=== wb_stage ===
Figure 1. Wiring heat map (wb_stage).
(2 px per um) The die is cut into 30 by 27 equal tiles; dark blue is low, red is high, scaled to the fullest tile. Values are wire area over tile area, all layers added.
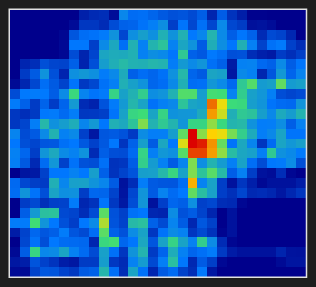

File: src/rtl/wb_stage.sv
// MEM/WB pipeline register and writeback formatting: drives the register-file
// write port and keeps a retired-instruction counter.
module wb_stage #(
  parameter int XLEN  = 32,
  parameter int CNT_W = 32
) (
  input  logic             clk,
  input  logic             rst_n,
  input  logic             stall,
  input  logic             flush,
  input  logic             in_valid,
  input  logic             in_regwrite,
  input  logic [4:0]       in_rd,
  input  logic [1:0]       in_wbsel,
  input  logic [2:0]       in_funct3,
  input  logic [XLEN-1:0]  in_alu_result,
  input  logic [XLEN-1:0]  in_mem_rdata,
  input  logic [XLEN-1:0]  in_pc_plus4,
  output logic             we,
  output logic [4:0]       rd,
  output logic [XLEN-1:0]  wd,
  output logic             wb_valid,
  output logic [CNT_W-1:0] retired_count
);

  localparam logic [1:0] WB_ALU  = 2'b00;
  localparam logic [1:0] WB_LOAD = 2'b01;
  localparam logic [1:0] WB_LINK = 2'b10;

  logic             r_valid;
  logic             r_regwrite;
  logic [4:0]       r_rd;
  logic [1:0]       r_wbsel;
  logic [2:0]       r_funct3;
  logic [XLEN-1:0]  r_alu;
  logic [XLEN-1:0]  r_rdata;
  logic [XLEN-1:0]  r_pc4;
  logic [CNT_W-1:0] r_cnt;

  logic             w_legal;
  logic             w_retire;

  function automatic logic is_legal(input logic [1:0] wbsel, input logic [2:0] f3);
    logic ok;
    ok = 1'b0;
    case (wbsel)
      WB_ALU, WB_LINK: ok = 1'b1;
      WB_LOAD: ok = (f3 == 3'b000) || (f3 == 3'b001) || (f3 == 3'b010) ||
                    (f3 == 3'b100) || (f3 == 3'b101);
      default: ok = 1'b0;
    endcase
    return ok;
  endfunction

  // Lane select and extension of the raw memory word; illegal sizes yield 0.
  function automatic logic [XLEN-1:0] load_fmt(input logic [2:0] f3, input logic [1:0] a,
                                               input logic [XLEN-1:0] word);
    logic signed [7:0]  sb;
    logic signed [15:0] sh;
    logic [XLEN-1:0]    res;
    case (a)
      2'd0:    sb = word[7:0];
      2'd1:    sb = word[15:8];
      2'd2:    sb = word[23:16];
      default: sb = word[31:24];
    endcase
    sh = a[1] ? word[31:16] : word[15:0];
    case (f3)
      3'b000:  res = {{(XLEN-8){sb[7]}}, sb};
      3'b100:  res = {{(XLEN-8){1'b0}}, sb};
      3'b001:  res = {{(XLEN-16){sh[15]}}, sh};
      3'b101:  res = {{(XLEN-16){1'b0}}, sh};
      3'b010:  res = word;
      default: res = '0;
    endcase
    return res;
  endfunction

  // Stage register: flush beats stall, stall holds everything.
  always_ff @(posedge clk or negedge rst_n) begin
    if (!rst_n) begin
      r_valid    <= 1'b0;
      r_regwrite <= 1'b0;
      r_rd       <= '0;
      r_wbsel    <= '0;
      r_funct3   <= '0;
      r_alu      <= '0;
      r_rdata    <= '0;
      r_pc4      <= '0;
      r_cnt      <= '0;
    end else begin
      if (w_retire) r_cnt <= r_cnt + CNT_W'(1);
      if (flush) begin
        r_valid <= 1'b0;
      end else if (!stall) begin
        r_valid    <= in_valid;
        r_regwrite <= in_regwrite;
        r_rd       <= in_rd;
        r_wbsel    <= in_wbsel;
        r_funct3   <= in_funct3;
        r_alu      <= in_alu_result;
        r_rdata    <= in_mem_rdata;
        r_pc4      <= in_pc_plus4;
      end
    end
  end

  assign w_legal  = is_legal(r_wbsel, r_funct3);
  assign w_retire = r_valid & ~stall;

  always_comb begin
    wd = '0;
    case (r_wbsel)
      WB_ALU:  wd = r_alu;
      WB_LOAD: wd = load_fmt(r_funct3, r_alu[1:0], r_rdata);
      WB_LINK: wd = r_pc4;
      default: wd = '0;
    endcase
  end

  // A stalled entry writes only in the cycle it is released.
  assign we            = w_retire & r_regwrite & (r_rd != 5'd0) & w_legal;
  assign rd            = r_valid ? r_rd : 5'd0;
  assign wb_valid      = w_retire;
  assign retired_count = r_cnt;

endmodule
File: config.mk
export PLATFORM = sky130hd
export DESIGN_NAME = wb_stage
export DESIGN_NICKNAME = d
export VERILOG_FILES = /design/src/rtl/wb_stage.sv
export SDC_FILE = /design/constraint.sdc
export NUM_CORES = 1
export LEC_CHECK = 0
export CAP_MARGIN = 40
export CORE_ASPECT_RATIO = 0.9
export CORE_UTILIZATION = 35
export CTS_BUF_LIST = sky130_fd_sc_hd__clkbuf_8
export DETAILED_ROUTE_END_ITERATION = 10
export GPL_TIMING_DRIVEN = 0
export SETUP_SLACK_MARGIN = 0.02
export SLEW_MARGIN = 5
export SYNTH_ARGS = -nofsm -noshare
export SYNTH_HDL_FRONTEND = slang
export SYNTH_SLANG_ARGS = --single-unit
File: constraint.sdc
create_clock -name clk -period 2.25 [get_ports clk]
set_input_delay 0.45 -clock clk [delete_from_list [all_inputs] [get_ports clk]]
set_output_delay 0.45 -clock clk [all_outputs]
set_load 0.01 [all_outputs]
=== bitonic_drain ===
==> src/rtl/bitonic_drain.sv <==
// bitonic_drain: captures one sorted NUM x W vector from the bitonic sorter
// and streams its elements out one per beat, element 0 first, over a
// valid/ready interface.
// Optional feature: define BITONIC_DRAIN_ORDER_CHECK_EN to check, at each
// capture, that the vector obeys its declared order (sticky order_err).
// Without the macro order_err is tied low and no comparators exist.
module bitonic_drain #(
  parameter int NUM = 4,
  parameter int W   = 16
) (
  input  logic                    clk,
  input  logic                    rst,
  input  logic                    direction,
  input  logic                    in_valid,
  output logic                    in_ready,
  input  logic [NUM*W-1:0]        IN,
  output logic                    out_valid,
  input  logic                    out_ready,
  output logic [W-1:0]            out_data,
  output logic [$clog2(NUM)-1:0]  out_index,
  output logic                    out_last,
  output logic                    order_err
);

  localparam int IDX_W = $clog2(NUM);
  localparam logic [IDX_W-1:0] LAST_IDX = IDX_W'(NUM - 1);

  typedef enum logic {IDLE, DRAIN} state_t;

  state_t             state;
  logic [NUM*W-1:0]   data_buf;
  logic [IDX_W-1:0]   idx;

  logic at_last;
  logic beat;
  logic capture;

  assign at_last = (idx == LAST_IDX);
  assign beat    = out_valid & out_ready;

  // A new vector may enter while idle, or on the very cycle the last
  // element of the current vector is popped (zero-bubble back-to-back).
  assign in_ready = (state == IDLE) | ((state == DRAIN) & at_last & out_ready);
  assign capture  = in_valid & in_ready;

  assign out_valid = (state == DRAIN);
  assign out_data  = data_buf[int'(idx)*W +: W];
  assign out_index = idx;
  assign out_last  = (state == DRAIN) & at_last;

  // Drain FSM: capture a vector, then step idx once per accepted beat.
  always_ff @(posedge clk or posedge rst) begin
    if (rst) begin
      state    <= IDLE;
      data_buf <= '0;
      idx      <= '0;
    end else if (capture) begin
      // Covers both the idle capture and the last-beat reload.
      state    <= DRAIN;
      data_buf <= IN;
      idx      <= '0;
    end else if (beat) begin
      if (at_last) begin
        state <= IDLE;
        idx   <= '0;
      end else begin
        idx <= idx + IDX_W'(1);
      end
    end
  end

`ifdef BITONIC_DRAIN_ORDER_CHECK_EN
  logic violation;

  // Any adjacent pair out of its declared order flags the presented vector.
  always_comb begin
    violation = 1'b0;
    for (int i = 0; i < NUM - 1; i++) begin
      if (direction ? (IN[i*W +: W] > IN[(i+1)*W +: W])
                    : (IN[i*W +: W] < IN[(i+1)*W +: W]))
        violation = 1'b1;
    end
  end

  // Sticky error: set at the capture edge, cleared only by reset.
  always_ff @(posedge clk or posedge rst) begin
    if (rst)
      order_err <= 1'b0;
    else if (capture && violation)
      order_err <= 1'b1;
  end
`else
  // Order is only meaningful to the checker; without it direction is dropped.
  logic unused_direction;
  assign unused_direction = direction;
  assign order_err        = 1'b0;
`endif

endmodule

==> config.mk <==
export PLATFORM = sky130hd
export DESIGN_NAME = bitonic_drain
export DESIGN_NICKNAME = d
export VERILOG_FILES = /design/src/rtl/bitonic_drain.sv
export SDC_FILE = /design/constraint.sdc
export NUM_CORES = 1
export LEC_CHECK = 0
export CAP_MARGIN = 20
export CORE_ASPECT_RATIO = 0.9
export CORE_MARGIN = 3
export CORE_UTILIZATION = 40
export DETAILED_ROUTE_END_ITERATION = 12
export GPL_TIMING_DRIVEN = 0
export HOLD_SLACK_MARGIN = 0.03
export PLACE_DENSITY = 0.66
export RECOVER_POWER = 25
export SLEW_MARGIN = 40
export SYNTH_ARGS = -nofsm -noshare
export SYNTH_HDL_FRONTEND = slang
export SYNTH_SLANG_ARGS = --single-unit
==> constraint.sdc <==
create_clock -name clk -period 6.3 [get_ports clk]
set_input_delay 1.26 -clock clk [delete_from_list [all_inputs] [get_ports clk]]
set_output_delay 1.26 -clock clk [all_outputs]
set_load 0.02 [all_outputs]
=== uart_tx_arbiter ===
File: src/rtl/uart_tx_arbiter.sv
// Round-robin, packet-locked arbiter sharing one UART transmitter between byte-stream requesters.
// A grant is held until the owner's last byte completes or the per-grant watchdog expires.
`timescale 1ns/1ps

// state     | meaning
// ----------+------------------------------------------------------------
// S_IDLE    | no owner; round-robin scan from ptr picks the next requester
// S_HOLD    | owner granted; waiting for its byte with the UART free
// S_WAIT_ACK| byte launched; waiting for the UART to raise tx_busy
// S_WAIT_DONE| frame on the wire; waiting for tx_busy to fall
module uart_tx_arbiter #(
  parameter int NUM_REQ        = 4,
  parameter int TIMEOUT_CYCLES = 5_000_000,
  localparam int GW            = (NUM_REQ > 1) ? $clog2(NUM_REQ) : 1
) (
  input  logic                 clk_50mhz,
  input  logic                 reset,
  input  logic [NUM_REQ-1:0]   req_valid,
  input  logic [8*NUM_REQ-1:0] req_data,
  input  logic [NUM_REQ-1:0]   req_last,
  output logic [NUM_REQ-1:0]   req_ready,
  output logic [7:0]           tx_data,
  output logic                 tx_start,
  input  logic                 tx_busy,
  output logic [GW-1:0]        grant_id,
  output logic                 grant_active,
  output logic                 timeout_err
);

  localparam int WW = $clog2(TIMEOUT_CYCLES);
  localparam logic [WW-1:0] WD_LOAD = WW'(TIMEOUT_CYCLES - 1);

  typedef enum logic [1:0] {
    S_IDLE,
    S_HOLD,
    S_WAIT_ACK,
    S_WAIT_DONE
  } state_t;

  state_t        state;
  logic [GW-1:0] ptr;
  logic [WW-1:0] wd_cnt;
  logic          last_flag;

  logic          pick_found;
  logic [GW-1:0] pick_idx;
  logic          accept;
  logic          wd_tc;
  logic [GW-1:0] next_ptr;

  always_comb begin
    pick_found = 1'b0;
    pick_idx   = '0;
    for (int k = 0; k < NUM_REQ; k++) begin
      int idx;
      idx = int'(ptr) + k;
      if (idx >= NUM_REQ) idx = idx - NUM_REQ;
      if (!pick_found && req_valid[idx]) begin
        pick_found = 1'b1;
        pick_idx   = GW'(idx);
      end
    end
  end

  assign accept   = (state == S_HOLD) && req_valid[grant_id] && !tx_busy;
  assign wd_tc    = (wd_cnt == '0);
  assign next_ptr = (grant_id == GW'(NUM_REQ - 1)) ? '0 : grant_id + 1'b1;

  always_comb begin
    req_ready = '0;
    if (accept) req_ready[grant_id] = 1'b1;
  end

  // Watchdog is a down-counter loaded with TIMEOUT_CYCLES-1 on entry to a
  // stallable state; terminal count on a stalled cycle releases the grant.
  always_ff @(posedge clk_50mhz or posedge reset) begin
    if (reset) begin
      state        <= S_IDLE;
      ptr          <= '0;
      wd_cnt       <= '0;
      last_flag    <= 1'b0;
      grant_id     <= '0;
      grant_active <= 1'b0;
      tx_data      <= 8'h00;
      tx_start     <= 1'b0;
      timeout_err  <= 1'b0;
    end else begin
      tx_start    <= 1'b0;
      timeout_err <= 1'b0;
      case (state)
        S_IDLE: begin
          if (pick_found) begin
            grant_id     <= pick_idx;
            grant_active <= 1'b1;
            wd_cnt       <= WD_LOAD;
            state        <= S_HOLD;
          end
        end
        S_HOLD: begin
          if (accept) begin
            tx_data   <= req_data[8*grant_id +: 8];
            last_flag <= req_last[grant_id];
            tx_start  <= 1'b1;
            wd_cnt    <= WD_LOAD;
            state     <= S_WAIT_ACK;
          end else if (wd_tc) begin
            grant_active <= 1'b0;
            ptr          <= next_ptr;
            timeout_err  <= 1'b1;
            state        <= S_IDLE;
          end else begin
            wd_cnt <= wd_cnt - 1'b1;
          end
        end
        S_WAIT_ACK: begin
          if (tx_busy) begin
            state <= S_WAIT_DONE;
          end else if (wd_tc) begin
            grant_active <= 1'b0;
            ptr          <= next_ptr;
            timeout_err  <= 1'b1;
            state        <= S_IDLE;
          end else begin
            wd_cnt <= wd_cnt - 1'b1;
          end
        end
        S_WAIT_DONE: begin
          if (!tx_busy) begin
            if (last_flag) begin
              grant_active <= 1'b0;
              ptr          <= next_ptr;
              state        <= S_IDLE;
            end else begin
              wd_cnt <= WD_LOAD;
              state  <= S_HOLD;
            end
          end
        end
        default: state <= S_IDLE;
      endcase
    end
  end

  a_ready_onehot: assert property (@(posedge clk_50mhz) disable iff (reset) $onehot0(req_ready));

endmodule

File: config.mk
export PLATFORM = sky130hd
export DESIGN_NAME = uart_tx_arbiter
export DESIGN_NICKNAME = d
export VERILOG_FILES = /design/src/rtl/uart_tx_arbiter.sv
export SDC_FILE = /design/constraint.sdc
export NUM_CORES = 1
export LEC_CHECK = 0
export ABC_AREA = 1
export ABC_CLOCK_PERIOD_IN_PS = 2100
export CORE_ASPECT_RATIO = 1.5
export CORE_UTILIZATION = 53
export DETAILED_ROUTE_END_ITERATION = 10
export GPL_ROUTABILITY_DRIVEN = 0
export HOLD_SLACK_MARGIN = 0.15
export PLACE_DENSITY = 0.87
export REMOVE_ABC_BUFFERS = 1
export SYNTH_ARGS = -nofsm -noshare
export SYNTH_HDL_FRONTEND = slang
export SYNTH_SLANG_ARGS = --single-unit
File: constraint.sdc
create_clock -name clk_50mhz -period 2.1 [get_ports clk_50mhz]
set_clock_uncertainty 0.1 [all_clocks]
set_input_delay 0.42 -clock clk_50mhz [delete_from_list [all_inputs] [get_ports clk_50mhz]]
set_output_delay 0.42 -clock clk_50mhz [all_outputs]
set_load 0.005 [all_outputs]
Figure 2. Signal wires on met3 (wb_stage).
(3 px per um)
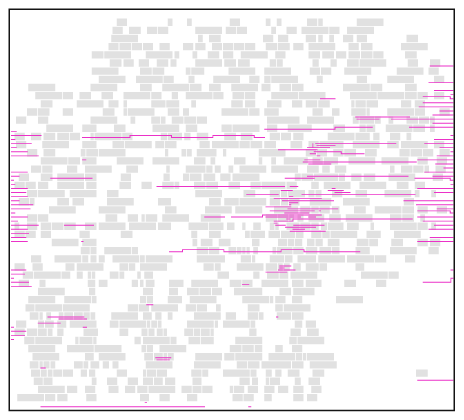
longest straight run = 54.5 um
main direction = horizontal

Notes on Figure 1 above:
fullest tile = 0.75
tiles over half the peak = 4.7%
nearly empty tiles = 13%
emptiest ninth of the die = bottom right

==> summary.txt, wb_stage <==
CP max-delay cell = a222oi_1
GPL Wtd Cong = 0.834
Synth Flop Type = dfrtp_1
CTS Buffer Depth = 2
Vias in the first global route = 5520
Most common cell in the netlist = dfrtp_1
Worst slack, placed = -0.868 ns
Synth Instances = 518
GR Util All Layers = 0.217
Diodes inserted = 0
Status = finished with violations
Routed len/inst = 20.7 um
# setup viols final = 32
Worst flop-to-flop path endpoint = retired_count[8]
Post-cts resize count = 196
CTS root buffer = clkbuf_8
Die Height = 133 um
Flop+latch power = 0.00312 W
Post-route setup slack = -0.548 ns
Chip area in the Yosys report = 6700 um2
Setup slack, reg-to-reg = 0.42 ns
Cell Count, Final, Fillers Out = 1004
PwrDens = 757 nW/um2
Hold crit path type = input port to async pin
Top-area cell type share of the netlist area = 0.523
Max-cap violation count = 0
Worst R2R Start = retired_count[0]
Die X = 148 um
Layout Nets = 859
Post-route cell area = 9600 um2
Setup Fix Bufs, Post-CTS = 15
Nets at Floorplan = 631
Die area = 19700 um2
Comb pwr share = 0.291
CTS sink cnt = 140
Cell area leaders = dfrtp_1 52%, mux2_2 18%, mux2i_1 4.9%
1st-pass router iterations = 7
Slew HR = 0.433
Inst Count DP = 949
Worst path top cell family by delay = AND-OR/OR-AND gates
DP Wirelength = 15.0 mm
Clock-pin slew on the worst setup and hold paths = 0.08 ns
Post-synth top cells = 140 x dfrtp_1, 109 x mux2_2, 33 x mux2i_1, 32 x o22ai_1, 23 x clkbuf_1
Initial antenna violation count = 0
Clock share of power = 0.280
DRT antenna net count = 0
Core Rows = 47
Violated checks = setup timing
Post-synth seq share = 0.523
# Cells Yosys = 518
[wb_stage: cells by family after synthesis]
logic type,share of synthesized area
muxes,0.257
DFF,0.523
and+or+nand+nor,0.0747
AOI/OAI and AO/OA,0.0793
buffers and inverters,0.0237
xor gates and xnor gates,0.0405
adders and majority gates,0.00187
[wb_stage: sequential cells by signal, indices dropped and copies added, names as in the netlist]
name,count
r_alu,32
r_pc4,32
r_wbsel,2
r_regwrite,1
retired_count,32
r_funct3,3
r_rd,5
r_rdata,32
r_valid,1
[wb_stage: per-layer routing]
| metal | track usage | routed length, um | up-vias |
|---|---|---|---|
| met2 | 0.343 | 9910 | 208 |
| li1 | - | - | 2408 |
| met5 | 0 | 0 | - |
| met1 | 0.298 | 9300 | 2687 |
| met4 | 0.0676 | 294 | 0 |
| met3 | 0.0442 | 1310 | 23 |
[wb_stage: layout make-up]
type                            count  area, um2
Fill cell                        1672       8980
Clock buffer                       19        262
Sequential cell                   140       3510
Multi-Input combinational cell    341       3240
Inverter                            2       7.51
Timing Repair Buffer              213       1950
Clock inverter                     13        129
Tap cell                          245        307
Buffer                             31        201
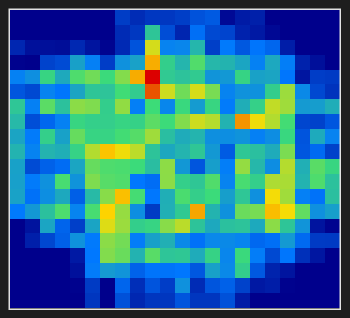
Figure 3: bitonic_drain, wiring heat map.
(3 px per um) The die is cut into 22 by 20 equal tiles; dark blue is low, red is high, scaled to the fullest tile. Values are wire area over tile area, all layers added.
tiles over half the peak = 18%
fullest tile = 0.47
nearly empty tiles = 16%
mean over tiles = 0.14

==> summary.txt, bitonic_drain <==
First-pass GRT wire length = 15.8 mm
Setup Fix Bufs, Post-CTS = 0
Crit path DAT = 3.03 ns
Hold Crit Endpoint = data_buf[7]
Residual DRC = 0
Synth Instances = 324
Max-cap violation count = 1
Status = finished with violations
Adder Area Share = 0.00322
Die Height = 99.5 um
PwrDens = 482 nW/um2
Worst R2R Start = out_index[1]
Crit end category = primary output
Largest reg by FF count = data_buf
Post-layout min period = 4.29 ns
Power Clock = 0.000392 W
Violated checks = capacitance limit, slew limit
Pins over their slew limit = 45
Clock Latency Late Sink = 0.34 ns
Post-cts resize count = 0
Internal = 0.00162 W
Worst-Margin Slew = 2.39 ns
Flop and latch count out of synthesis = 67
Area grow syn2layout = 32.3%
Die area = 10900 um2
CP required = 5.04 ns
IO Port Bufs = 88
Final clock skew = 0.00739 ns
## bitonic_drain: cell type report
cell class | instances | area [um2]
multi-input cells | 158 | 1710
clock buffers | 10 | 138
flip-flops and latches | 67 | 1680
clock inverters | 5 | 77.6
fillers | 820 | 4150
repair buffers | 89 | 885
inverters | 66 | 249
well taps | 122 | 153
plain buffers | 33 | 246
## bitonic_drain: synthesized netlist by cell type
master    count  area (um2)
a21boi_2      1        11.3
a31o_1        1        8.76
a32o_1        1        10.0
and2_1        1        6.26
and3_1        2        12.5
buf_2         8        40.0
buf_4         9        67.6
buf_6         9         101
clkbuf_1      4        15.0
clkbuf_4      3        22.5
conb_1        1        3.75
dfrtp_1      67        1680
ha_1          1        12.5
inv_1        65         244
inv_2         1        3.75
mux4_2       16         360
nand2_1      66         248
nand2b_1      1        6.26
nor2b_1       1        6.26
nor4bb_1      1        10.0
o32ai_1       4        35.0
o32ai_2      60         976
or2_1         1        6.26
## bitonic_drain: through the flow
step / setup WS (ns) / power (W)
CTS: 2.01 / 0.00251
global placement: 2.05 / 0.00208
floorplan: 3.21 / 0.00168
finish: 2.01 / 0.00248
detailed placement: 2.01 / 0.00211
global route: 1.42 / 0.00262
Figure 4. Wiring heat map (uart_tx_arbiter).
(4 px per um) The die is cut into 13 by 20 equal tiles; dark blue is low, red is high, scaled to the fullest tile. Values are wire area over tile area, all layers added.
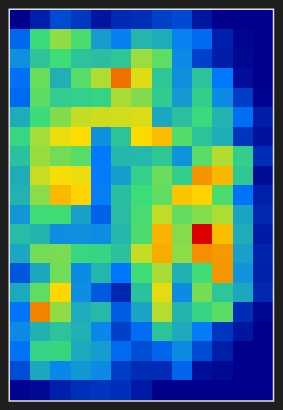
tiles over half the peak = 28%
fullest tile = 0.72
mean over tiles = 0.26

==> summary.txt, uart_tx_arbiter <==
Pins over their slew limit = 0
Hold crit path type = register to register
Die area = 6410 um2
Clock buffers = 6
Tool Warnings = 34
Logic share of the area = 0.461
Filler Cell Count = 382
Largest register FFs = 23
Status = finished, final reports clean
P_leak = 2.12 nW
Yosys aoi share = 0.135
Synth area leader = dfrtp_1
Net switching power = 0.00313 W
Hold Startpoint = tx_data[7]
Comb gates = 392
Xor/xnor share = 0.0163
CTS tree = yes
Critical path type = register to register
Worst path top cell family by delay = AND-OR/OR-AND gates
WL met2 = 5.34 mm
Seq area share = 0.234
Worst-Margin Slew = 0.535 ns
Top-area cell type share of the netlist area = 0.318
I/O pins = 60
# setup viols final = 0
Core Rows = 34
Post-route cell area = 4400 um2
Startpoint types = register
Post-cts resize count = 43
Synth Instances = 493
Die Height = 97.5 um
Wl on met1 = 3.65 mm
Met3 wire length = 619 um
Flops = 41
Cell Chain, Critical Path = buf_4, inv_1, ha_1, o21ai_1, o21a_1, nand2_4, nor2_4, buf_12, a21oi_1
Area of the multi-input gates = 2030 um2
CTS Buffer Depth = 2
Max-cap violation count = 0
Initial antenna violation count = 0
Flop and latch count out of synthesis = 41
CP bufs+invs = 3
Comb pwr share = 0.704
CP max FO = 7
Final Routed Wirelength = 10.1 mm
Most frequent cells in the layout = 157 x nand2_1, 64 x nor2_1, 52 x clkdlybuf4s50_1, 39 x dfrtp_1, 36 x inv_1
Clock share of power = 0.082
Maximum VDD drop = 978 uV
Diodes inserted = 0
Vias per inst = 5.70
Buffering overhead = 0.227
Simple-Gate Fraction of Synth Area = 0.406
Final worst-path cycle share = 0.978
IO Port Bufs = 59
Avg Synthesized Cell Area = 6.54 um2
Slew HR = 0.643
GR Util All Layers = 0.305
Fp_density = 0.553
-- uart_tx_arbiter: metrics by stage --
step / setup WS, ns / utilization / std cells / hold WS (ns) / power (W)
floorplan: -0.193 / - / 477 / 0.373 / 0.00363
global placement: -0.221 / 0.699 / 641 / 0.361 / 0.00494
detailed placement: -0.332 / 0.699 / 641 / 0.364 / 0.00508
CTS: -0.123 / 0.734 / 655 / 0.386 / 0.00584
global route: -0.0398 / 0.756 / 660 / 0.419 / 0.00689
finish: 0.0458 / 0.756 / 660 / 0.384 / 0.00640
-- uart_tx_arbiter: Yosys cell counts (all sizes together), types with 2 or more instances --
cell    instances
dfrtp          41
nand2         167
ha             11
nand3b          7
clkbuf          9
xor2            5
nand3          28
nor3            2
inv            44
nand4          10
nor2           83
o21ai          40
buf             7
o22ai           9
a21oi          21
-- uart_tx_arbiter: final timing paths --
kind                               to  slack, ns  cells after the start
setup / recovery            wd_cnt[0]       0.05                      9
hold / removal             tx_data[7]       0.38                      2
setup reg to reg            wd_cnt[0]       0.05                      9
hold reg to reg            tx_data[7]       0.38                      2
max in group asynchronous      ptr[0]       1.05                      3
min in group asynchronous  wd_cnt[14]       0.47                      3

=== sprite_overlay ===
### config.mk
export PLATFORM = sky130hd
export DESIGN_NAME = sprite_overlay
export DESIGN_NICKNAME = d
export VERILOG_FILES = /design/src/rtl/disp_pkg.sv /design/src/rtl/sprite_ram.sv /design/src/rtl/sprite_overlay.sv
export SDC_FILE = /design/constraint.sdc
export NUM_CORES = 2
export LEC_CHECK = 0
export ABC_AREA = 0
export ABC_CLOCK_PERIOD_IN_PS = 4300
export CAP_MARGIN = 40
export CORE_ASPECT_RATIO = 1.2
export CORE_MARGIN = 2
export CORE_UTILIZATION = 60
export CTS_BUF_LIST = sky130_fd_sc_hd__clkbuf_8
export CTS_CLUSTER_DIAMETER = 200
export CTS_CLUSTER_SIZE = 16
export DETAILED_ROUTE_END_ITERATION = 6
export PLACE_DENSITY = 0.87
export SLEW_MARGIN = 20
export SYNTH_ARGS = -nofsm -noshare
export SYNTH_HDL_FRONTEND = slang
export SYNTH_SLANG_ARGS = --single-unit
### constraint.sdc
create_clock -name iCLK -period 4.3 [get_ports iCLK]
set_input_delay 0.86 -clock iCLK [delete_from_list [all_inputs] [get_ports iCLK]]
set_output_delay 0.86 -clock iCLK [all_outputs]
set_load 0.05 [all_outputs]
### src/rtl/disp_pkg.sv
// Shared display-path types and elaboration helpers for the sprite overlay.
package disp_pkg;

    localparam int unsigned COORD_W = 11;
    localparam int unsigned CHAN_W  = 12;
    localparam int unsigned PIX_W   = 24;

    typedef struct packed {
        logic [CHAN_W-1:0] red;
        logic [CHAN_W-1:0] green;
        logic [CHAN_W-1:0] blue;
    } rgb12_t;

    function automatic int unsigned clog2(input int unsigned n);
        int unsigned r;
        r = 0;
        while ((32'd1 << r) < n) r = r + 1;
        return (r == 0) ? 1 : r;
    endfunction

    function automatic int unsigned npix(input int unsigned w, input int unsigned h);
        return w * h;
    endfunction

    function automatic int unsigned disp_dim(input int unsigned n, input int unsigned scale_log2);
        return n << scale_log2;
    endfunction

    // RGB888 sits in the upper 8 bits of each 12-bit channel.
    function automatic rgb12_t expand(input logic [PIX_W-1:0] p);
        rgb12_t c;
        c.red   = {p[23:16], 4'h0};
        c.green = {p[15:8],  4'h0};
        c.blue  = {p[7:0],   4'h0};
        return c;
    endfunction

endpackage

### src/rtl/sprite_ram.sv
// Simple dual-port sprite store: one write port, registered read (read-before-write).
module sprite_ram #(
    parameter int unsigned DEPTH = 100,
    parameter int unsigned AW    = 7,
    parameter int unsigned DW    = 24
) (
    input  logic          clk,
    input  logic          wr_en,
    input  logic [AW-1:0] wr_addr,
    input  logic [DW-1:0] wr_data,
    input  logic [AW-1:0] rd_addr,
    output logic [DW-1:0] rd_data
);

    logic [DW-1:0] mem [DEPTH];

    // Out-of-range writes are dropped so a short sprite never aliases.
    always_ff @(posedge clk) begin
        if (wr_en && (32'(wr_addr) < DEPTH)) begin
            mem[wr_addr] <= wr_data;
        end
        rd_data <= mem[rd_addr];
    end

endmodule

### src/rtl/sprite_overlay.sv
// Composites a RAM-held RGB888 sprite over the 12-bit video stream with
// integer upscaling, colour-key transparency and frame-aligned repositioning.
module sprite_overlay
    import disp_pkg::*;
#(
    parameter int unsigned H_ACTIVE   = 640,
    parameter int unsigned V_ACTIVE   = 480,
    parameter int unsigned IMG_W      = 10,
    parameter int unsigned IMG_H      = 10,
    parameter int unsigned SCALE_LOG2 = 0,
    parameter bit          KEY_EN     = 1'b1,
    parameter logic [23:0] KEY_COLOR  = 24'hFF00FF,
    localparam int unsigned NPIX      = npix(IMG_W, IMG_H),
    localparam int unsigned AW        = clog2(NPIX)
) (
    input  logic          iCLK,
    input  logic          iRST,
    input  logic [10:0]   iX_Cont,
    input  logic [10:0]   iY_Cont,
    input  logic          iDVAL,
    input  logic [11:0]   iRed,
    input  logic [11:0]   iGreen,
    input  logic [11:0]   iBlue,
    input  logic          iEnable,
    input  logic          iWr_en,
    input  logic [AW-1:0] iWr_addr,
    input  logic [23:0]   iWr_data,
    input  logic [10:0]   iPos_X,
    input  logic [10:0]   iPos_Y,
    input  logic          iPos_load,
    output logic [11:0]   oRed,
    output logic [11:0]   oGreen,
    output logic [11:0]   oBlue,
    output logic          oDVAL
);

    localparam int unsigned DISP_W = disp_dim(IMG_W, SCALE_LOG2);
    localparam int unsigned DISP_H = disp_dim(IMG_H, SCALE_LOG2);
    localparam int unsigned POS_X0 = (H_ACTIVE - DISP_W) / 2;
    localparam int unsigned POS_Y0 = (V_ACTIVE - DISP_H) / 2;

    logic [10:0] pos_x, pos_y;
    logic [10:0] pend_x, pend_y;
    logic        pend_vld;

    logic signed [11:0] dx_c, dy_c;
    logic [10:0]        lx_c, ly_c;
    logic               hit_c, frame_start_c;
    logic [AW-1:0]      addr_c;

    logic          s1_hit, s1_dval;
    rgb12_t        s1_bg;
    logic [AW-1:0] s1_addr;
    logic          s2_hit, s2_dval;
    rgb12_t        s2_bg;
    logic [23:0]   rd_data;
    rgb12_t        out_c, out_q;

    assign frame_start_c = iDVAL && (iX_Cont == 11'd0) && (iY_Cont == 11'd0);

    // Position double buffer: the frame-start pixel still uses the old position.
    always_ff @(posedge iCLK or negedge iRST) begin
        if (!iRST) begin
            pos_x    <= 11'(POS_X0);
            pos_y    <= 11'(POS_Y0);
            pend_x   <= '0;
            pend_y   <= '0;
            pend_vld <= 1'b0;
        end else begin
            if (iPos_load) begin
                pend_x   <= iPos_X;
                pend_y   <= iPos_Y;
                pend_vld <= 1'b1;
            end else if (frame_start_c && pend_vld) begin
                pend_vld <= 1'b0;
            end
            if (frame_start_c && pend_vld) begin
                pos_x <= pend_x;
                pos_y <= pend_y;
            end
        end
    end

    // Hit test and sprite address; negative offsets fall outside, so no wrap.
    always_comb begin
        dx_c   = $signed({1'b0, iX_Cont}) - $signed({1'b0, pos_x});
        dy_c   = $signed({1'b0, iY_Cont}) - $signed({1'b0, pos_y});
        hit_c  = iDVAL && iEnable
                 && !dx_c[11] && (dx_c[10:0] < 11'(DISP_W))
                 && !dy_c[11] && (dy_c[10:0] < 11'(DISP_H));
        lx_c   = dx_c[10:0] >> SCALE_LOG2;
        ly_c   = dy_c[10:0] >> SCALE_LOG2;
        addr_c = '0;
        if (hit_c) begin
            addr_c = AW'(32'(ly_c) * IMG_W + 32'(lx_c));
        end
    end

    sprite_ram #(
        .DEPTH (NPIX),
        .AW    (AW),
        .DW    (24)
    ) u_ram (
        .clk     (iCLK),
        .wr_en   (iWr_en),
        .wr_addr (iWr_addr),
        .wr_data (iWr_data),
        .rd_addr (s1_addr),
        .rd_data (rd_data)
    );

    // Final select; blanking forces black so sync intervals stay clean.
    always_comb begin
        out_c = '0;
        if (s2_dval) begin
            out_c = s2_bg;
            if (s2_hit && !(KEY_EN && (rd_data == KEY_COLOR))) begin
                out_c = expand(rd_data);
            end
        end
    end

    always_ff @(posedge iCLK or negedge iRST) begin
        if (!iRST) begin
            s1_hit  <= 1'b0;
            s1_dval <= 1'b0;
            s1_bg   <= '0;
            s1_addr <= '0;
            s2_hit  <= 1'b0;
            s2_dval <= 1'b0;
            s2_bg   <= '0;
            out_q   <= '0;
            oDVAL   <= 1'b0;
        end else begin
            s1_hit  <= hit_c;
            s1_dval <= iDVAL;
            s1_bg   <= '{red: iRed, green: iGreen, blue: iBlue};
            s1_addr <= addr_c;
            s2_hit  <= s1_hit;
            s2_dval <= s1_dval;
            s2_bg   <= s1_bg;
            out_q   <= out_c;
            oDVAL   <= s2_dval;
        end
    end

    assign oRed   = out_q.red;
    assign oGreen = out_q.green;
    assign oBlue  = out_q.blue;

endmodule
=== hack_screen_scanout ===
<file path="config.mk">
export PLATFORM = sky130hd
export DESIGN_NAME = hack_screen_scanout
export DESIGN_NICKNAME = d
export VERILOG_FILES = /design/src/rtl/hack_screen_pkg.sv /design/src/rtl/hack_pixel_serializer.sv /design/src/rtl/hack_screen_scanout.sv
export SDC_FILE = /design/constraint.sdc
export NUM_CORES = 1
export LEC_CHECK = 0
export CAP_MARGIN = 10
export CORE_MARGIN = 1
export CORE_UTILIZATION = 48
export CTS_CLUSTER_SIZE = 24
export DETAILED_ROUTE_END_ITERATION = 8
export PLACE_DENSITY_LB_ADDON = 0.08
export SETUP_SLACK_MARGIN = 0.15
export SLEW_MARGIN = 10
export SYNTH_ARGS = -nofsm -noshare
export SYNTH_HDL_FRONTEND = slang
export SYNTH_SLANG_ARGS = --single-unit
export TNS_END_PERCENT = 1
</file>
<file path="constraint.sdc">
create_clock -name clock -period 2.4 [get_ports clock]
set_input_delay 0.48 -clock clock [delete_from_list [all_inputs] [get_ports clock]]
set_output_delay 0.48 -clock clock [all_outputs]
set_load 0.02 [all_outputs]
</file>
<file path="src/rtl/hack_screen_pkg.sv">
// Shared screen-buffer geometry and the scanout sequencer state encoding.
package hack_screen_pkg;

  localparam int unsigned SCREEN_WORDS    = 8192;
  localparam int unsigned WORDS_PER_ROW   = 32;
  localparam int unsigned PIXELS_PER_WORD = 16;
  localparam int unsigned ADDR_W          = 13;
  localparam int unsigned DATA_W          = 16;

  typedef enum logic [2:0] {
    StIdle,
    StClear,
    StFetch,
    StCapture,
    StShift
  } scan_state_e;

endpackage

</file>
<file path="src/rtl/hack_pixel_serializer.sv">
// Serialises one screen word LSB-first over a valid/ready pixel stream.
module hack_pixel_serializer #(
  parameter int unsigned DATA_W = hack_screen_pkg::PIXELS_PER_WORD
) (
  input  logic                      clock,
  input  logic                      reset,
  input  logic                      load,
  input  logic [DATA_W-1:0]         load_data,
  input  logic                      pix_ready,
  output logic                      pix_valid,
  output logic                      pix_data,
  output logic [$clog2(DATA_W)-1:0] bit_idx,
  output logic                      last_bit
);

  localparam int unsigned IdxW = $clog2(DATA_W);
  localparam logic [IdxW-1:0] LastIdx = IdxW'(DATA_W - 1);

  logic [DATA_W-1:0] shift_q;
  logic [IdxW-1:0]   idx_q;
  logic              valid_q;
  logic              xfer;

  assign xfer     = valid_q & pix_ready;
  assign last_bit = xfer & (idx_q == LastIdx);

  // Shift and index only move on a transfer, so data and flags hold while stalled.
  always_ff @(posedge clock or posedge reset) begin
    if (reset) begin
      shift_q <= '0;
      idx_q   <= '0;
      valid_q <= 1'b0;
    end else if (load) begin
      shift_q <= load_data;
      idx_q   <= '0;
      valid_q <= 1'b1;
    end else if (xfer) begin
      shift_q <= {1'b0, shift_q[DATA_W-1:1]};
      idx_q   <= idx_q + IdxW'(1);
      if (idx_q == LastIdx) begin
        valid_q <= 1'b0;
      end
    end
  end

  assign pix_valid = valid_q;
  assign pix_data  = valid_q & shift_q[0];
  assign bit_idx   = idx_q;

endmodule

</file>
<file path="src/rtl/hack_screen_scanout.sv">
// Owns screen-buffer port B: streams frames out as pixels or fills the buffer with a word.
module hack_screen_scanout #(
  parameter int unsigned ADDR_W        = hack_screen_pkg::ADDR_W,
  parameter int unsigned DATA_W        = hack_screen_pkg::DATA_W,
  parameter int unsigned WORDS_PER_ROW = hack_screen_pkg::WORDS_PER_ROW
) (
  input  logic              clock,
  input  logic              reset,
  input  logic              start,
  input  logic              clear_req,
  input  logic [DATA_W-1:0] clear_value,
  output logic [ADDR_W-1:0] addr_b,
  output logic              load_b,
  output logic [DATA_W-1:0] in_b,
  input  logic [DATA_W-1:0] out_b,
  output logic              pix_valid,
  input  logic              pix_ready,
  output logic              pix_data,
  output logic              pix_sof,
  output logic              pix_eol,
  output logic              pix_eof,
  output logic              busy,
  output logic              clear_done
);

  import hack_screen_pkg::*;

  localparam int unsigned IdxW = $clog2(DATA_W);
  localparam int unsigned RowW = $clog2(WORDS_PER_ROW);
  localparam logic [ADDR_W-1:0] LastWord = '1;
  localparam logic [RowW-1:0]   LastCol  = '1;
  localparam logic [IdxW-1:0]   LastBit  = IdxW'(DATA_W - 1);

  scan_state_e       state_q, state_d;
  logic [ADDR_W-1:0] cnt_q, cnt_d;
  logic [DATA_W-1:0] fill_q, fill_d;
  logic              pend_q, pend_d;
  logic              done_q, done_d;
  logic              clear_any;
  logic              shift_load;
  logic              ser_valid;
  logic              ser_data;
  logic              last_bit;
  logic [IdxW-1:0]   bit_idx;

  assign clear_any = pend_q | clear_req;

  always_comb begin
    state_d    = state_q;
    cnt_d      = cnt_q;
    fill_d     = fill_q;
    pend_d     = pend_q | (clear_req & busy);
    done_d     = 1'b0;
    shift_load = 1'b0;
    unique case (state_q)
      StIdle: begin
        // Clear has priority; a simultaneous start is dropped, not queued.
        if (clear_any) begin
          state_d = StClear;
          cnt_d   = '0;
          fill_d  = clear_value;
          pend_d  = 1'b0;
        end else if (start) begin
          state_d = StFetch;
          cnt_d   = '0;
        end
      end
      StClear: begin
        if (cnt_q == LastWord) begin
          state_d = StIdle;
          done_d  = 1'b1;
        end else begin
          cnt_d = cnt_q + ADDR_W'(1);
        end
      end
      StFetch:   state_d = StCapture;
      StCapture: begin
        shift_load = 1'b1;
        state_d    = StShift;
      end
      StShift: begin
        if (last_bit) begin
          if (cnt_q != LastWord) begin
            cnt_d   = cnt_q + ADDR_W'(1);
            state_d = StFetch;
          end else if (clear_any) begin
            state_d = StClear;
            cnt_d   = '0;
            fill_d  = clear_value;
            pend_d  = 1'b0;
          end else begin
            state_d = StIdle;
          end
        end
      end
      default: state_d = StIdle;
    endcase
  end

  always_ff @(posedge clock or posedge reset) begin
    if (reset) begin
      state_q <= StIdle;
      cnt_q   <= '0;
      fill_q  <= '0;
      pend_q  <= 1'b0;
      done_q  <= 1'b0;
    end else begin
      state_q <= state_d;
      cnt_q   <= cnt_d;
      fill_q  <= fill_d;
      pend_q  <= pend_d;
      done_q  <= done_d;
    end
  end

  hack_pixel_serializer #(
    .DATA_W (DATA_W)
  ) u_serializer (
    .clock     (clock),
    .reset     (reset),
    .load      (shift_load),
    .load_data (out_b),
    .pix_ready (pix_ready),
    .pix_valid (ser_valid),
    .pix_data  (ser_data),
    .bit_idx   (bit_idx),
    .last_bit  (last_bit)
  );

  // The counter only moves in CLEAR/FETCH paths, so it doubles as the held port-B address.
  assign addr_b     = cnt_q;
  assign load_b     = (state_q == StClear);
  assign in_b       = fill_q;
  assign busy       = (state_q != StIdle);
  assign clear_done = done_q;
  assign pix_valid  = ser_valid;
  assign pix_data   = ser_data;
  assign pix_sof    = ser_valid & (cnt_q == '0) & (bit_idx == '0);
  assign pix_eol    = ser_valid & (cnt_q[RowW-1:0] == LastCol) & (bit_idx == LastBit);
  assign pix_eof    = ser_valid & (cnt_q == LastWord) & (bit_idx == LastBit);

endmodule

</file>
Figure 5. Ports around the boundary (sprite_overlay).
(1 px per um) Pins as bars across the die edge, other pins in grey.
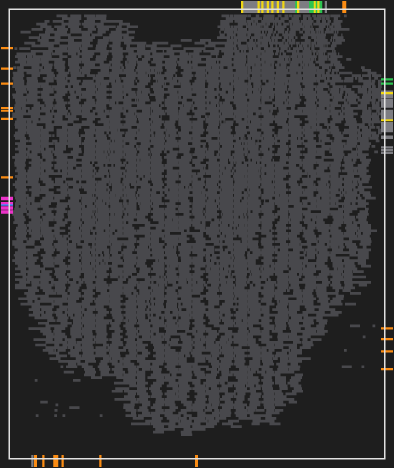
magenta -> iWr_addr  # pins 7, direction input, edge left
orange -> iWr_data  # pins 24, direction input, edge 10 bottom, 7 left, 4 right, 3 top
green -> iPos_X  # pins 11, direction input, edge 9 top, 2 right
blue -> iWr_en  # pins 1, direction input, edge left
yellow -> iBlue  # pins 12, direction input, edge 10 top, 2 right

==> summary.txt, sprite_overlay <==
Status = finished with violations
Violated checks = DRC
Leading cell kind = sequential cells
Hold Crit Endpoint = u_ram.mem[18][15]
Critical path type = register to register
Fmax = 0.262 GHz
DRT antenna net count = 0
# Cells Yosys = 4285
Share of post-route cells with drive strength above 1 = 0.290
Top Registers = u_ram.mem: 2400 flops, s1_bg: 36 flops, s2_bg: 36 flops
Residual DRC = 17
GPL Wtd Cong = 0.914
Net switching power = 0.00825 W
CTS tree = yes
PwrDens = 371 nW/um2
Clock-pin slew on the worst setup and hold paths = 0.10 ns
Comb gates = 1438
Clock share of power = 0.282
Largest reg by FF count = u_ram.mem
Area grow syn2layout = 9.65%
Cell area leaders = edfxtp_1 73%, mux4_2 16%, dfrtp_1 3.9%
# setup viols final = 0
## sprite_overlay: logic make-up (layout without fill, tap and decap cells)
kind of cell	after synthesis	in the layout	synth area share
xor gates and xnor gates	13	13	0.00116
DFF	2589	2589	0.778
other	0	11	0
buffers and inverters	258	742	0.0105
and+or+nand+nor	330	330	0.0160
adders and majority gates	35	35	0.00475
AOI/OAI and AO/OA	252	252	0.0173
muxes	808	808	0.172
## sprite_overlay: per-stage QoR
stage               TNS [ns]  std cells  setup slack (ns)  utilization  hold WS (ns)
CTS                        0       6888             0.511        0.662         0.193
finish                     0       6912             0.490        0.664         0.144
global placement      -0.262       6626            -0.262        0.642         0.333
floorplan                  0       4285             0.464            -         0.331
global route               0       6907             0.314        0.664        0.0967
detailed placement    -0.248       6644            -0.248        0.645         0.335
## sprite_overlay: layer usage
layer	wire (um)	part of all wire	global-route usage	vias to the layer above
met3	31800	0.12	0.0789	965
li1	-	-	-	18700
met2	129000	0.49	0.512	4501
met4	19400	0.075	0.194	12
met1	80600	0.31	0.381	25600
met5	88	0.00034	0	-
Figure 6. Ports around the boundary (hack_screen_scanout).
(6 px per um) Pins as bars across the die edge, other pins in grey.
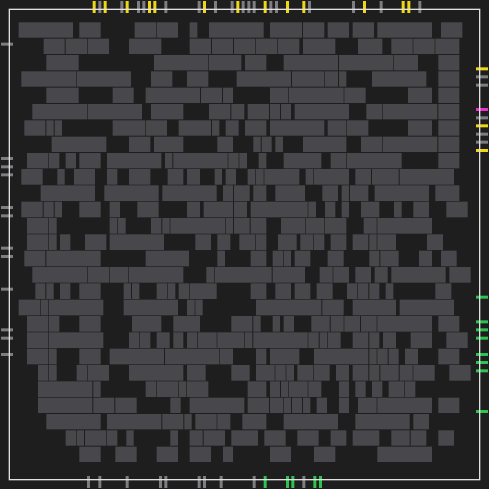
yellow -> clear_value  # pins 16, direction input, edge 13 top, 3 right
green -> addr_b  # pins 13, direction output, edge 8 right, 5 bottom
magenta -> clear_done  # pins 1, direction output, edge right
all pins by edge = 30 top, 17 right, 15 bottom, 12 left

Figure 7. Wiring heat map (hack_screen_scanout).
(4 px per um) The die is cut into 16 by 16 equal tiles; dark blue is low, red is high, scaled to the fullest tile. Values are wire area over tile area, all layers added.
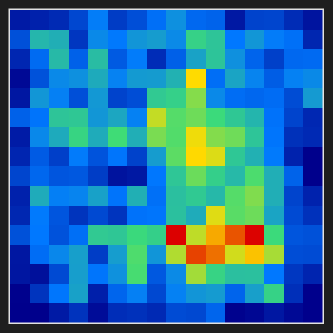
tiles over half the peak = 14%
nearly empty tiles = 4.3%
fullest tile = 0.57
emptiest ninth of the die = bottom left
routed len/inst: 14.7 um
GR Util All Layers: 0.223

==> summary.txt, hack_screen_scanout <==
Status = finished, final reports clean
Worst R2R Start = addr_b[1]
Number of enable flip-flop cells = 0
Core Rows = 27
Setup Fix Bufs, Post-CTS = 1
Clock Latency Late Sink = 0.31 ns
GR peak layer = met2
Cell area leaders = dfrtp_1 49%, mux2_4 5.4%, mux2i_1 5.4%
Clock share of power = 0.148
CTS sink cnt = 55
Seq area share = 0.348
Avg Synthesized Cell Area = 10.5 um2
GR Layer Usage met1 = 0.307
Synth Flop Type = dfrtp_1
Vias per inst = 5.38
Filler Cell Count = 429
Final hold slack = 0.432 ns
I/O pins = 74
Area grow syn2layout = 42.5%
Flop and latch count out of synthesis = 55
Post-cts resize count = 8
FF+latch area = 1380 um2
Worst flop-to-flop path endpoint = in_b[14]
Fp_density = 0.502
Warnings, synthesis = 0
Share of post-route cells with drive strength above 1 = 0.200
CP max FO = 5
Unrepaired setup endpoints after global routing = yes
Clock buffers = 7
Final clock skew = 0.00884 ns
Initial antenna violation count = 0
Met3 wire length = 324 um
-- hack_screen_scanout: cell families (layout without fill, tap and decap cells) --
| logic type | count (synthesis) | count (layout) | share of synthesized area |
|---|---|---|---|
| fa+ha+maj | 5 | 5 | 0.0225 |
| xor+xnor | 2 | 2 | 0.00630 |
| flops | 55 | 55 | 0.495 |
| buf+inv | 23 | 127 | 0.0355 |
| simple gates | 95 | 95 | 0.180 |
| compound gates | 55 | 55 | 0.129 |
| mux | 31 | 31 | 0.132 |
-- hack_screen_scanout: Yosys cell counts (all sizes together) (2+ instances only) --
| cell type | count |
|---|---|
| nand4 | 3 |
| dfrtp | 55 |
| inv | 10 |
| nor4 | 7 |
| and3 | 3 |
| nor2 | 15 |
| a21oi | 7 |
| buf | 5 |
| or3 | 3 |
| nor3 | 7 |
| mux2i | 15 |
| o41ai | 4 |
| mux2 | 16 |
| and2 | 3 |
| o22a | 8 |
| and4 | 2 |
| a21o | 2 |
| ha | 5 |
| nand2b | 2 |
| nand3 | 11 |
| nand2 | 29 |
| or2 | 4 |
| o21ai | 30 |
| clkbuf | 8 |

==> screenshots <==
Signal wires on met3.
shot_01.png
(1 px per um)
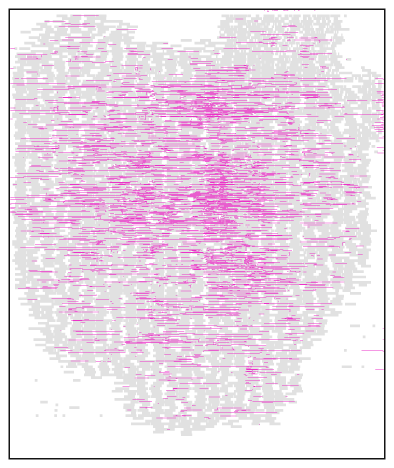
shot_02.png
(6 px per um)
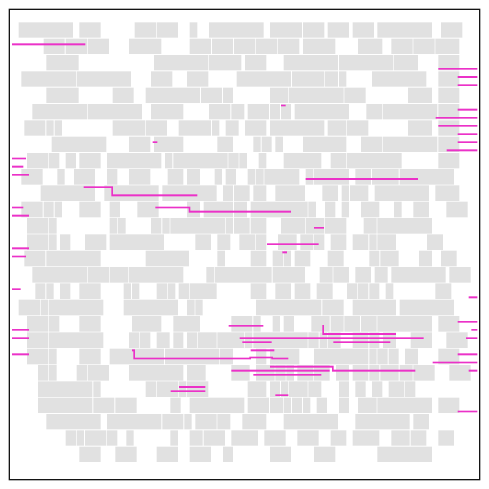
Of these, largest die: shot_01.png
For hack_screen_scanout, see shot_02.png.
For sprite_overlay, see shot_01.png.

Key to shot_02.png:
main direction = horizontal
share of all routed wire = 5.0%
nets with wire on the layer = 44


=== axi_config_wr ===
Figure 8. Wiring heat map (axi_config_wr).
(3 px per um) The die is cut into 25 by 25 equal tiles; dark blue is low, red is high, scaled to the fullest tile. Values are wire area over tile area, all layers added.
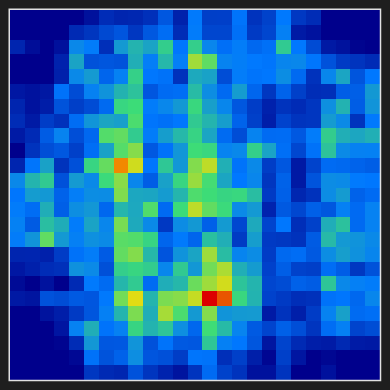

$ cat config.mk
export PLATFORM = sky130hd
export DESIGN_NAME = axi_config_wr
export DESIGN_NICKNAME = d
export VERILOG_FILES = /design/src/rtl/axi_config_wr.sv
export SDC_FILE = /design/constraint.sdc
export NUM_CORES = 1
export LEC_CHECK = 0
export CORE_MARGIN = 5
export CORE_UTILIZATION = 48
export CTS_BUF_LIST = sky130_fd_sc_hd__clkbuf_8
export CTS_CLUSTER_DIAMETER = 100
export DETAILED_ROUTE_END_ITERATION = 6
export PLACE_DENSITY = 0.81
export SYNTH_ARGS = -nofsm -noshare
export SYNTH_HDL_FRONTEND = slang
export SYNTH_SLANG_ARGS = --single-unit
$ cat constraint.sdc
create_clock -name clk -period 2.9 [get_ports clk]
set_input_delay 0.435 -clock clk [delete_from_list [all_inputs] [get_ports clk]]
set_output_delay 0.435 -clock clk [all_outputs]
set_load 0.02 [all_outputs]
$ cat src/rtl/axi_config_wr.sv
// AXI4 write slave that turns write bursts into single-cycle register write strobes.
// One burst at a time; one B response per burst, SLVERR when wlast disagrees with awlen.
module axi_config_wr #(
  parameter int ADDR_WIDTH  = 32,
  parameter int DATA_WIDTH  = 32,
  parameter int STRB_WIDTH  = DATA_WIDTH / 8,
  parameter int ID_WIDTH    = 8,
  parameter int BUSER_WIDTH = 1
) (
  input  logic                   clk,
  input  logic                   rst_n,
  input  logic [ID_WIDTH-1:0]    s_axi_awid,
  input  logic [ADDR_WIDTH-1:0]  s_axi_awaddr,
  input  logic [7:0]             s_axi_awlen,
  input  logic [2:0]             s_axi_awsize,
  input  logic [1:0]             s_axi_awburst,
  input  logic                   s_axi_awvalid,
  output logic                   s_axi_awready,
  input  logic [DATA_WIDTH-1:0]  s_axi_wdata,
  input  logic [STRB_WIDTH-1:0]  s_axi_wstrb,
  input  logic                   s_axi_wlast,
  input  logic                   s_axi_wvalid,
  output logic                   s_axi_wready,
  output logic [ID_WIDTH-1:0]    s_axi_bid,
  output logic [1:0]             s_axi_bresp,
  output logic [BUSER_WIDTH-1:0] s_axi_buser,
  output logic                   s_axi_bvalid,
  input  logic                   s_axi_bready,
  output logic                   wr,
  output logic [ADDR_WIDTH-1:0]  waddr,
  output logic [DATA_WIDTH-1:0]  wdata,
  output logic [STRB_WIDTH-1:0]  wstrb
);

  typedef enum logic [1:0] {
    ST_IDLE = 2'd0,
    ST_DATA = 2'd1,
    ST_RESP = 2'd2
  } state_t;

  localparam logic [ADDR_WIDTH-1:0] BEAT_BYTES = ADDR_WIDTH'(STRB_WIDTH);
  localparam logic [ADDR_WIDTH-1:0] ALIGN_MASK = ~(BEAT_BYTES - {{(ADDR_WIDTH-1){1'b0}}, 1'b1});
  localparam logic [1:0] RESP_OKAY   = 2'b00;
  localparam logic [1:0] RESP_SLVERR = 2'b10;

  state_t                state_r, state_s;
  logic                  awready_r, awready_s;
  logic                  wready_r, wready_s;
  logic                  bvalid_r, bvalid_s;
  logic [ID_WIDTH-1:0]   bid_r, bid_s;
  logic [1:0]            bresp_r, bresp_s;
  logic                  wr_r, wr_s;
  logic [ADDR_WIDTH-1:0] waddr_r, waddr_s;
  logic [DATA_WIDTH-1:0] wdata_r, wdata_s;
  logic [STRB_WIDTH-1:0] wstrb_r, wstrb_s;
  logic [ADDR_WIDTH-1:0] addr_r, addr_s;
  logic [7:0]            len_r, len_s;
  logic [7:0]            cnt_r, cnt_s;
  logic                  fixed_r, fixed_s;
  logic                  err_r, err_s;
  logic [ID_WIDTH-1:0]   id_r, id_s;
  logic                  last_beat_s;
  logic                  unused_s;

  // Beat size is implied by the bus width, so awsize carries no information here.
  assign unused_s = ^s_axi_awsize;

  // Next-state and next-output decode for the burst FSM.
  always_comb begin
    state_s     = state_r;
    awready_s   = awready_r;
    wready_s    = wready_r;
    bvalid_s    = bvalid_r;
    bid_s       = bid_r;
    bresp_s     = bresp_r;
    wr_s        = 1'b0;
    waddr_s     = waddr_r;
    wdata_s     = wdata_r;
    wstrb_s     = wstrb_r;
    addr_s      = addr_r;
    len_s       = len_r;
    cnt_s       = cnt_r;
    fixed_s     = fixed_r;
    err_s       = err_r;
    id_s        = id_r;
    last_beat_s = (cnt_r == len_r);
    case (state_r)
      ST_IDLE: begin
        awready_s = 1'b1;
        if (s_axi_awvalid && awready_r) begin
          id_s      = s_axi_awid;
          len_s     = s_axi_awlen;
          fixed_s   = (s_axi_awburst == 2'b00);
          addr_s    = s_axi_awaddr & ALIGN_MASK;
          cnt_s     = 8'd0;
          err_s     = 1'b0;
          awready_s = 1'b0;
          wready_s  = 1'b1;
          state_s   = ST_DATA;
        end else begin
          state_s = ST_IDLE;
        end
      end
      ST_DATA: begin
        if (s_axi_wvalid && wready_r) begin
          wr_s    = |s_axi_wstrb;
          waddr_s = addr_r;
          wdata_s = s_axi_wdata;
          wstrb_s = s_axi_wstrb;
          if (fixed_r) begin
            addr_s = addr_r;
          end else begin
            addr_s = addr_r + BEAT_BYTES;
          end
          err_s = err_r | (s_axi_wlast != last_beat_s);
          cnt_s = cnt_r + 8'd1;
          // Beat count alone ends the burst; wlast only feeds the error flag.
          if (last_beat_s) begin
            wready_s = 1'b0;
            bvalid_s = 1'b1;
            bid_s    = id_r;
            bresp_s  = err_s ? RESP_SLVERR : RESP_OKAY;
            state_s  = ST_RESP;
          end else begin
            state_s = ST_DATA;
          end
        end else begin
          state_s = ST_DATA;
        end
      end
      ST_RESP: begin
        if (bvalid_r && s_axi_bready) begin
          bvalid_s  = 1'b0;
          awready_s = 1'b1;
          state_s   = ST_IDLE;
        end else begin
          state_s = ST_RESP;
        end
      end
      default: begin
        state_s   = ST_IDLE;
        awready_s = 1'b0;
        wready_s  = 1'b0;
        bvalid_s  = 1'b0;
      end
    endcase
  end

  // State and registered-output update; async reset drops any burst in flight.
  always_ff @(posedge clk or negedge rst_n) begin
    if (!rst_n) begin
      state_r   <= ST_IDLE;
      awready_r <= 1'b0;
      wready_r  <= 1'b0;
      bvalid_r  <= 1'b0;
      bid_r     <= {ID_WIDTH{1'b0}};
      bresp_r   <= 2'b00;
      wr_r      <= 1'b0;
      waddr_r   <= {ADDR_WIDTH{1'b0}};
      wdata_r   <= {DATA_WIDTH{1'b0}};
      wstrb_r   <= {STRB_WIDTH{1'b0}};
      addr_r    <= {ADDR_WIDTH{1'b0}};
      len_r     <= 8'd0;
      cnt_r     <= 8'd0;
      fixed_r   <= 1'b0;
      err_r     <= 1'b0;
      id_r      <= {ID_WIDTH{1'b0}};
    end else begin
      state_r   <= state_s;
      awready_r <= awready_s;
      wready_r  <= wready_s;
      bvalid_r  <= bvalid_s;
      bid_r     <= bid_s;
      bresp_r   <= bresp_s;
      wr_r      <= wr_s;
      waddr_r   <= waddr_s;
      wdata_r   <= wdata_s;
      wstrb_r   <= wstrb_s;
      addr_r    <= addr_s;
      len_r     <= len_s;
      cnt_r     <= cnt_s;
      fixed_r   <= fixed_s;
      err_r     <= err_s;
      id_r      <= id_s;
    end
  end

  assign s_axi_awready = awready_r;
  assign s_axi_wready  = wready_r;
  assign s_axi_bvalid  = bvalid_r;
  assign s_axi_bid     = bid_r;
  assign s_axi_bresp   = bresp_r;
  assign s_axi_buser   = {BUSER_WIDTH{1'b0}};
  assign wr            = wr_r;
  assign waddr         = waddr_r;
  assign wdata         = wdata_r;
  assign wstrb         = wstrb_r;

endmodule

=== decode_unit ===
**src/rtl/decode_pkg.sv**
```systemverilog
// Shared definitions for decode_unit: opcodes, mux/ALU encodings, the decoded
// control bundle and the FSM state type.
// Optional feature macro: DECODE_IMM_ALU_EN (opcode 4'hA decodes as ADDI).
package decode_pkg;

  localparam int unsigned OPC_W = 4;
  localparam int unsigned NZP_W = 3;

  localparam logic [OPC_W-1:0] OP_NOP   = 4'h0;
  localparam logic [OPC_W-1:0] OP_BR    = 4'h1;
  localparam logic [OPC_W-1:0] OP_CMP   = 4'h2;
  localparam logic [OPC_W-1:0] OP_ADD   = 4'h3;
  localparam logic [OPC_W-1:0] OP_SUB   = 4'h4;
  localparam logic [OPC_W-1:0] OP_MUL   = 4'h5;
  localparam logic [OPC_W-1:0] OP_DIV   = 4'h6;
  localparam logic [OPC_W-1:0] OP_LDR   = 4'h7;
  localparam logic [OPC_W-1:0] OP_STR   = 4'h8;
  localparam logic [OPC_W-1:0] OP_CONST = 4'h9;
  localparam logic [OPC_W-1:0] OP_ADDI  = 4'hA;
  localparam logic [OPC_W-1:0] OP_RET   = 4'hF;

  typedef enum logic [1:0] {
    RIM_ALU = 2'b00,
    RIM_LSU = 2'b01,
    RIM_IMM = 2'b10
  } reg_in_mux_e;

  typedef enum logic [1:0] {
    ALU_ADD = 2'b00,
    ALU_SUB = 2'b01,
    ALU_MUL = 2'b10,
    ALU_DIV = 2'b11
  } alu_ctl_e;

  // Control part of one decoded op; register fields and imm are appended by
  // the top because their widths are parameters.
  typedef struct packed {
    logic              reg_write_enable;
    logic              mem_read_enable;
    logic              mem_write_enable;
    logic              nzp_write_enable;
    reg_in_mux_e       reg_input_mux;
    alu_ctl_e          alu_control;
    logic              alu_output_mux;
    logic              alu_src_imm;
    logic              next_pc_mux;
    logic              decoded_ret;
    logic              dec_illegal;
    logic [NZP_W-1:0]  nzp;
  } dec_ctrl_t;

  localparam int unsigned CTRL_W = $bits(dec_ctrl_t);

  typedef enum logic {
    ST_RUN    = 1'b0,
    ST_HALTED = 1'b1
  } dec_state_e;

  // Full bundle width: control + rd/rs/rt + imm.
  function automatic int unsigned bundle_w(input int unsigned reg_w, input int unsigned imm_w);
    return CTRL_W + 3 * reg_w + imm_w;
  endfunction

endpackage

```
**src/rtl/decode_fifo2.sv**
```systemverilog
// Two-entry skid FIFO holding decoded bundles.
// Ports: clk, reset_n (async active-low), flush (empties, wins over push),
//        push/push_data, pop, count (0..2), valid (count != 0),
//        head (oldest entry, all-zero when empty).
module decode_fifo2 #(
  parameter int unsigned W = 8
) (
  input  logic         clk,
  input  logic         reset_n,
  input  logic         flush,
  input  logic         push,
  input  logic [W-1:0] push_data,
  input  logic         pop,
  output logic [1:0]   count,
  output logic         valid,
  output logic [W-1:0] head
);

  logic [W-1:0] mem [2];
  logic         wr_ptr;
  logic         rd_ptr;
  logic         push_ok;
  logic         pop_ok;

  assign push_ok = push && (count != 2'd2) && !flush;
  assign pop_ok  = pop  && (count != 2'd0) && !flush;

  // Pointer and occupancy tracking; flush resets everything in one edge.
  always_ff @(posedge clk or negedge reset_n) begin
    if (!reset_n) begin
      wr_ptr <= 1'b0;
      rd_ptr <= 1'b0;
      count  <= 2'd0;
    end else if (flush) begin
      wr_ptr <= 1'b0;
      rd_ptr <= 1'b0;
      count  <= 2'd0;
    end else begin
      if (push_ok) wr_ptr <= ~wr_ptr;
      if (pop_ok)  rd_ptr <= ~rd_ptr;
      case ({push_ok, pop_ok})
        2'b10:   count <= count + 2'd1;
        2'b01:   count <= count - 2'd1;
        default: count <= count;
      endcase
    end
  end

  // Storage.
  always_ff @(posedge clk or negedge reset_n) begin
    if (!reset_n) begin
      for (int i = 0; i < 2; i++) mem[i] <= '0;
    end else if (push_ok) begin
      mem[wr_ptr] <= push_data;
    end
  end

  assign valid = (count != 2'd0);
  assign head  = valid ? mem[rd_ptr] : '0;

endmodule

```
**src/rtl/decode_unit.sv**
```systemverilog
// miniGPU instruction decoder with valid/ready on both sides, a two-entry
// output FIFO, halt-after-RET, illegal-opcode flagging and a saturating
// decode counter.
// Optional feature macro: DECODE_IMM_ALU_EN -- opcode 4'hA decodes as ADDI
//   (imm = rt field, alu_src_imm = 1); undefined, opcode 4'hA is illegal.
// Ports: clk, reset_n, start, flush; fetch side instr_valid/instr/instr_ready;
//        decode side dec_valid/dec_ready plus the decoded fields of the FIFO
//        head; status err_illegal, halted, decode_count.
module decode_unit
  import decode_pkg::*;
#(
  parameter int unsigned INSTR_W    = 16,
  parameter int unsigned REG_ADDR_W = 4,
  parameter int unsigned IMM_W      = 8,
  parameter int unsigned CNT_W      = 16
) (
  input  logic                  clk,
  input  logic                  reset_n,
  input  logic                  start,
  input  logic                  flush,
  input  logic                  instr_valid,
  input  logic [INSTR_W-1:0]    instr,
  output logic                  instr_ready,
  output logic                  dec_valid,
  input  logic                  dec_ready,
  output logic [REG_ADDR_W-1:0] rd_addr,
  output logic [REG_ADDR_W-1:0] rs_addr,
  output logic [REG_ADDR_W-1:0] rt_addr,
  output logic [IMM_W-1:0]      imm,
  output logic [2:0]            decoded_nzp,
  output logic                  reg_write_enable,
  output logic                  mem_read_enable,
  output logic                  mem_write_enable,
  output logic                  nzp_write_enable,
  output logic [1:0]            reg_input_mux,
  output logic [1:0]            alu_control,
  output logic                  alu_output_mux,
  output logic                  alu_src_imm,
  output logic                  next_pc_mux,
  output logic                  decoded_ret,
  output logic                  dec_illegal,
  output logic                  err_illegal,
  output logic                  halted,
  output logic [CNT_W-1:0]      decode_count
);

  localparam int unsigned FLD_W    = 3 * REG_ADDR_W + IMM_W;
  localparam int unsigned BUNDLE_W = bundle_w(REG_ADDR_W, IMM_W);
  localparam int unsigned RD_HI    = INSTR_W - OPC_W - 1;

  dec_state_e            state_q, state_d;
  logic [OPC_W-1:0]      opcode_c;
  logic [REG_ADDR_W-1:0] rd_c, rs_c, rt_c;
  logic [IMM_W-1:0]      imm_c;
  dec_ctrl_t             ctrl_c;
  logic                  push;
  logic                  pop;
  logic [1:0]            fifo_count;
  logic [BUNDLE_W-1:0]   head;
  dec_ctrl_t             head_ctrl;

  // Instruction field extraction.
  assign opcode_c = instr[INSTR_W-1 -: OPC_W];
  assign rd_c     = instr[RD_HI -: REG_ADDR_W];
  assign rs_c     = instr[RD_HI - REG_ADDR_W -: REG_ADDR_W];
  assign rt_c     = instr[RD_HI - 2 * REG_ADDR_W -: REG_ADDR_W];

  // Combinational opcode decode; unknown opcodes leave every enable low.
  always_comb begin
    ctrl_c     = '0;
    ctrl_c.nzp = instr[RD_HI -: NZP_W];
    imm_c      = instr[IMM_W-1:0];
    case (opcode_c)
      OP_NOP: ;
      OP_BR:  ctrl_c.next_pc_mux = 1'b1;
      OP_CMP: begin
        ctrl_c.alu_control      = ALU_SUB;
        ctrl_c.alu_output_mux   = 1'b1;
        ctrl_c.nzp_write_enable = 1'b1;
      end
      OP_ADD: ctrl_c.reg_write_enable = 1'b1;
      OP_SUB: begin
        ctrl_c.reg_write_enable = 1'b1;
        ctrl_c.alu_control      = ALU_SUB;
      end
      OP_MUL: begin
        ctrl_c.reg_write_enable = 1'b1;
        ctrl_c.alu_control      = ALU_MUL;
      end
      OP_DIV: begin
        ctrl_c.reg_write_enable = 1'b1;
        ctrl_c.alu_control      = ALU_DIV;
      end
      OP_LDR: begin
        ctrl_c.reg_write_enable = 1'b1;
        ctrl_c.mem_read_enable  = 1'b1;
        ctrl_c.reg_input_mux    = RIM_LSU;
      end
      OP_STR: ctrl_c.mem_write_enable = 1'b1;
      OP_CONST: begin
        ctrl_c.reg_write_enable = 1'b1;
        ctrl_c.reg_input_mux    = RIM_IMM;
      end
`ifdef DECODE_IMM_ALU_EN
      OP_ADDI: begin
        ctrl_c.reg_write_enable = 1'b1;
        ctrl_c.alu_src_imm      = 1'b1;
        imm_c                   = IMM_W'(rt_c);
      end
`endif
      OP_RET: ctrl_c.decoded_ret = 1'b1;
      default: ctrl_c.dec_illegal = 1'b1;
    endcase
  end

  assign instr_ready = (state_q == ST_RUN) && (fifo_count < 2'd2);
  // A flush drops any op offered in the same cycle.
  assign push        = instr_valid && instr_ready && !flush;
  assign pop         = dec_valid && dec_ready;

  // State register.
  always_ff @(posedge clk or negedge reset_n) begin
    if (!reset_n) state_q <= ST_RUN;
    else          state_q <= state_d;
  end

  // Next-state logic: RET intake halts, start or flush resumes.
  always_comb begin
    state_d = state_q;
    if (flush) begin
      state_d = ST_RUN;
    end else begin
      case (state_q)
        ST_RUN:    if (push && ctrl_c.decoded_ret) state_d = ST_HALTED;
        ST_HALTED: if (start) state_d = ST_RUN;
        default:   state_d = ST_RUN;
      endcase
    end
  end

  // Sticky illegal flag (a new illegal op beats start) and saturating counter.
  always_ff @(posedge clk or negedge reset_n) begin
    if (!reset_n) begin
      err_illegal  <= 1'b0;
      decode_count <= '0;
    end else begin
      if (push && ctrl_c.dec_illegal) err_illegal <= 1'b1;
      else if (start)                 err_illegal <= 1'b0;
      if (push && (decode_count != {CNT_W{1'b1}}))
        decode_count <= decode_count + CNT_W'(1);
    end
  end

  decode_fifo2 #(
    .W (BUNDLE_W)
  ) u_fifo (
    .clk       (clk),
    .reset_n   (reset_n),
    .flush     (flush),
    .push      (push),
    .push_data ({ctrl_c, rd_c, rs_c, rt_c, imm_c}),
    .pop       (pop),
    .count     (fifo_count),
    .valid     (dec_valid),
    .head      (head)
  );

  // Unpack the FIFO head onto the decoded output ports.
  assign head_ctrl        = head[BUNDLE_W-1 -: CTRL_W];
  assign rd_addr          = head[FLD_W-1 -: REG_ADDR_W];
  assign rs_addr          = head[FLD_W-1-REG_ADDR_W -: REG_ADDR_W];
  assign rt_addr          = head[IMM_W+REG_ADDR_W-1 -: REG_ADDR_W];
  assign imm              = head[IMM_W-1:0];
  assign decoded_nzp      = head_ctrl.nzp;
  assign reg_write_enable = head_ctrl.reg_write_enable;
  assign mem_read_enable  = head_ctrl.mem_read_enable;
  assign mem_write_enable = head_ctrl.mem_write_enable;
  assign nzp_write_enable = head_ctrl.nzp_write_enable;
  assign reg_input_mux    = head_ctrl.reg_input_mux;
  assign alu_control      = head_ctrl.alu_control;
  assign alu_output_mux   = head_ctrl.alu_output_mux;
  assign alu_src_imm      = head_ctrl.alu_src_imm;
  assign next_pc_mux      = head_ctrl.next_pc_mux;
  assign decoded_ret      = head_ctrl.decoded_ret;
  assign dec_illegal      = head_ctrl.dec_illegal;
  assign halted           = (state_q == ST_HALTED);

endmodule
```
**config.mk**
```make
export PLATFORM = sky130hd
export DESIGN_NAME = decode_unit
export DESIGN_NICKNAME = d
export VERILOG_FILES = /design/src/rtl/decode_pkg.sv /design/src/rtl/decode_fifo2.sv /design/src/rtl/decode_unit.sv
export SDC_FILE = /design/constraint.sdc
export NUM_CORES = 1
export LEC_CHECK = 0
export ABC_AREA = 1
export CAP_MARGIN = 20
export CORE_MARGIN = 1
export CORE_UTILIZATION = 40
export DETAILED_ROUTE_END_ITERATION = 10
export SETUP_SLACK_MARGIN = 0.2
export SYNTH_ARGS = -nofsm -noshare
export SYNTH_HDL_FRONTEND = slang
export SYNTH_HIERARCHICAL = 1
export SYNTH_SLANG_ARGS = --single-unit
export TNS_END_PERCENT = 5
```
**constraint.sdc**
```tcl
create_clock -name clk -period 5.1 [get_ports clk]
set_input_delay 1.02 -clock clk [delete_from_list [all_inputs] [get_ports clk]]
set_output_delay 1.02 -clock clk [all_outputs]
set_load 0.01 [all_outputs]
```
=== dram_arbiter_mc_flat ===
<file path="src/rtl/dram_arbiter_mc_if.sv">
// Bus bundle for the multi-channel DRAM slot arbiter: controller side,
// video fetch port and the packed client ports.
interface dram_arbiter_mc_if #(
  parameter int NCH = 4,
  parameter int AW  = 21
);
  // DRAM controller side
  logic              dram_cbeg;
  logic              dram_rrdy;
  logic [15:0]       dram_rddata;
  logic              dram_req;
  logic              dram_rnw;
  logic [AW-1:0]     dram_addr;
  logic [1:0]        dram_bsel;
  logic [15:0]       dram_wrdata;
  // video fetch port
  logic              vid_go;
  logic [1:0]        vid_bw;
  logic [AW-1:0]     vid_addr;
  logic              vid_strobe;
  // client ports
  logic [NCH-1:0]    cli_req;
  logic [NCH-1:0]    cli_rnw;
  logic [NCH*AW-1:0] cli_addr;
  logic [NCH*2-1:0]  cli_bsel;
  logic [NCH*16-1:0] cli_wrdata;
  logic [NCH-1:0]    cli_grant;
  logic [NCH-1:0]    cli_rdstrobe;
  logic [15:0]       rd_data;
  logic              tag_err;

  // arbiter view
  modport slave (
    input  dram_cbeg, dram_rrdy, dram_rddata,
    output dram_req, dram_rnw, dram_addr, dram_bsel, dram_wrdata,
    input  vid_go, vid_bw, vid_addr,
    output vid_strobe,
    input  cli_req, cli_rnw, cli_addr, cli_bsel, cli_wrdata,
    output cli_grant, cli_rdstrobe, rd_data, tag_err
  );

  // environment view (controller model, clients, video)
  modport master (
    output dram_cbeg, dram_rrdy, dram_rddata,
    input  dram_req, dram_rnw, dram_addr, dram_bsel, dram_wrdata,
    output vid_go, vid_bw, vid_addr,
    input  vid_strobe,
    output cli_req, cli_rnw, cli_addr, cli_bsel, cli_wrdata,
    input  cli_grant, cli_rdstrobe, rd_data, tag_err
  );
endinterface

</file>
<file path="src/rtl/dram_arbiter_mc.sv">
// Multi-channel DRAM slot arbiter. At every DRAM cycle boundary (dram_cbeg)
// it decides whether the slot goes to video (bandwidth share by vid_bw),
// to one of NCH clients (round-robin or fixed priority) or stays idle.
// Every issued read pushes its owner tag into a small FIFO; each dram_rrdy
// pops the oldest tag and steers the registered read data to its owner.
module dram_arbiter_mc #(
  parameter int NCH       = 4,
  parameter int AW        = 21,
  parameter int RR_MODE   = 1,
  parameter int RDQ_DEPTH = 4
) (
  input  logic             clk,
  input  logic             rst,
  dram_arbiter_mc_if.slave bus
);
  localparam int DATA_W = 16;
  localparam int IDX_W  = (NCH > 1) ? $clog2(NCH) : 1;
  localparam int TAG_W  = $clog2(NCH + 1);
  localparam int PTR_W  = $clog2(RDQ_DEPTH);
  localparam int CNT_W  = PTR_W + 1;

  // Returns {found, index}. Round-robin scans starting just after the last
  // granted client and wraps; fixed priority scans from index 0 upward.
  function automatic logic [IDX_W:0] pick_client(input logic [NCH-1:0] elig,
                                                  input logic [IDX_W-1:0] last);
    logic             found;
    logic [IDX_W-1:0] idx;
    logic [IDX_W-1:0] cand;
    int               pos;
    found = 1'b0;
    idx   = '0;
    for (int k = 1; k <= NCH; k++) begin
      pos  = (RR_MODE != 0) ? (int'(last) + k) % NCH : k - 1;
      cand = IDX_W'(pos);
      if (!found && elig[cand]) begin
        found = 1'b1;
        idx   = cand;
      end
    end
    return {found, idx};
  endfunction

  logic [1:0]       slot;
  logic [IDX_W-1:0] rr_ptr;
  logic [TAG_W-1:0] tag_mem [RDQ_DEPTH];
  logic [PTR_W-1:0] wr_ptr;
  logic [PTR_W-1:0] rd_ptr;
  logic [CNT_W-1:0] count;
  logic             fifo_full;
  logic             fifo_empty;
  logic [TAG_W-1:0] head_tag;

  logic             vid_slot_p0;
  logic             vid_own_p0;
  logic [NCH-1:0]   elig_p0;
  logic             cli_found_p0;
  logic [IDX_W-1:0] cli_idx_p0;
  logic             push_p0;
  logic [TAG_W-1:0] push_tag_p0;
  logic             pop_p0;

  // Stage p0: slot ownership decision from current requests and FIFO state
  always_comb begin
    fifo_full   = (count == CNT_W'(RDQ_DEPTH));
    fifo_empty  = (count == '0);
    vid_slot_p0 = bus.vid_go & ((bus.vid_bw == 2'd3) |
                                ((bus.vid_bw == 2'd2) & ~slot[0]) |
                                ((bus.vid_bw == 2'd1) & (slot == 2'd0)));
    // a full tag FIFO cannot take another read, so the video slot is handed on
    vid_own_p0  = vid_slot_p0 & ~fifo_full;
    elig_p0     = bus.cli_req & ~(bus.cli_rnw & {NCH{fifo_full}});
    {cli_found_p0, cli_idx_p0} = pick_client(elig_p0, rr_ptr);
    push_p0     = bus.dram_cbeg & (vid_own_p0 | (cli_found_p0 & bus.cli_rnw[cli_idx_p0]));
    push_tag_p0 = vid_own_p0 ? TAG_W'(NCH) : TAG_W'(cli_idx_p0);
    pop_p0      = bus.dram_rrdy & ~fifo_empty;
    head_tag    = tag_mem[rd_ptr];
  end

  // Stage p1: register the slot owner's command, grant pulse, RR pointer and slot counter
  always_ff @(posedge clk) begin
    if (rst) begin
      bus.dram_req    <= 1'b0;
      bus.dram_rnw    <= 1'b0;
      bus.dram_addr   <= '0;
      bus.dram_bsel   <= 2'b00;
      bus.dram_wrdata <= '0;
      bus.cli_grant   <= '0;
      rr_ptr          <= IDX_W'(NCH - 1);
      slot            <= 2'd0;
    end else begin
      bus.cli_grant <= '0;
      if (!bus.vid_go) begin
        slot <= 2'd0;
      end else if (bus.dram_cbeg) begin
        slot <= slot + 2'd1;
      end
      if (bus.dram_cbeg) begin
        if (vid_own_p0) begin
          bus.dram_req    <= 1'b1;
          bus.dram_rnw    <= 1'b1;
          bus.dram_addr   <= bus.vid_addr;
          bus.dram_bsel   <= 2'b11;
          bus.dram_wrdata <= '0;
        end else if (cli_found_p0) begin
          bus.dram_req    <= 1'b1;
          bus.dram_rnw    <= bus.cli_rnw[cli_idx_p0];
          bus.dram_addr   <= bus.cli_addr[cli_idx_p0*AW +: AW];
          bus.dram_bsel   <= bus.cli_rnw[cli_idx_p0] ? 2'b11 : bus.cli_bsel[cli_idx_p0*2 +: 2];
          bus.dram_wrdata <= bus.cli_wrdata[cli_idx_p0*DATA_W +: DATA_W];
          bus.cli_grant   <= NCH'(1) << cli_idx_p0;
          if (RR_MODE != 0) begin
            rr_ptr <= cli_idx_p0;
          end
        end else begin
          bus.dram_req    <= 1'b0;
          bus.dram_rnw    <= 1'b0;
          bus.dram_addr   <= '0;
          bus.dram_bsel   <= 2'b00;
          bus.dram_wrdata <= '0;
        end
      end
    end
  end

  // Tag FIFO control; simultaneous push and pop leaves the count unchanged
  always_ff @(posedge clk) begin
    if (rst) begin
      wr_ptr <= '0;
      rd_ptr <= '0;
      count  <= '0;
    end else begin
      if (push_p0) begin
        wr_ptr <= wr_ptr + PTR_W'(1);
      end
      if (pop_p0) begin
        rd_ptr <= rd_ptr + PTR_W'(1);
      end
      case ({push_p0, pop_p0})
        2'b10:   count <= count + CNT_W'(1);
        2'b01:   count <= count - CNT_W'(1);
        default: count <= count;
      endcase
    end
  end

  // Tag FIFO storage; contents are meaningless once the pointers are reset
  always_ff @(posedge clk) begin
    if (push_p0) begin
      tag_mem[wr_ptr] <= push_tag_p0;
    end
  end

  // Stage p1: read return - capture data and strobe the owner of the oldest tag
  always_ff @(posedge clk) begin
    if (rst) begin
      bus.rd_data      <= '0;
      bus.vid_strobe   <= 1'b0;
      bus.cli_rdstrobe <= '0;
      bus.tag_err      <= 1'b0;
    end else begin
      bus.vid_strobe   <= 1'b0;
      bus.cli_rdstrobe <= '0;
      if (bus.dram_rrdy) begin
        if (fifo_empty) begin
          bus.tag_err <= 1'b1;
        end else begin
          bus.rd_data <= bus.dram_rddata;
          if (head_tag == TAG_W'(NCH)) begin
            bus.vid_strobe <= 1'b1;
          end else begin
            bus.cli_rdstrobe <= NCH'(1) << head_tag;
          end
        end
      end
    end
  end
endmodule

</file>
<file path="src/flat_wrapper.sv">
// flat-port wrapper written by rule: the top's interface ports become plain ports
module dram_arbiter_mc_flat 
#(
  parameter int NCH       = 4,
  parameter int AW        = 21,
  parameter int RR_MODE   = 1,
  parameter int RDQ_DEPTH = 4
)
  (clk, rst, bus_dram_cbeg, bus_dram_rrdy, bus_dram_rddata, bus_dram_req, bus_dram_rnw, bus_dram_addr, bus_dram_bsel, bus_dram_wrdata, bus_vid_go, bus_vid_bw, bus_vid_addr, bus_vid_strobe, bus_cli_req, bus_cli_rnw, bus_cli_addr, bus_cli_bsel, bus_cli_wrdata, bus_cli_grant, bus_cli_rdstrobe, bus_rd_data, bus_tag_err);
  dram_arbiter_mc_if #(.NCH(NCH), .AW(AW)) bus_i ();
  input  logic clk;
  input  logic rst;
  input wire logic [$bits(bus_i.dram_cbeg)-1:0] bus_dram_cbeg;
  input wire logic [$bits(bus_i.dram_rrdy)-1:0] bus_dram_rrdy;
  input wire logic [$bits(bus_i.dram_rddata)-1:0] bus_dram_rddata;
  output wire logic [$bits(bus_i.dram_req)-1:0] bus_dram_req;
  output wire logic [$bits(bus_i.dram_rnw)-1:0] bus_dram_rnw;
  output wire logic [$bits(bus_i.dram_addr)-1:0] bus_dram_addr;
  output wire logic [$bits(bus_i.dram_bsel)-1:0] bus_dram_bsel;
  output wire logic [$bits(bus_i.dram_wrdata)-1:0] bus_dram_wrdata;
  input wire logic [$bits(bus_i.vid_go)-1:0] bus_vid_go;
  input wire logic [$bits(bus_i.vid_bw)-1:0] bus_vid_bw;
  input wire logic [$bits(bus_i.vid_addr)-1:0] bus_vid_addr;
  output wire logic [$bits(bus_i.vid_strobe)-1:0] bus_vid_strobe;
  input wire logic [$bits(bus_i.cli_req)-1:0] bus_cli_req;
  input wire logic [$bits(bus_i.cli_rnw)-1:0] bus_cli_rnw;
  input wire logic [$bits(bus_i.cli_addr)-1:0] bus_cli_addr;
  input wire logic [$bits(bus_i.cli_bsel)-1:0] bus_cli_bsel;
  input wire logic [$bits(bus_i.cli_wrdata)-1:0] bus_cli_wrdata;
  output wire logic [$bits(bus_i.cli_grant)-1:0] bus_cli_grant;
  output wire logic [$bits(bus_i.cli_rdstrobe)-1:0] bus_cli_rdstrobe;
  output wire logic [$bits(bus_i.rd_data)-1:0] bus_rd_data;
  output wire logic [$bits(bus_i.tag_err)-1:0] bus_tag_err;
  assign bus_i.dram_cbeg = bus_dram_cbeg;
  assign bus_i.dram_rrdy = bus_dram_rrdy;
  assign bus_i.dram_rddata = bus_dram_rddata;
  assign bus_dram_req = bus_i.dram_req;
  assign bus_dram_rnw = bus_i.dram_rnw;
  assign bus_dram_addr = bus_i.dram_addr;
  assign bus_dram_bsel = bus_i.dram_bsel;
  assign bus_dram_wrdata = bus_i.dram_wrdata;
  assign bus_i.vid_go = bus_vid_go;
  assign bus_i.vid_bw = bus_vid_bw;
  assign bus_i.vid_addr = bus_vid_addr;
  assign bus_vid_strobe = bus_i.vid_strobe;
  assign bus_i.cli_req = bus_cli_req;
  assign bus_i.cli_rnw = bus_cli_rnw;
  assign bus_i.cli_addr = bus_cli_addr;
  assign bus_i.cli_bsel = bus_cli_bsel;
  assign bus_i.cli_wrdata = bus_cli_wrdata;
  assign bus_cli_grant = bus_i.cli_grant;
  assign bus_cli_rdstrobe = bus_i.cli_rdstrobe;
  assign bus_rd_data = bus_i.rd_data;
  assign bus_tag_err = bus_i.tag_err;
  dram_arbiter_mc #(.NCH(NCH), .AW(AW), .RR_MODE(RR_MODE), .RDQ_DEPTH(RDQ_DEPTH)) u_core (.clk(clk), .rst(rst), .bus(bus_i));
endmodule
</file>
<file path="config.mk">
export PLATFORM = sky130hd
export DESIGN_NAME = dram_arbiter_mc_flat
export DESIGN_NICKNAME = d
export VERILOG_FILES = /design/src/rtl/dram_arbiter_mc_if.sv /design/src/rtl/dram_arbiter_mc.sv /design/src/flat_wrapper.sv
export SDC_FILE = /design/constraint.sdc
export NUM_CORES = 1
export LEC_CHECK = 0
export CAP_MARGIN = 10
export CELL_PAD_IN_SITES_DETAIL_PLACEMENT = 1
export CELL_PAD_IN_SITES_GLOBAL_PLACEMENT = 2
export CORE_ASPECT_RATIO = 1.4
export CORE_MARGIN = 3
export CORE_UTILIZATION = 19
export DETAILED_ROUTE_END_ITERATION = 6
export PLACE_DENSITY = 0.79
export SYNTH_ARGS = -nofsm -noshare
export SYNTH_HDL_FRONTEND = slang
export SYNTH_SLANG_ARGS = --single-unit
</file>
<file path="constraint.sdc">
create_clock -name clk -period 3.1 [get_ports clk]
set_input_delay 0.62 -clock clk [delete_from_list [all_inputs] [get_ports clk]]
set_output_delay 0.62 -clock clk [all_outputs]
set_load 0.05 [all_outputs]
</file>
Figure 9. Wiring heat map (dram_arbiter_mc_flat).
(2 px per um) The die is cut into 28 by 39 equal tiles; dark blue is low, red is high, scaled to the fullest tile. Values are wire area over tile area, all layers added.
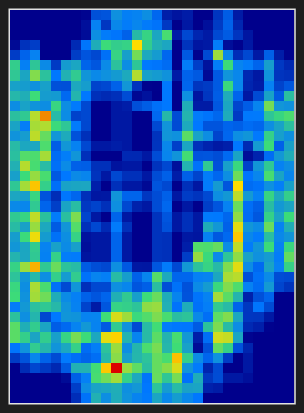
emptiest ninth of the die = middle
densest ninth of the die = bottom middle
mean over tiles = 0.14
fullest tile = 0.55
nearly empty tiles = 16%
tiles over half the peak = 9.8%

==> summary.txt, dram_arbiter_mc_flat <==
CP max-delay cell = clkdlybuf4s50_1
Max-cap violation count = 0
Worst setup path startpoint = bus_cli_req[1]
Worst Hold Depth = 2
Final hold slack = 0.457 ns
Setup slack, reg-to-reg = 0.12 ns
Layout Nets = 1109
P_leak = 3.27 nW
Final worst-path cycle share = 0.964
CTS Hold Bufs = 0
Fp_density = 0.193
Simple-Gate Fraction of Synth Area = 0.243
1st-pass router iterations = 4
CP bufs+invs = 3
DP Wirelength = 17.8 mm
Power Total = 0.00543 W
Fmax = 0.335 GHz
Top Registers = u_core.bus.dram_addr: 21 flops, u_core.bus.dram_wrdata: 16 flops, u_core.bus.rd_data: 16 flops
Routed vias = 5636
Tool Warnings = 31
Xor/xnor share = 0.00889
Final Routed Wirelength = 23.7 mm
CTS root buffer = clkbuf_16
Top Metal Used = met4
Unrepaired setup endpoints after global routing = no
Cell Area, Synth = 4930 um2
I/O pins = 275
Core Rows = 69
Dominant kind of combinational cell = simple AND/OR/NAND/NOR gates
Wl on met1 = 9.26 mm
Inst Count DP = 1195
Ys async rst share = 0
Cell Chain, Critical Path = clkdlybuf4s50_1, inv_2, o22ai_2, a211o_2, o21ai_2, nand3_2, a41oi_4, ha_2, inv_1, fa_2, xor2_1, or3_1, a21oi_1
Hold crit path type = register to register
Detailed Route Iter0 Violations = 138
Worst path top cell family by delay = AND-OR/OR-AND gates
IO Port Bufs = 274
CP max FO = 3
Residual DRC = 0
Largest reg by FF count = u_core.bus.dram_addr
Largest net degree at the start of global routing = 60
Clock Latency Late Sink = 0.36 ns
Startpoint types = input port
Die area = 27900 um2
Clock-pin slew on the worst setup and hold paths = 0.07 ns
Worst R2R Start = u_core.count[2]
Pins over their slew limit = 0
Status = finished, final reports clean
Crit path DAT = 3.27 ns
Final clock skew = 0.00779 ns
Crit end category = register
Hold Crit Endpoint = u_core.bus.rd_data[14]
[dram_arbiter_mc_flat: worst reg2reg max path: cells and delay by family, from the launching register on]
family	cells	cell delay (ns)
adder cells (fa/ha/maj)	2	0.54
XOR/XNOR	1	0.15
flip-flops	1	0.44
AND-OR/OR-AND	5	0.94
AND/OR/NAND/NOR	3	0.79
buffers and inverters	1	0.05
[dram_arbiter_mc_flat: cell type report]
type	instances	area [um2]	share of cell area
diodes	2	5.00	0.000568
clock buffers	10	229	0.0260
clock inverters	6	76.3	0.00866
inverters	11	41.3	0.00469
multi-input cells	447	2850	0.323
flip-flops and latches	92	1960	0.223
well taps	319	399	0.0453
repair buffers	333	3250	0.369
[dram_arbiter_mc_flat: power by group]
group          total (W)  leakage (nW)  internal (W)  switching (W)
logic            0.00270          2.35       0.00114        0.00156
registers        0.00155         0.767       0.00141       0.000135
clock network    0.00118         0.150      0.000643       0.000541
total            0.00543          3.27       0.00319        0.00224
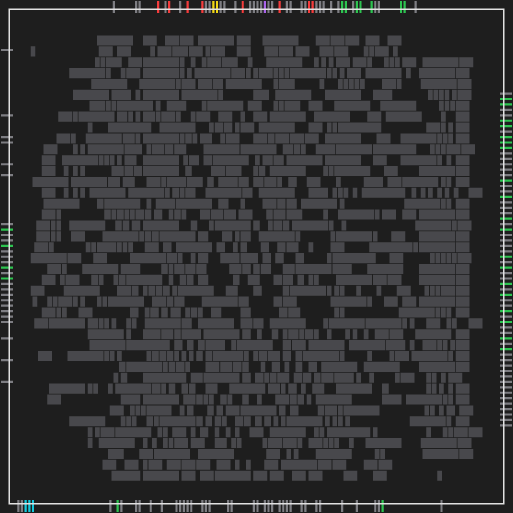
Figure 10: axi_config_wr, ports around the boundary.
(4 px per um) Pins as bars across the die edge, other pins in grey.
yellow -> s_axi_awburst  # pins 2, direction input, edge top
purple -> s_axi_wready  # pins 1, direction output, edge top
red -> s_axi_bid  # pins 8, direction output, edge top
cyan -> s_axi_awsize  # pins 3, direction input, edge bottom
green -> wdata  # pins 32, direction output, edge 19 right, 7 top, 4 left, 2 bottom
all pins by edge = 62 right, 47 top, 41 bottom, 28 left

About Figure 8:
mean over tiles = 0.18
fullest tile = 0.74
nearly empty tiles = 9.4%
tiles over half the peak = 7.4%

==> summary.txt, axi_config_wr <==
Status = finished, final reports clean
Unique cell types = 58
Fmax = 0.448 GHz
Flops = 137
1st-pass router iterations = 5
Crit end category = register
Diodes inserted = 0
Fin. Hold Viols = 0
Layout Nets = 951
Largest net degree at the start of global routing = 57
Met3 wire length = 1.05 mm
Final clock skew = 0.0124 ns
Gr ovfl total = 0
Startpoint types = register
GR Util All Layers = 0.224
Residual DRC = 0
Worst R2R Start = addr_r[10]
Cell area leaders = dfrtp_1 56%, nand2_1 17%, a21oi_1 2.7%
Comb gates = 510
Area grow syn2layout = 39.3%
Dpl cell area = 8020 um2
PwrDens = 491 nW/um2
Core area = 12600 um2
axi_config_wr: worst min path at each step:
| stage | start | endpoint | slack [ns] | cells after the start |
|---|---|---|---|---|
| after CTS | id_r[1] | id_r[1] | 0.48 | 2 |
| after detailed placement | rst_n | waddr[5] | 0.42 | 1 |
| after global routing | id_r[5] | id_r[5] | 0.49 | 2 |
| after global placement | rst_n | waddr[5] | 0.41 | 1 |
| after floorplan | rst_n | addr_r[10] | 0.14 | 0 |
| final | waddr[17] | waddr[17] | 0.47 | 2 |
axi_config_wr: repair_timing:
item / in CTS / in global routing
hold endpoints to repair: 53 / 0
hold buffers: 1 / 0
setup endpoints to repair: 0 / 0
axi_config_wr: worst min-delay path, cell delays in order (launching register included):
cell,delay (ns)
dfrtp_1,0.34
nand2_1,0.05
nand2_1,0.05
axi_config_wr: power breakdown:
group	leakage [nW]	internal, W	total, W	switching, W
Combinational	1.92	0.000111	0.000175	0.0000640
Sequential	1.88	0.00191	0.00191	0
Clock	0.269	0.00139	0.00212	0.000736
axi_config_wr: flip-flops by register name, indices dropped and copies added (netlist names), 2 cells and up:
name and count:
addr_r 30, cnt_r 8, id_r 8, len_r 8
s_axi_bid 8, state_r 2, waddr 30, wdata 32
wstrb 4
Figure 11. Metal 2 (decode_unit).
(4 px per um)
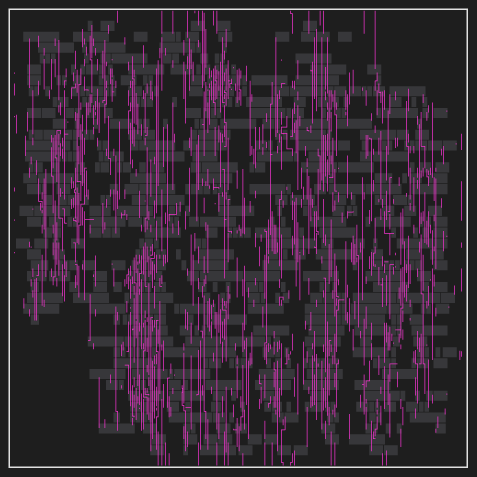
share of all routed wire = 47%
main direction = vertical

==> summary.txt, decode_unit <==
CP bufs+invs = 1
Clock buffers = 9
Synth Flop Type = dfrtp_1
Core area = 12100 um2
Flops = 94
Fp_density = 0.415
GR Util All Layers = 0.184
CP max-delay cell = nor2_4
CTS Hold Bufs = 0
Nets at Floorplan = 631
Core Rows = 40
Clock Latency Late Sink = 0.35 ns
Status = finished, final reports clean
Synth Instances = 608
Area grow syn2layout = 23.0%
Hold crit path type = register to register
Initial antenna violation count = 0
Setup TNS Final = 0 ns
FF+latch area = 2350 um2
Chip area in the Yosys report = 5030 um2
# setup viols final = 0
Fmax = 0.297 GHz
[decode_unit: layer usage]
layer	global-route usage	vias up	wire, um
met1	0.239	1894	4960
met2	0.292	98	5260
met3	0.0551	15	693
li1	-	2034	-
met5	0	-	0
met4	0.0667	0	221
[decode_unit: final timing paths]
kind	start	to	slack, ns	depth (start not counted)
max	u_fifo/count[1]	decoded_ret	1.74	3
min	u_fifo/mem[9]	u_fifo/mem[9]	0.48	2
max reg2reg	u_fifo/count[1]	u_fifo/mem[2]	2.65	8
min reg2reg	u_fifo/mem[9]	u_fifo/mem[9]	0.48	2
max in group asynchronous	reset_n	halted	3.43	2
min in group asynchronous	reset_n	u_fifo/mem[17]	0.78	1
[decode_unit: registers in the layout (all words and copies together), names as in the netlist]
signal	cells
u_fifo/mem	72
decode_count	16
u_fifo/count	2
err_illegal	1
halted	1
u_fifo/rd_ptr	1
u_fifo/wr_ptr	1
[decode_unit: through the flow]
stage                     utilization  hold slack [ns]
after floorplan                     -            0.455
after global placement          0.478            0.465
after detailed placement        0.478            0.468
after CTS                       0.509            0.485
after global routing            0.511            0.500
final                           0.511            0.481

==> notes/layouts.md <==
Pictures saved along the way, in no particular order.

Routing congestion map.
panel A
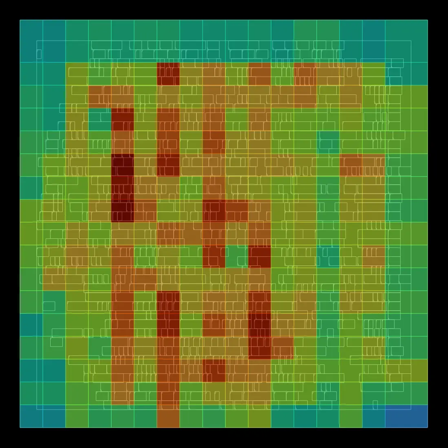
panel B
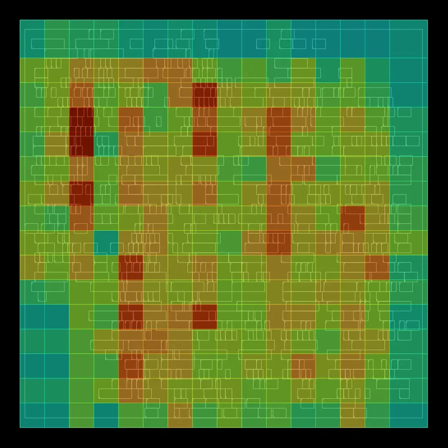
panel C
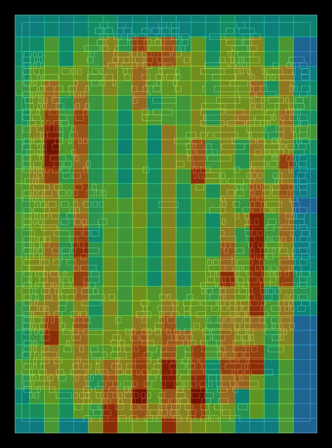
- panel B = decode_unit
- panel A = axi_config_wr
- panel C = dram_arbiter_mc_flat



==> gallery <==
Ports around the boundary.
(a)
(3 px per um) Pins as bars across the die edge, other pins in grey.
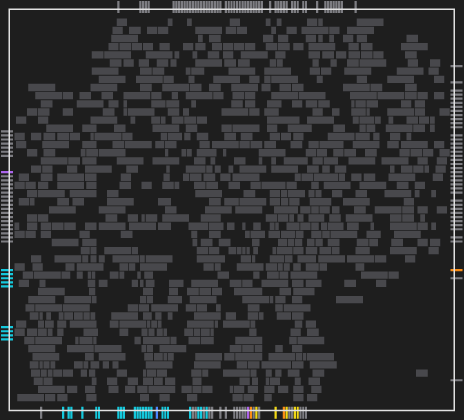
(b)
(4 px per um) Pins as bars across the die edge, other pins in grey.
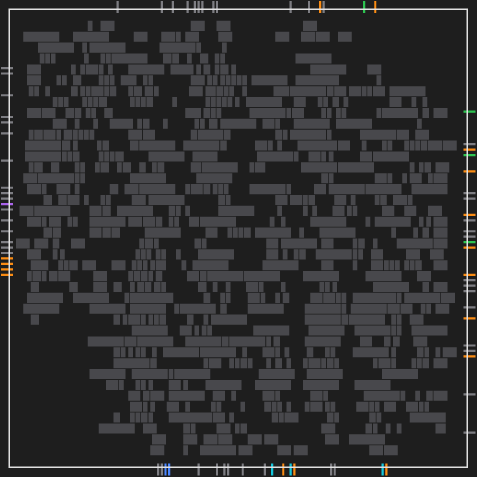
(c)
(4 px per um) Pins as bars across the die edge, other pins in grey.
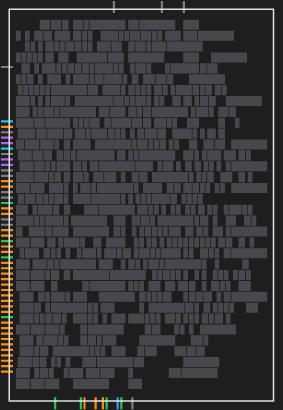
(d)
(2 px per um) Pins as bars across the die edge, other pins in grey.
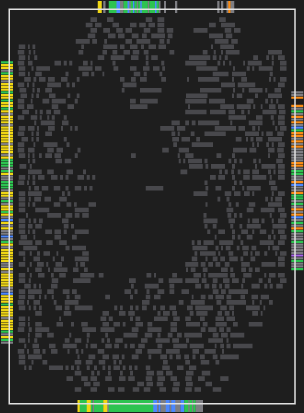
(e)
(4 px per um) Pins as bars across the die edge, other pins in grey.
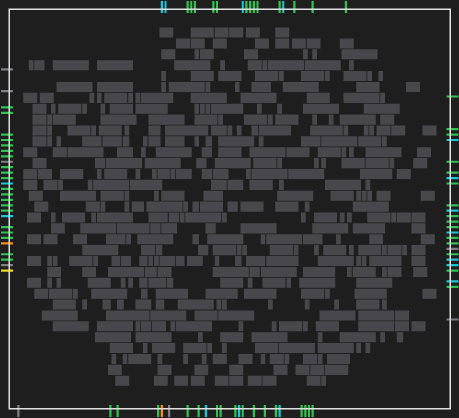
(d) -> dram_arbiter_mc_flat
(c) -> uart_tx_arbiter
(a) -> wb_stage
(e) -> bitonic_drain
(b) -> decode_unit
The one with the most pins is (d).

Key to (b):
blue -> alu_control  # pins 2, direction output, edge bottom
green -> rt_addr  # pins 4, direction output, edge 3 right, 1 top
orange -> instr  # pins 16, direction input, edge 7 right, 4 left, 3 bottom, 2 top
cyan -> decoded_nzp  # pins 3, direction output, edge bottom
purple -> err_illegal  # pins 1, direction output, edge left
all pins by edge = 24 right, 21 left, 18 bottom, 15 top


==> screenshots <==
Signal wires on met3.
image #1
(2 px per um)
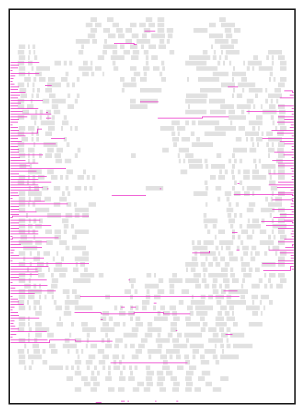
image #2
(4 px per um)
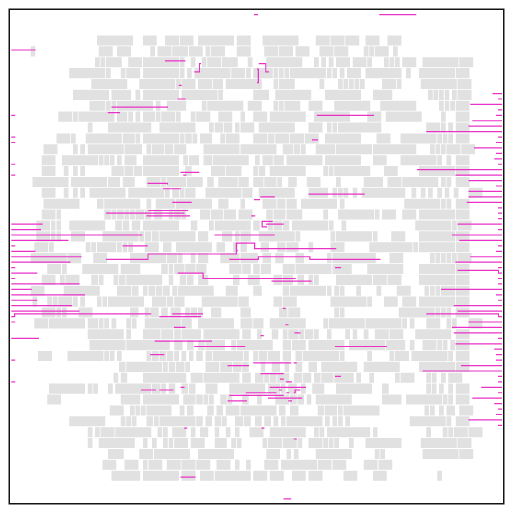
image #3
(4 px per um)
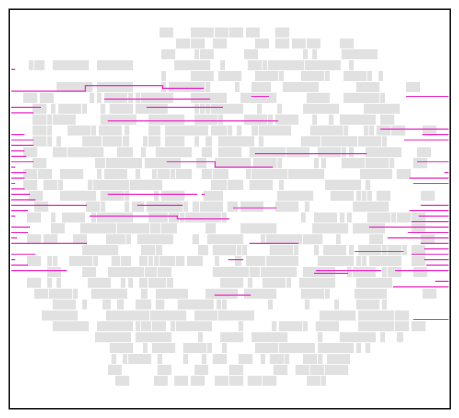
image #4
(4 px per um)
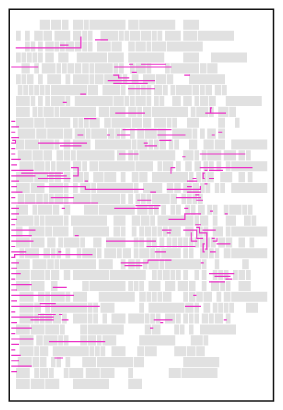
image #5
(4 px per um)
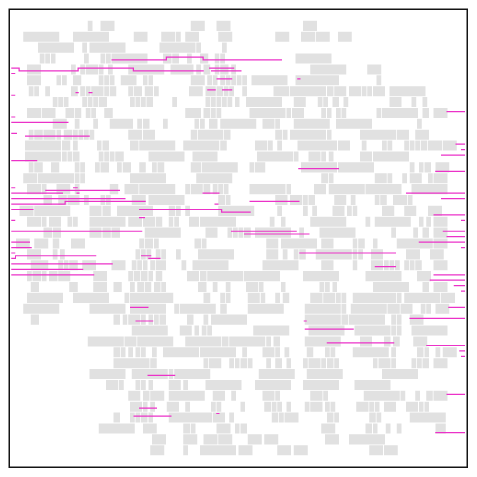
image #4: uart_tx_arbiter
image #5: decode_unit
image #1: dram_arbiter_mc_flat
image #2: axi_config_wr
image #3: bitonic_drain
The one with the smallest die is image #4.

Key to image #5:
wire length on this layer = 693 um
main direction = horizontal
share of all routed wire = 6.2%
longest straight run = 32.4 um

Power is estimated from default activity; no workload was simulated.
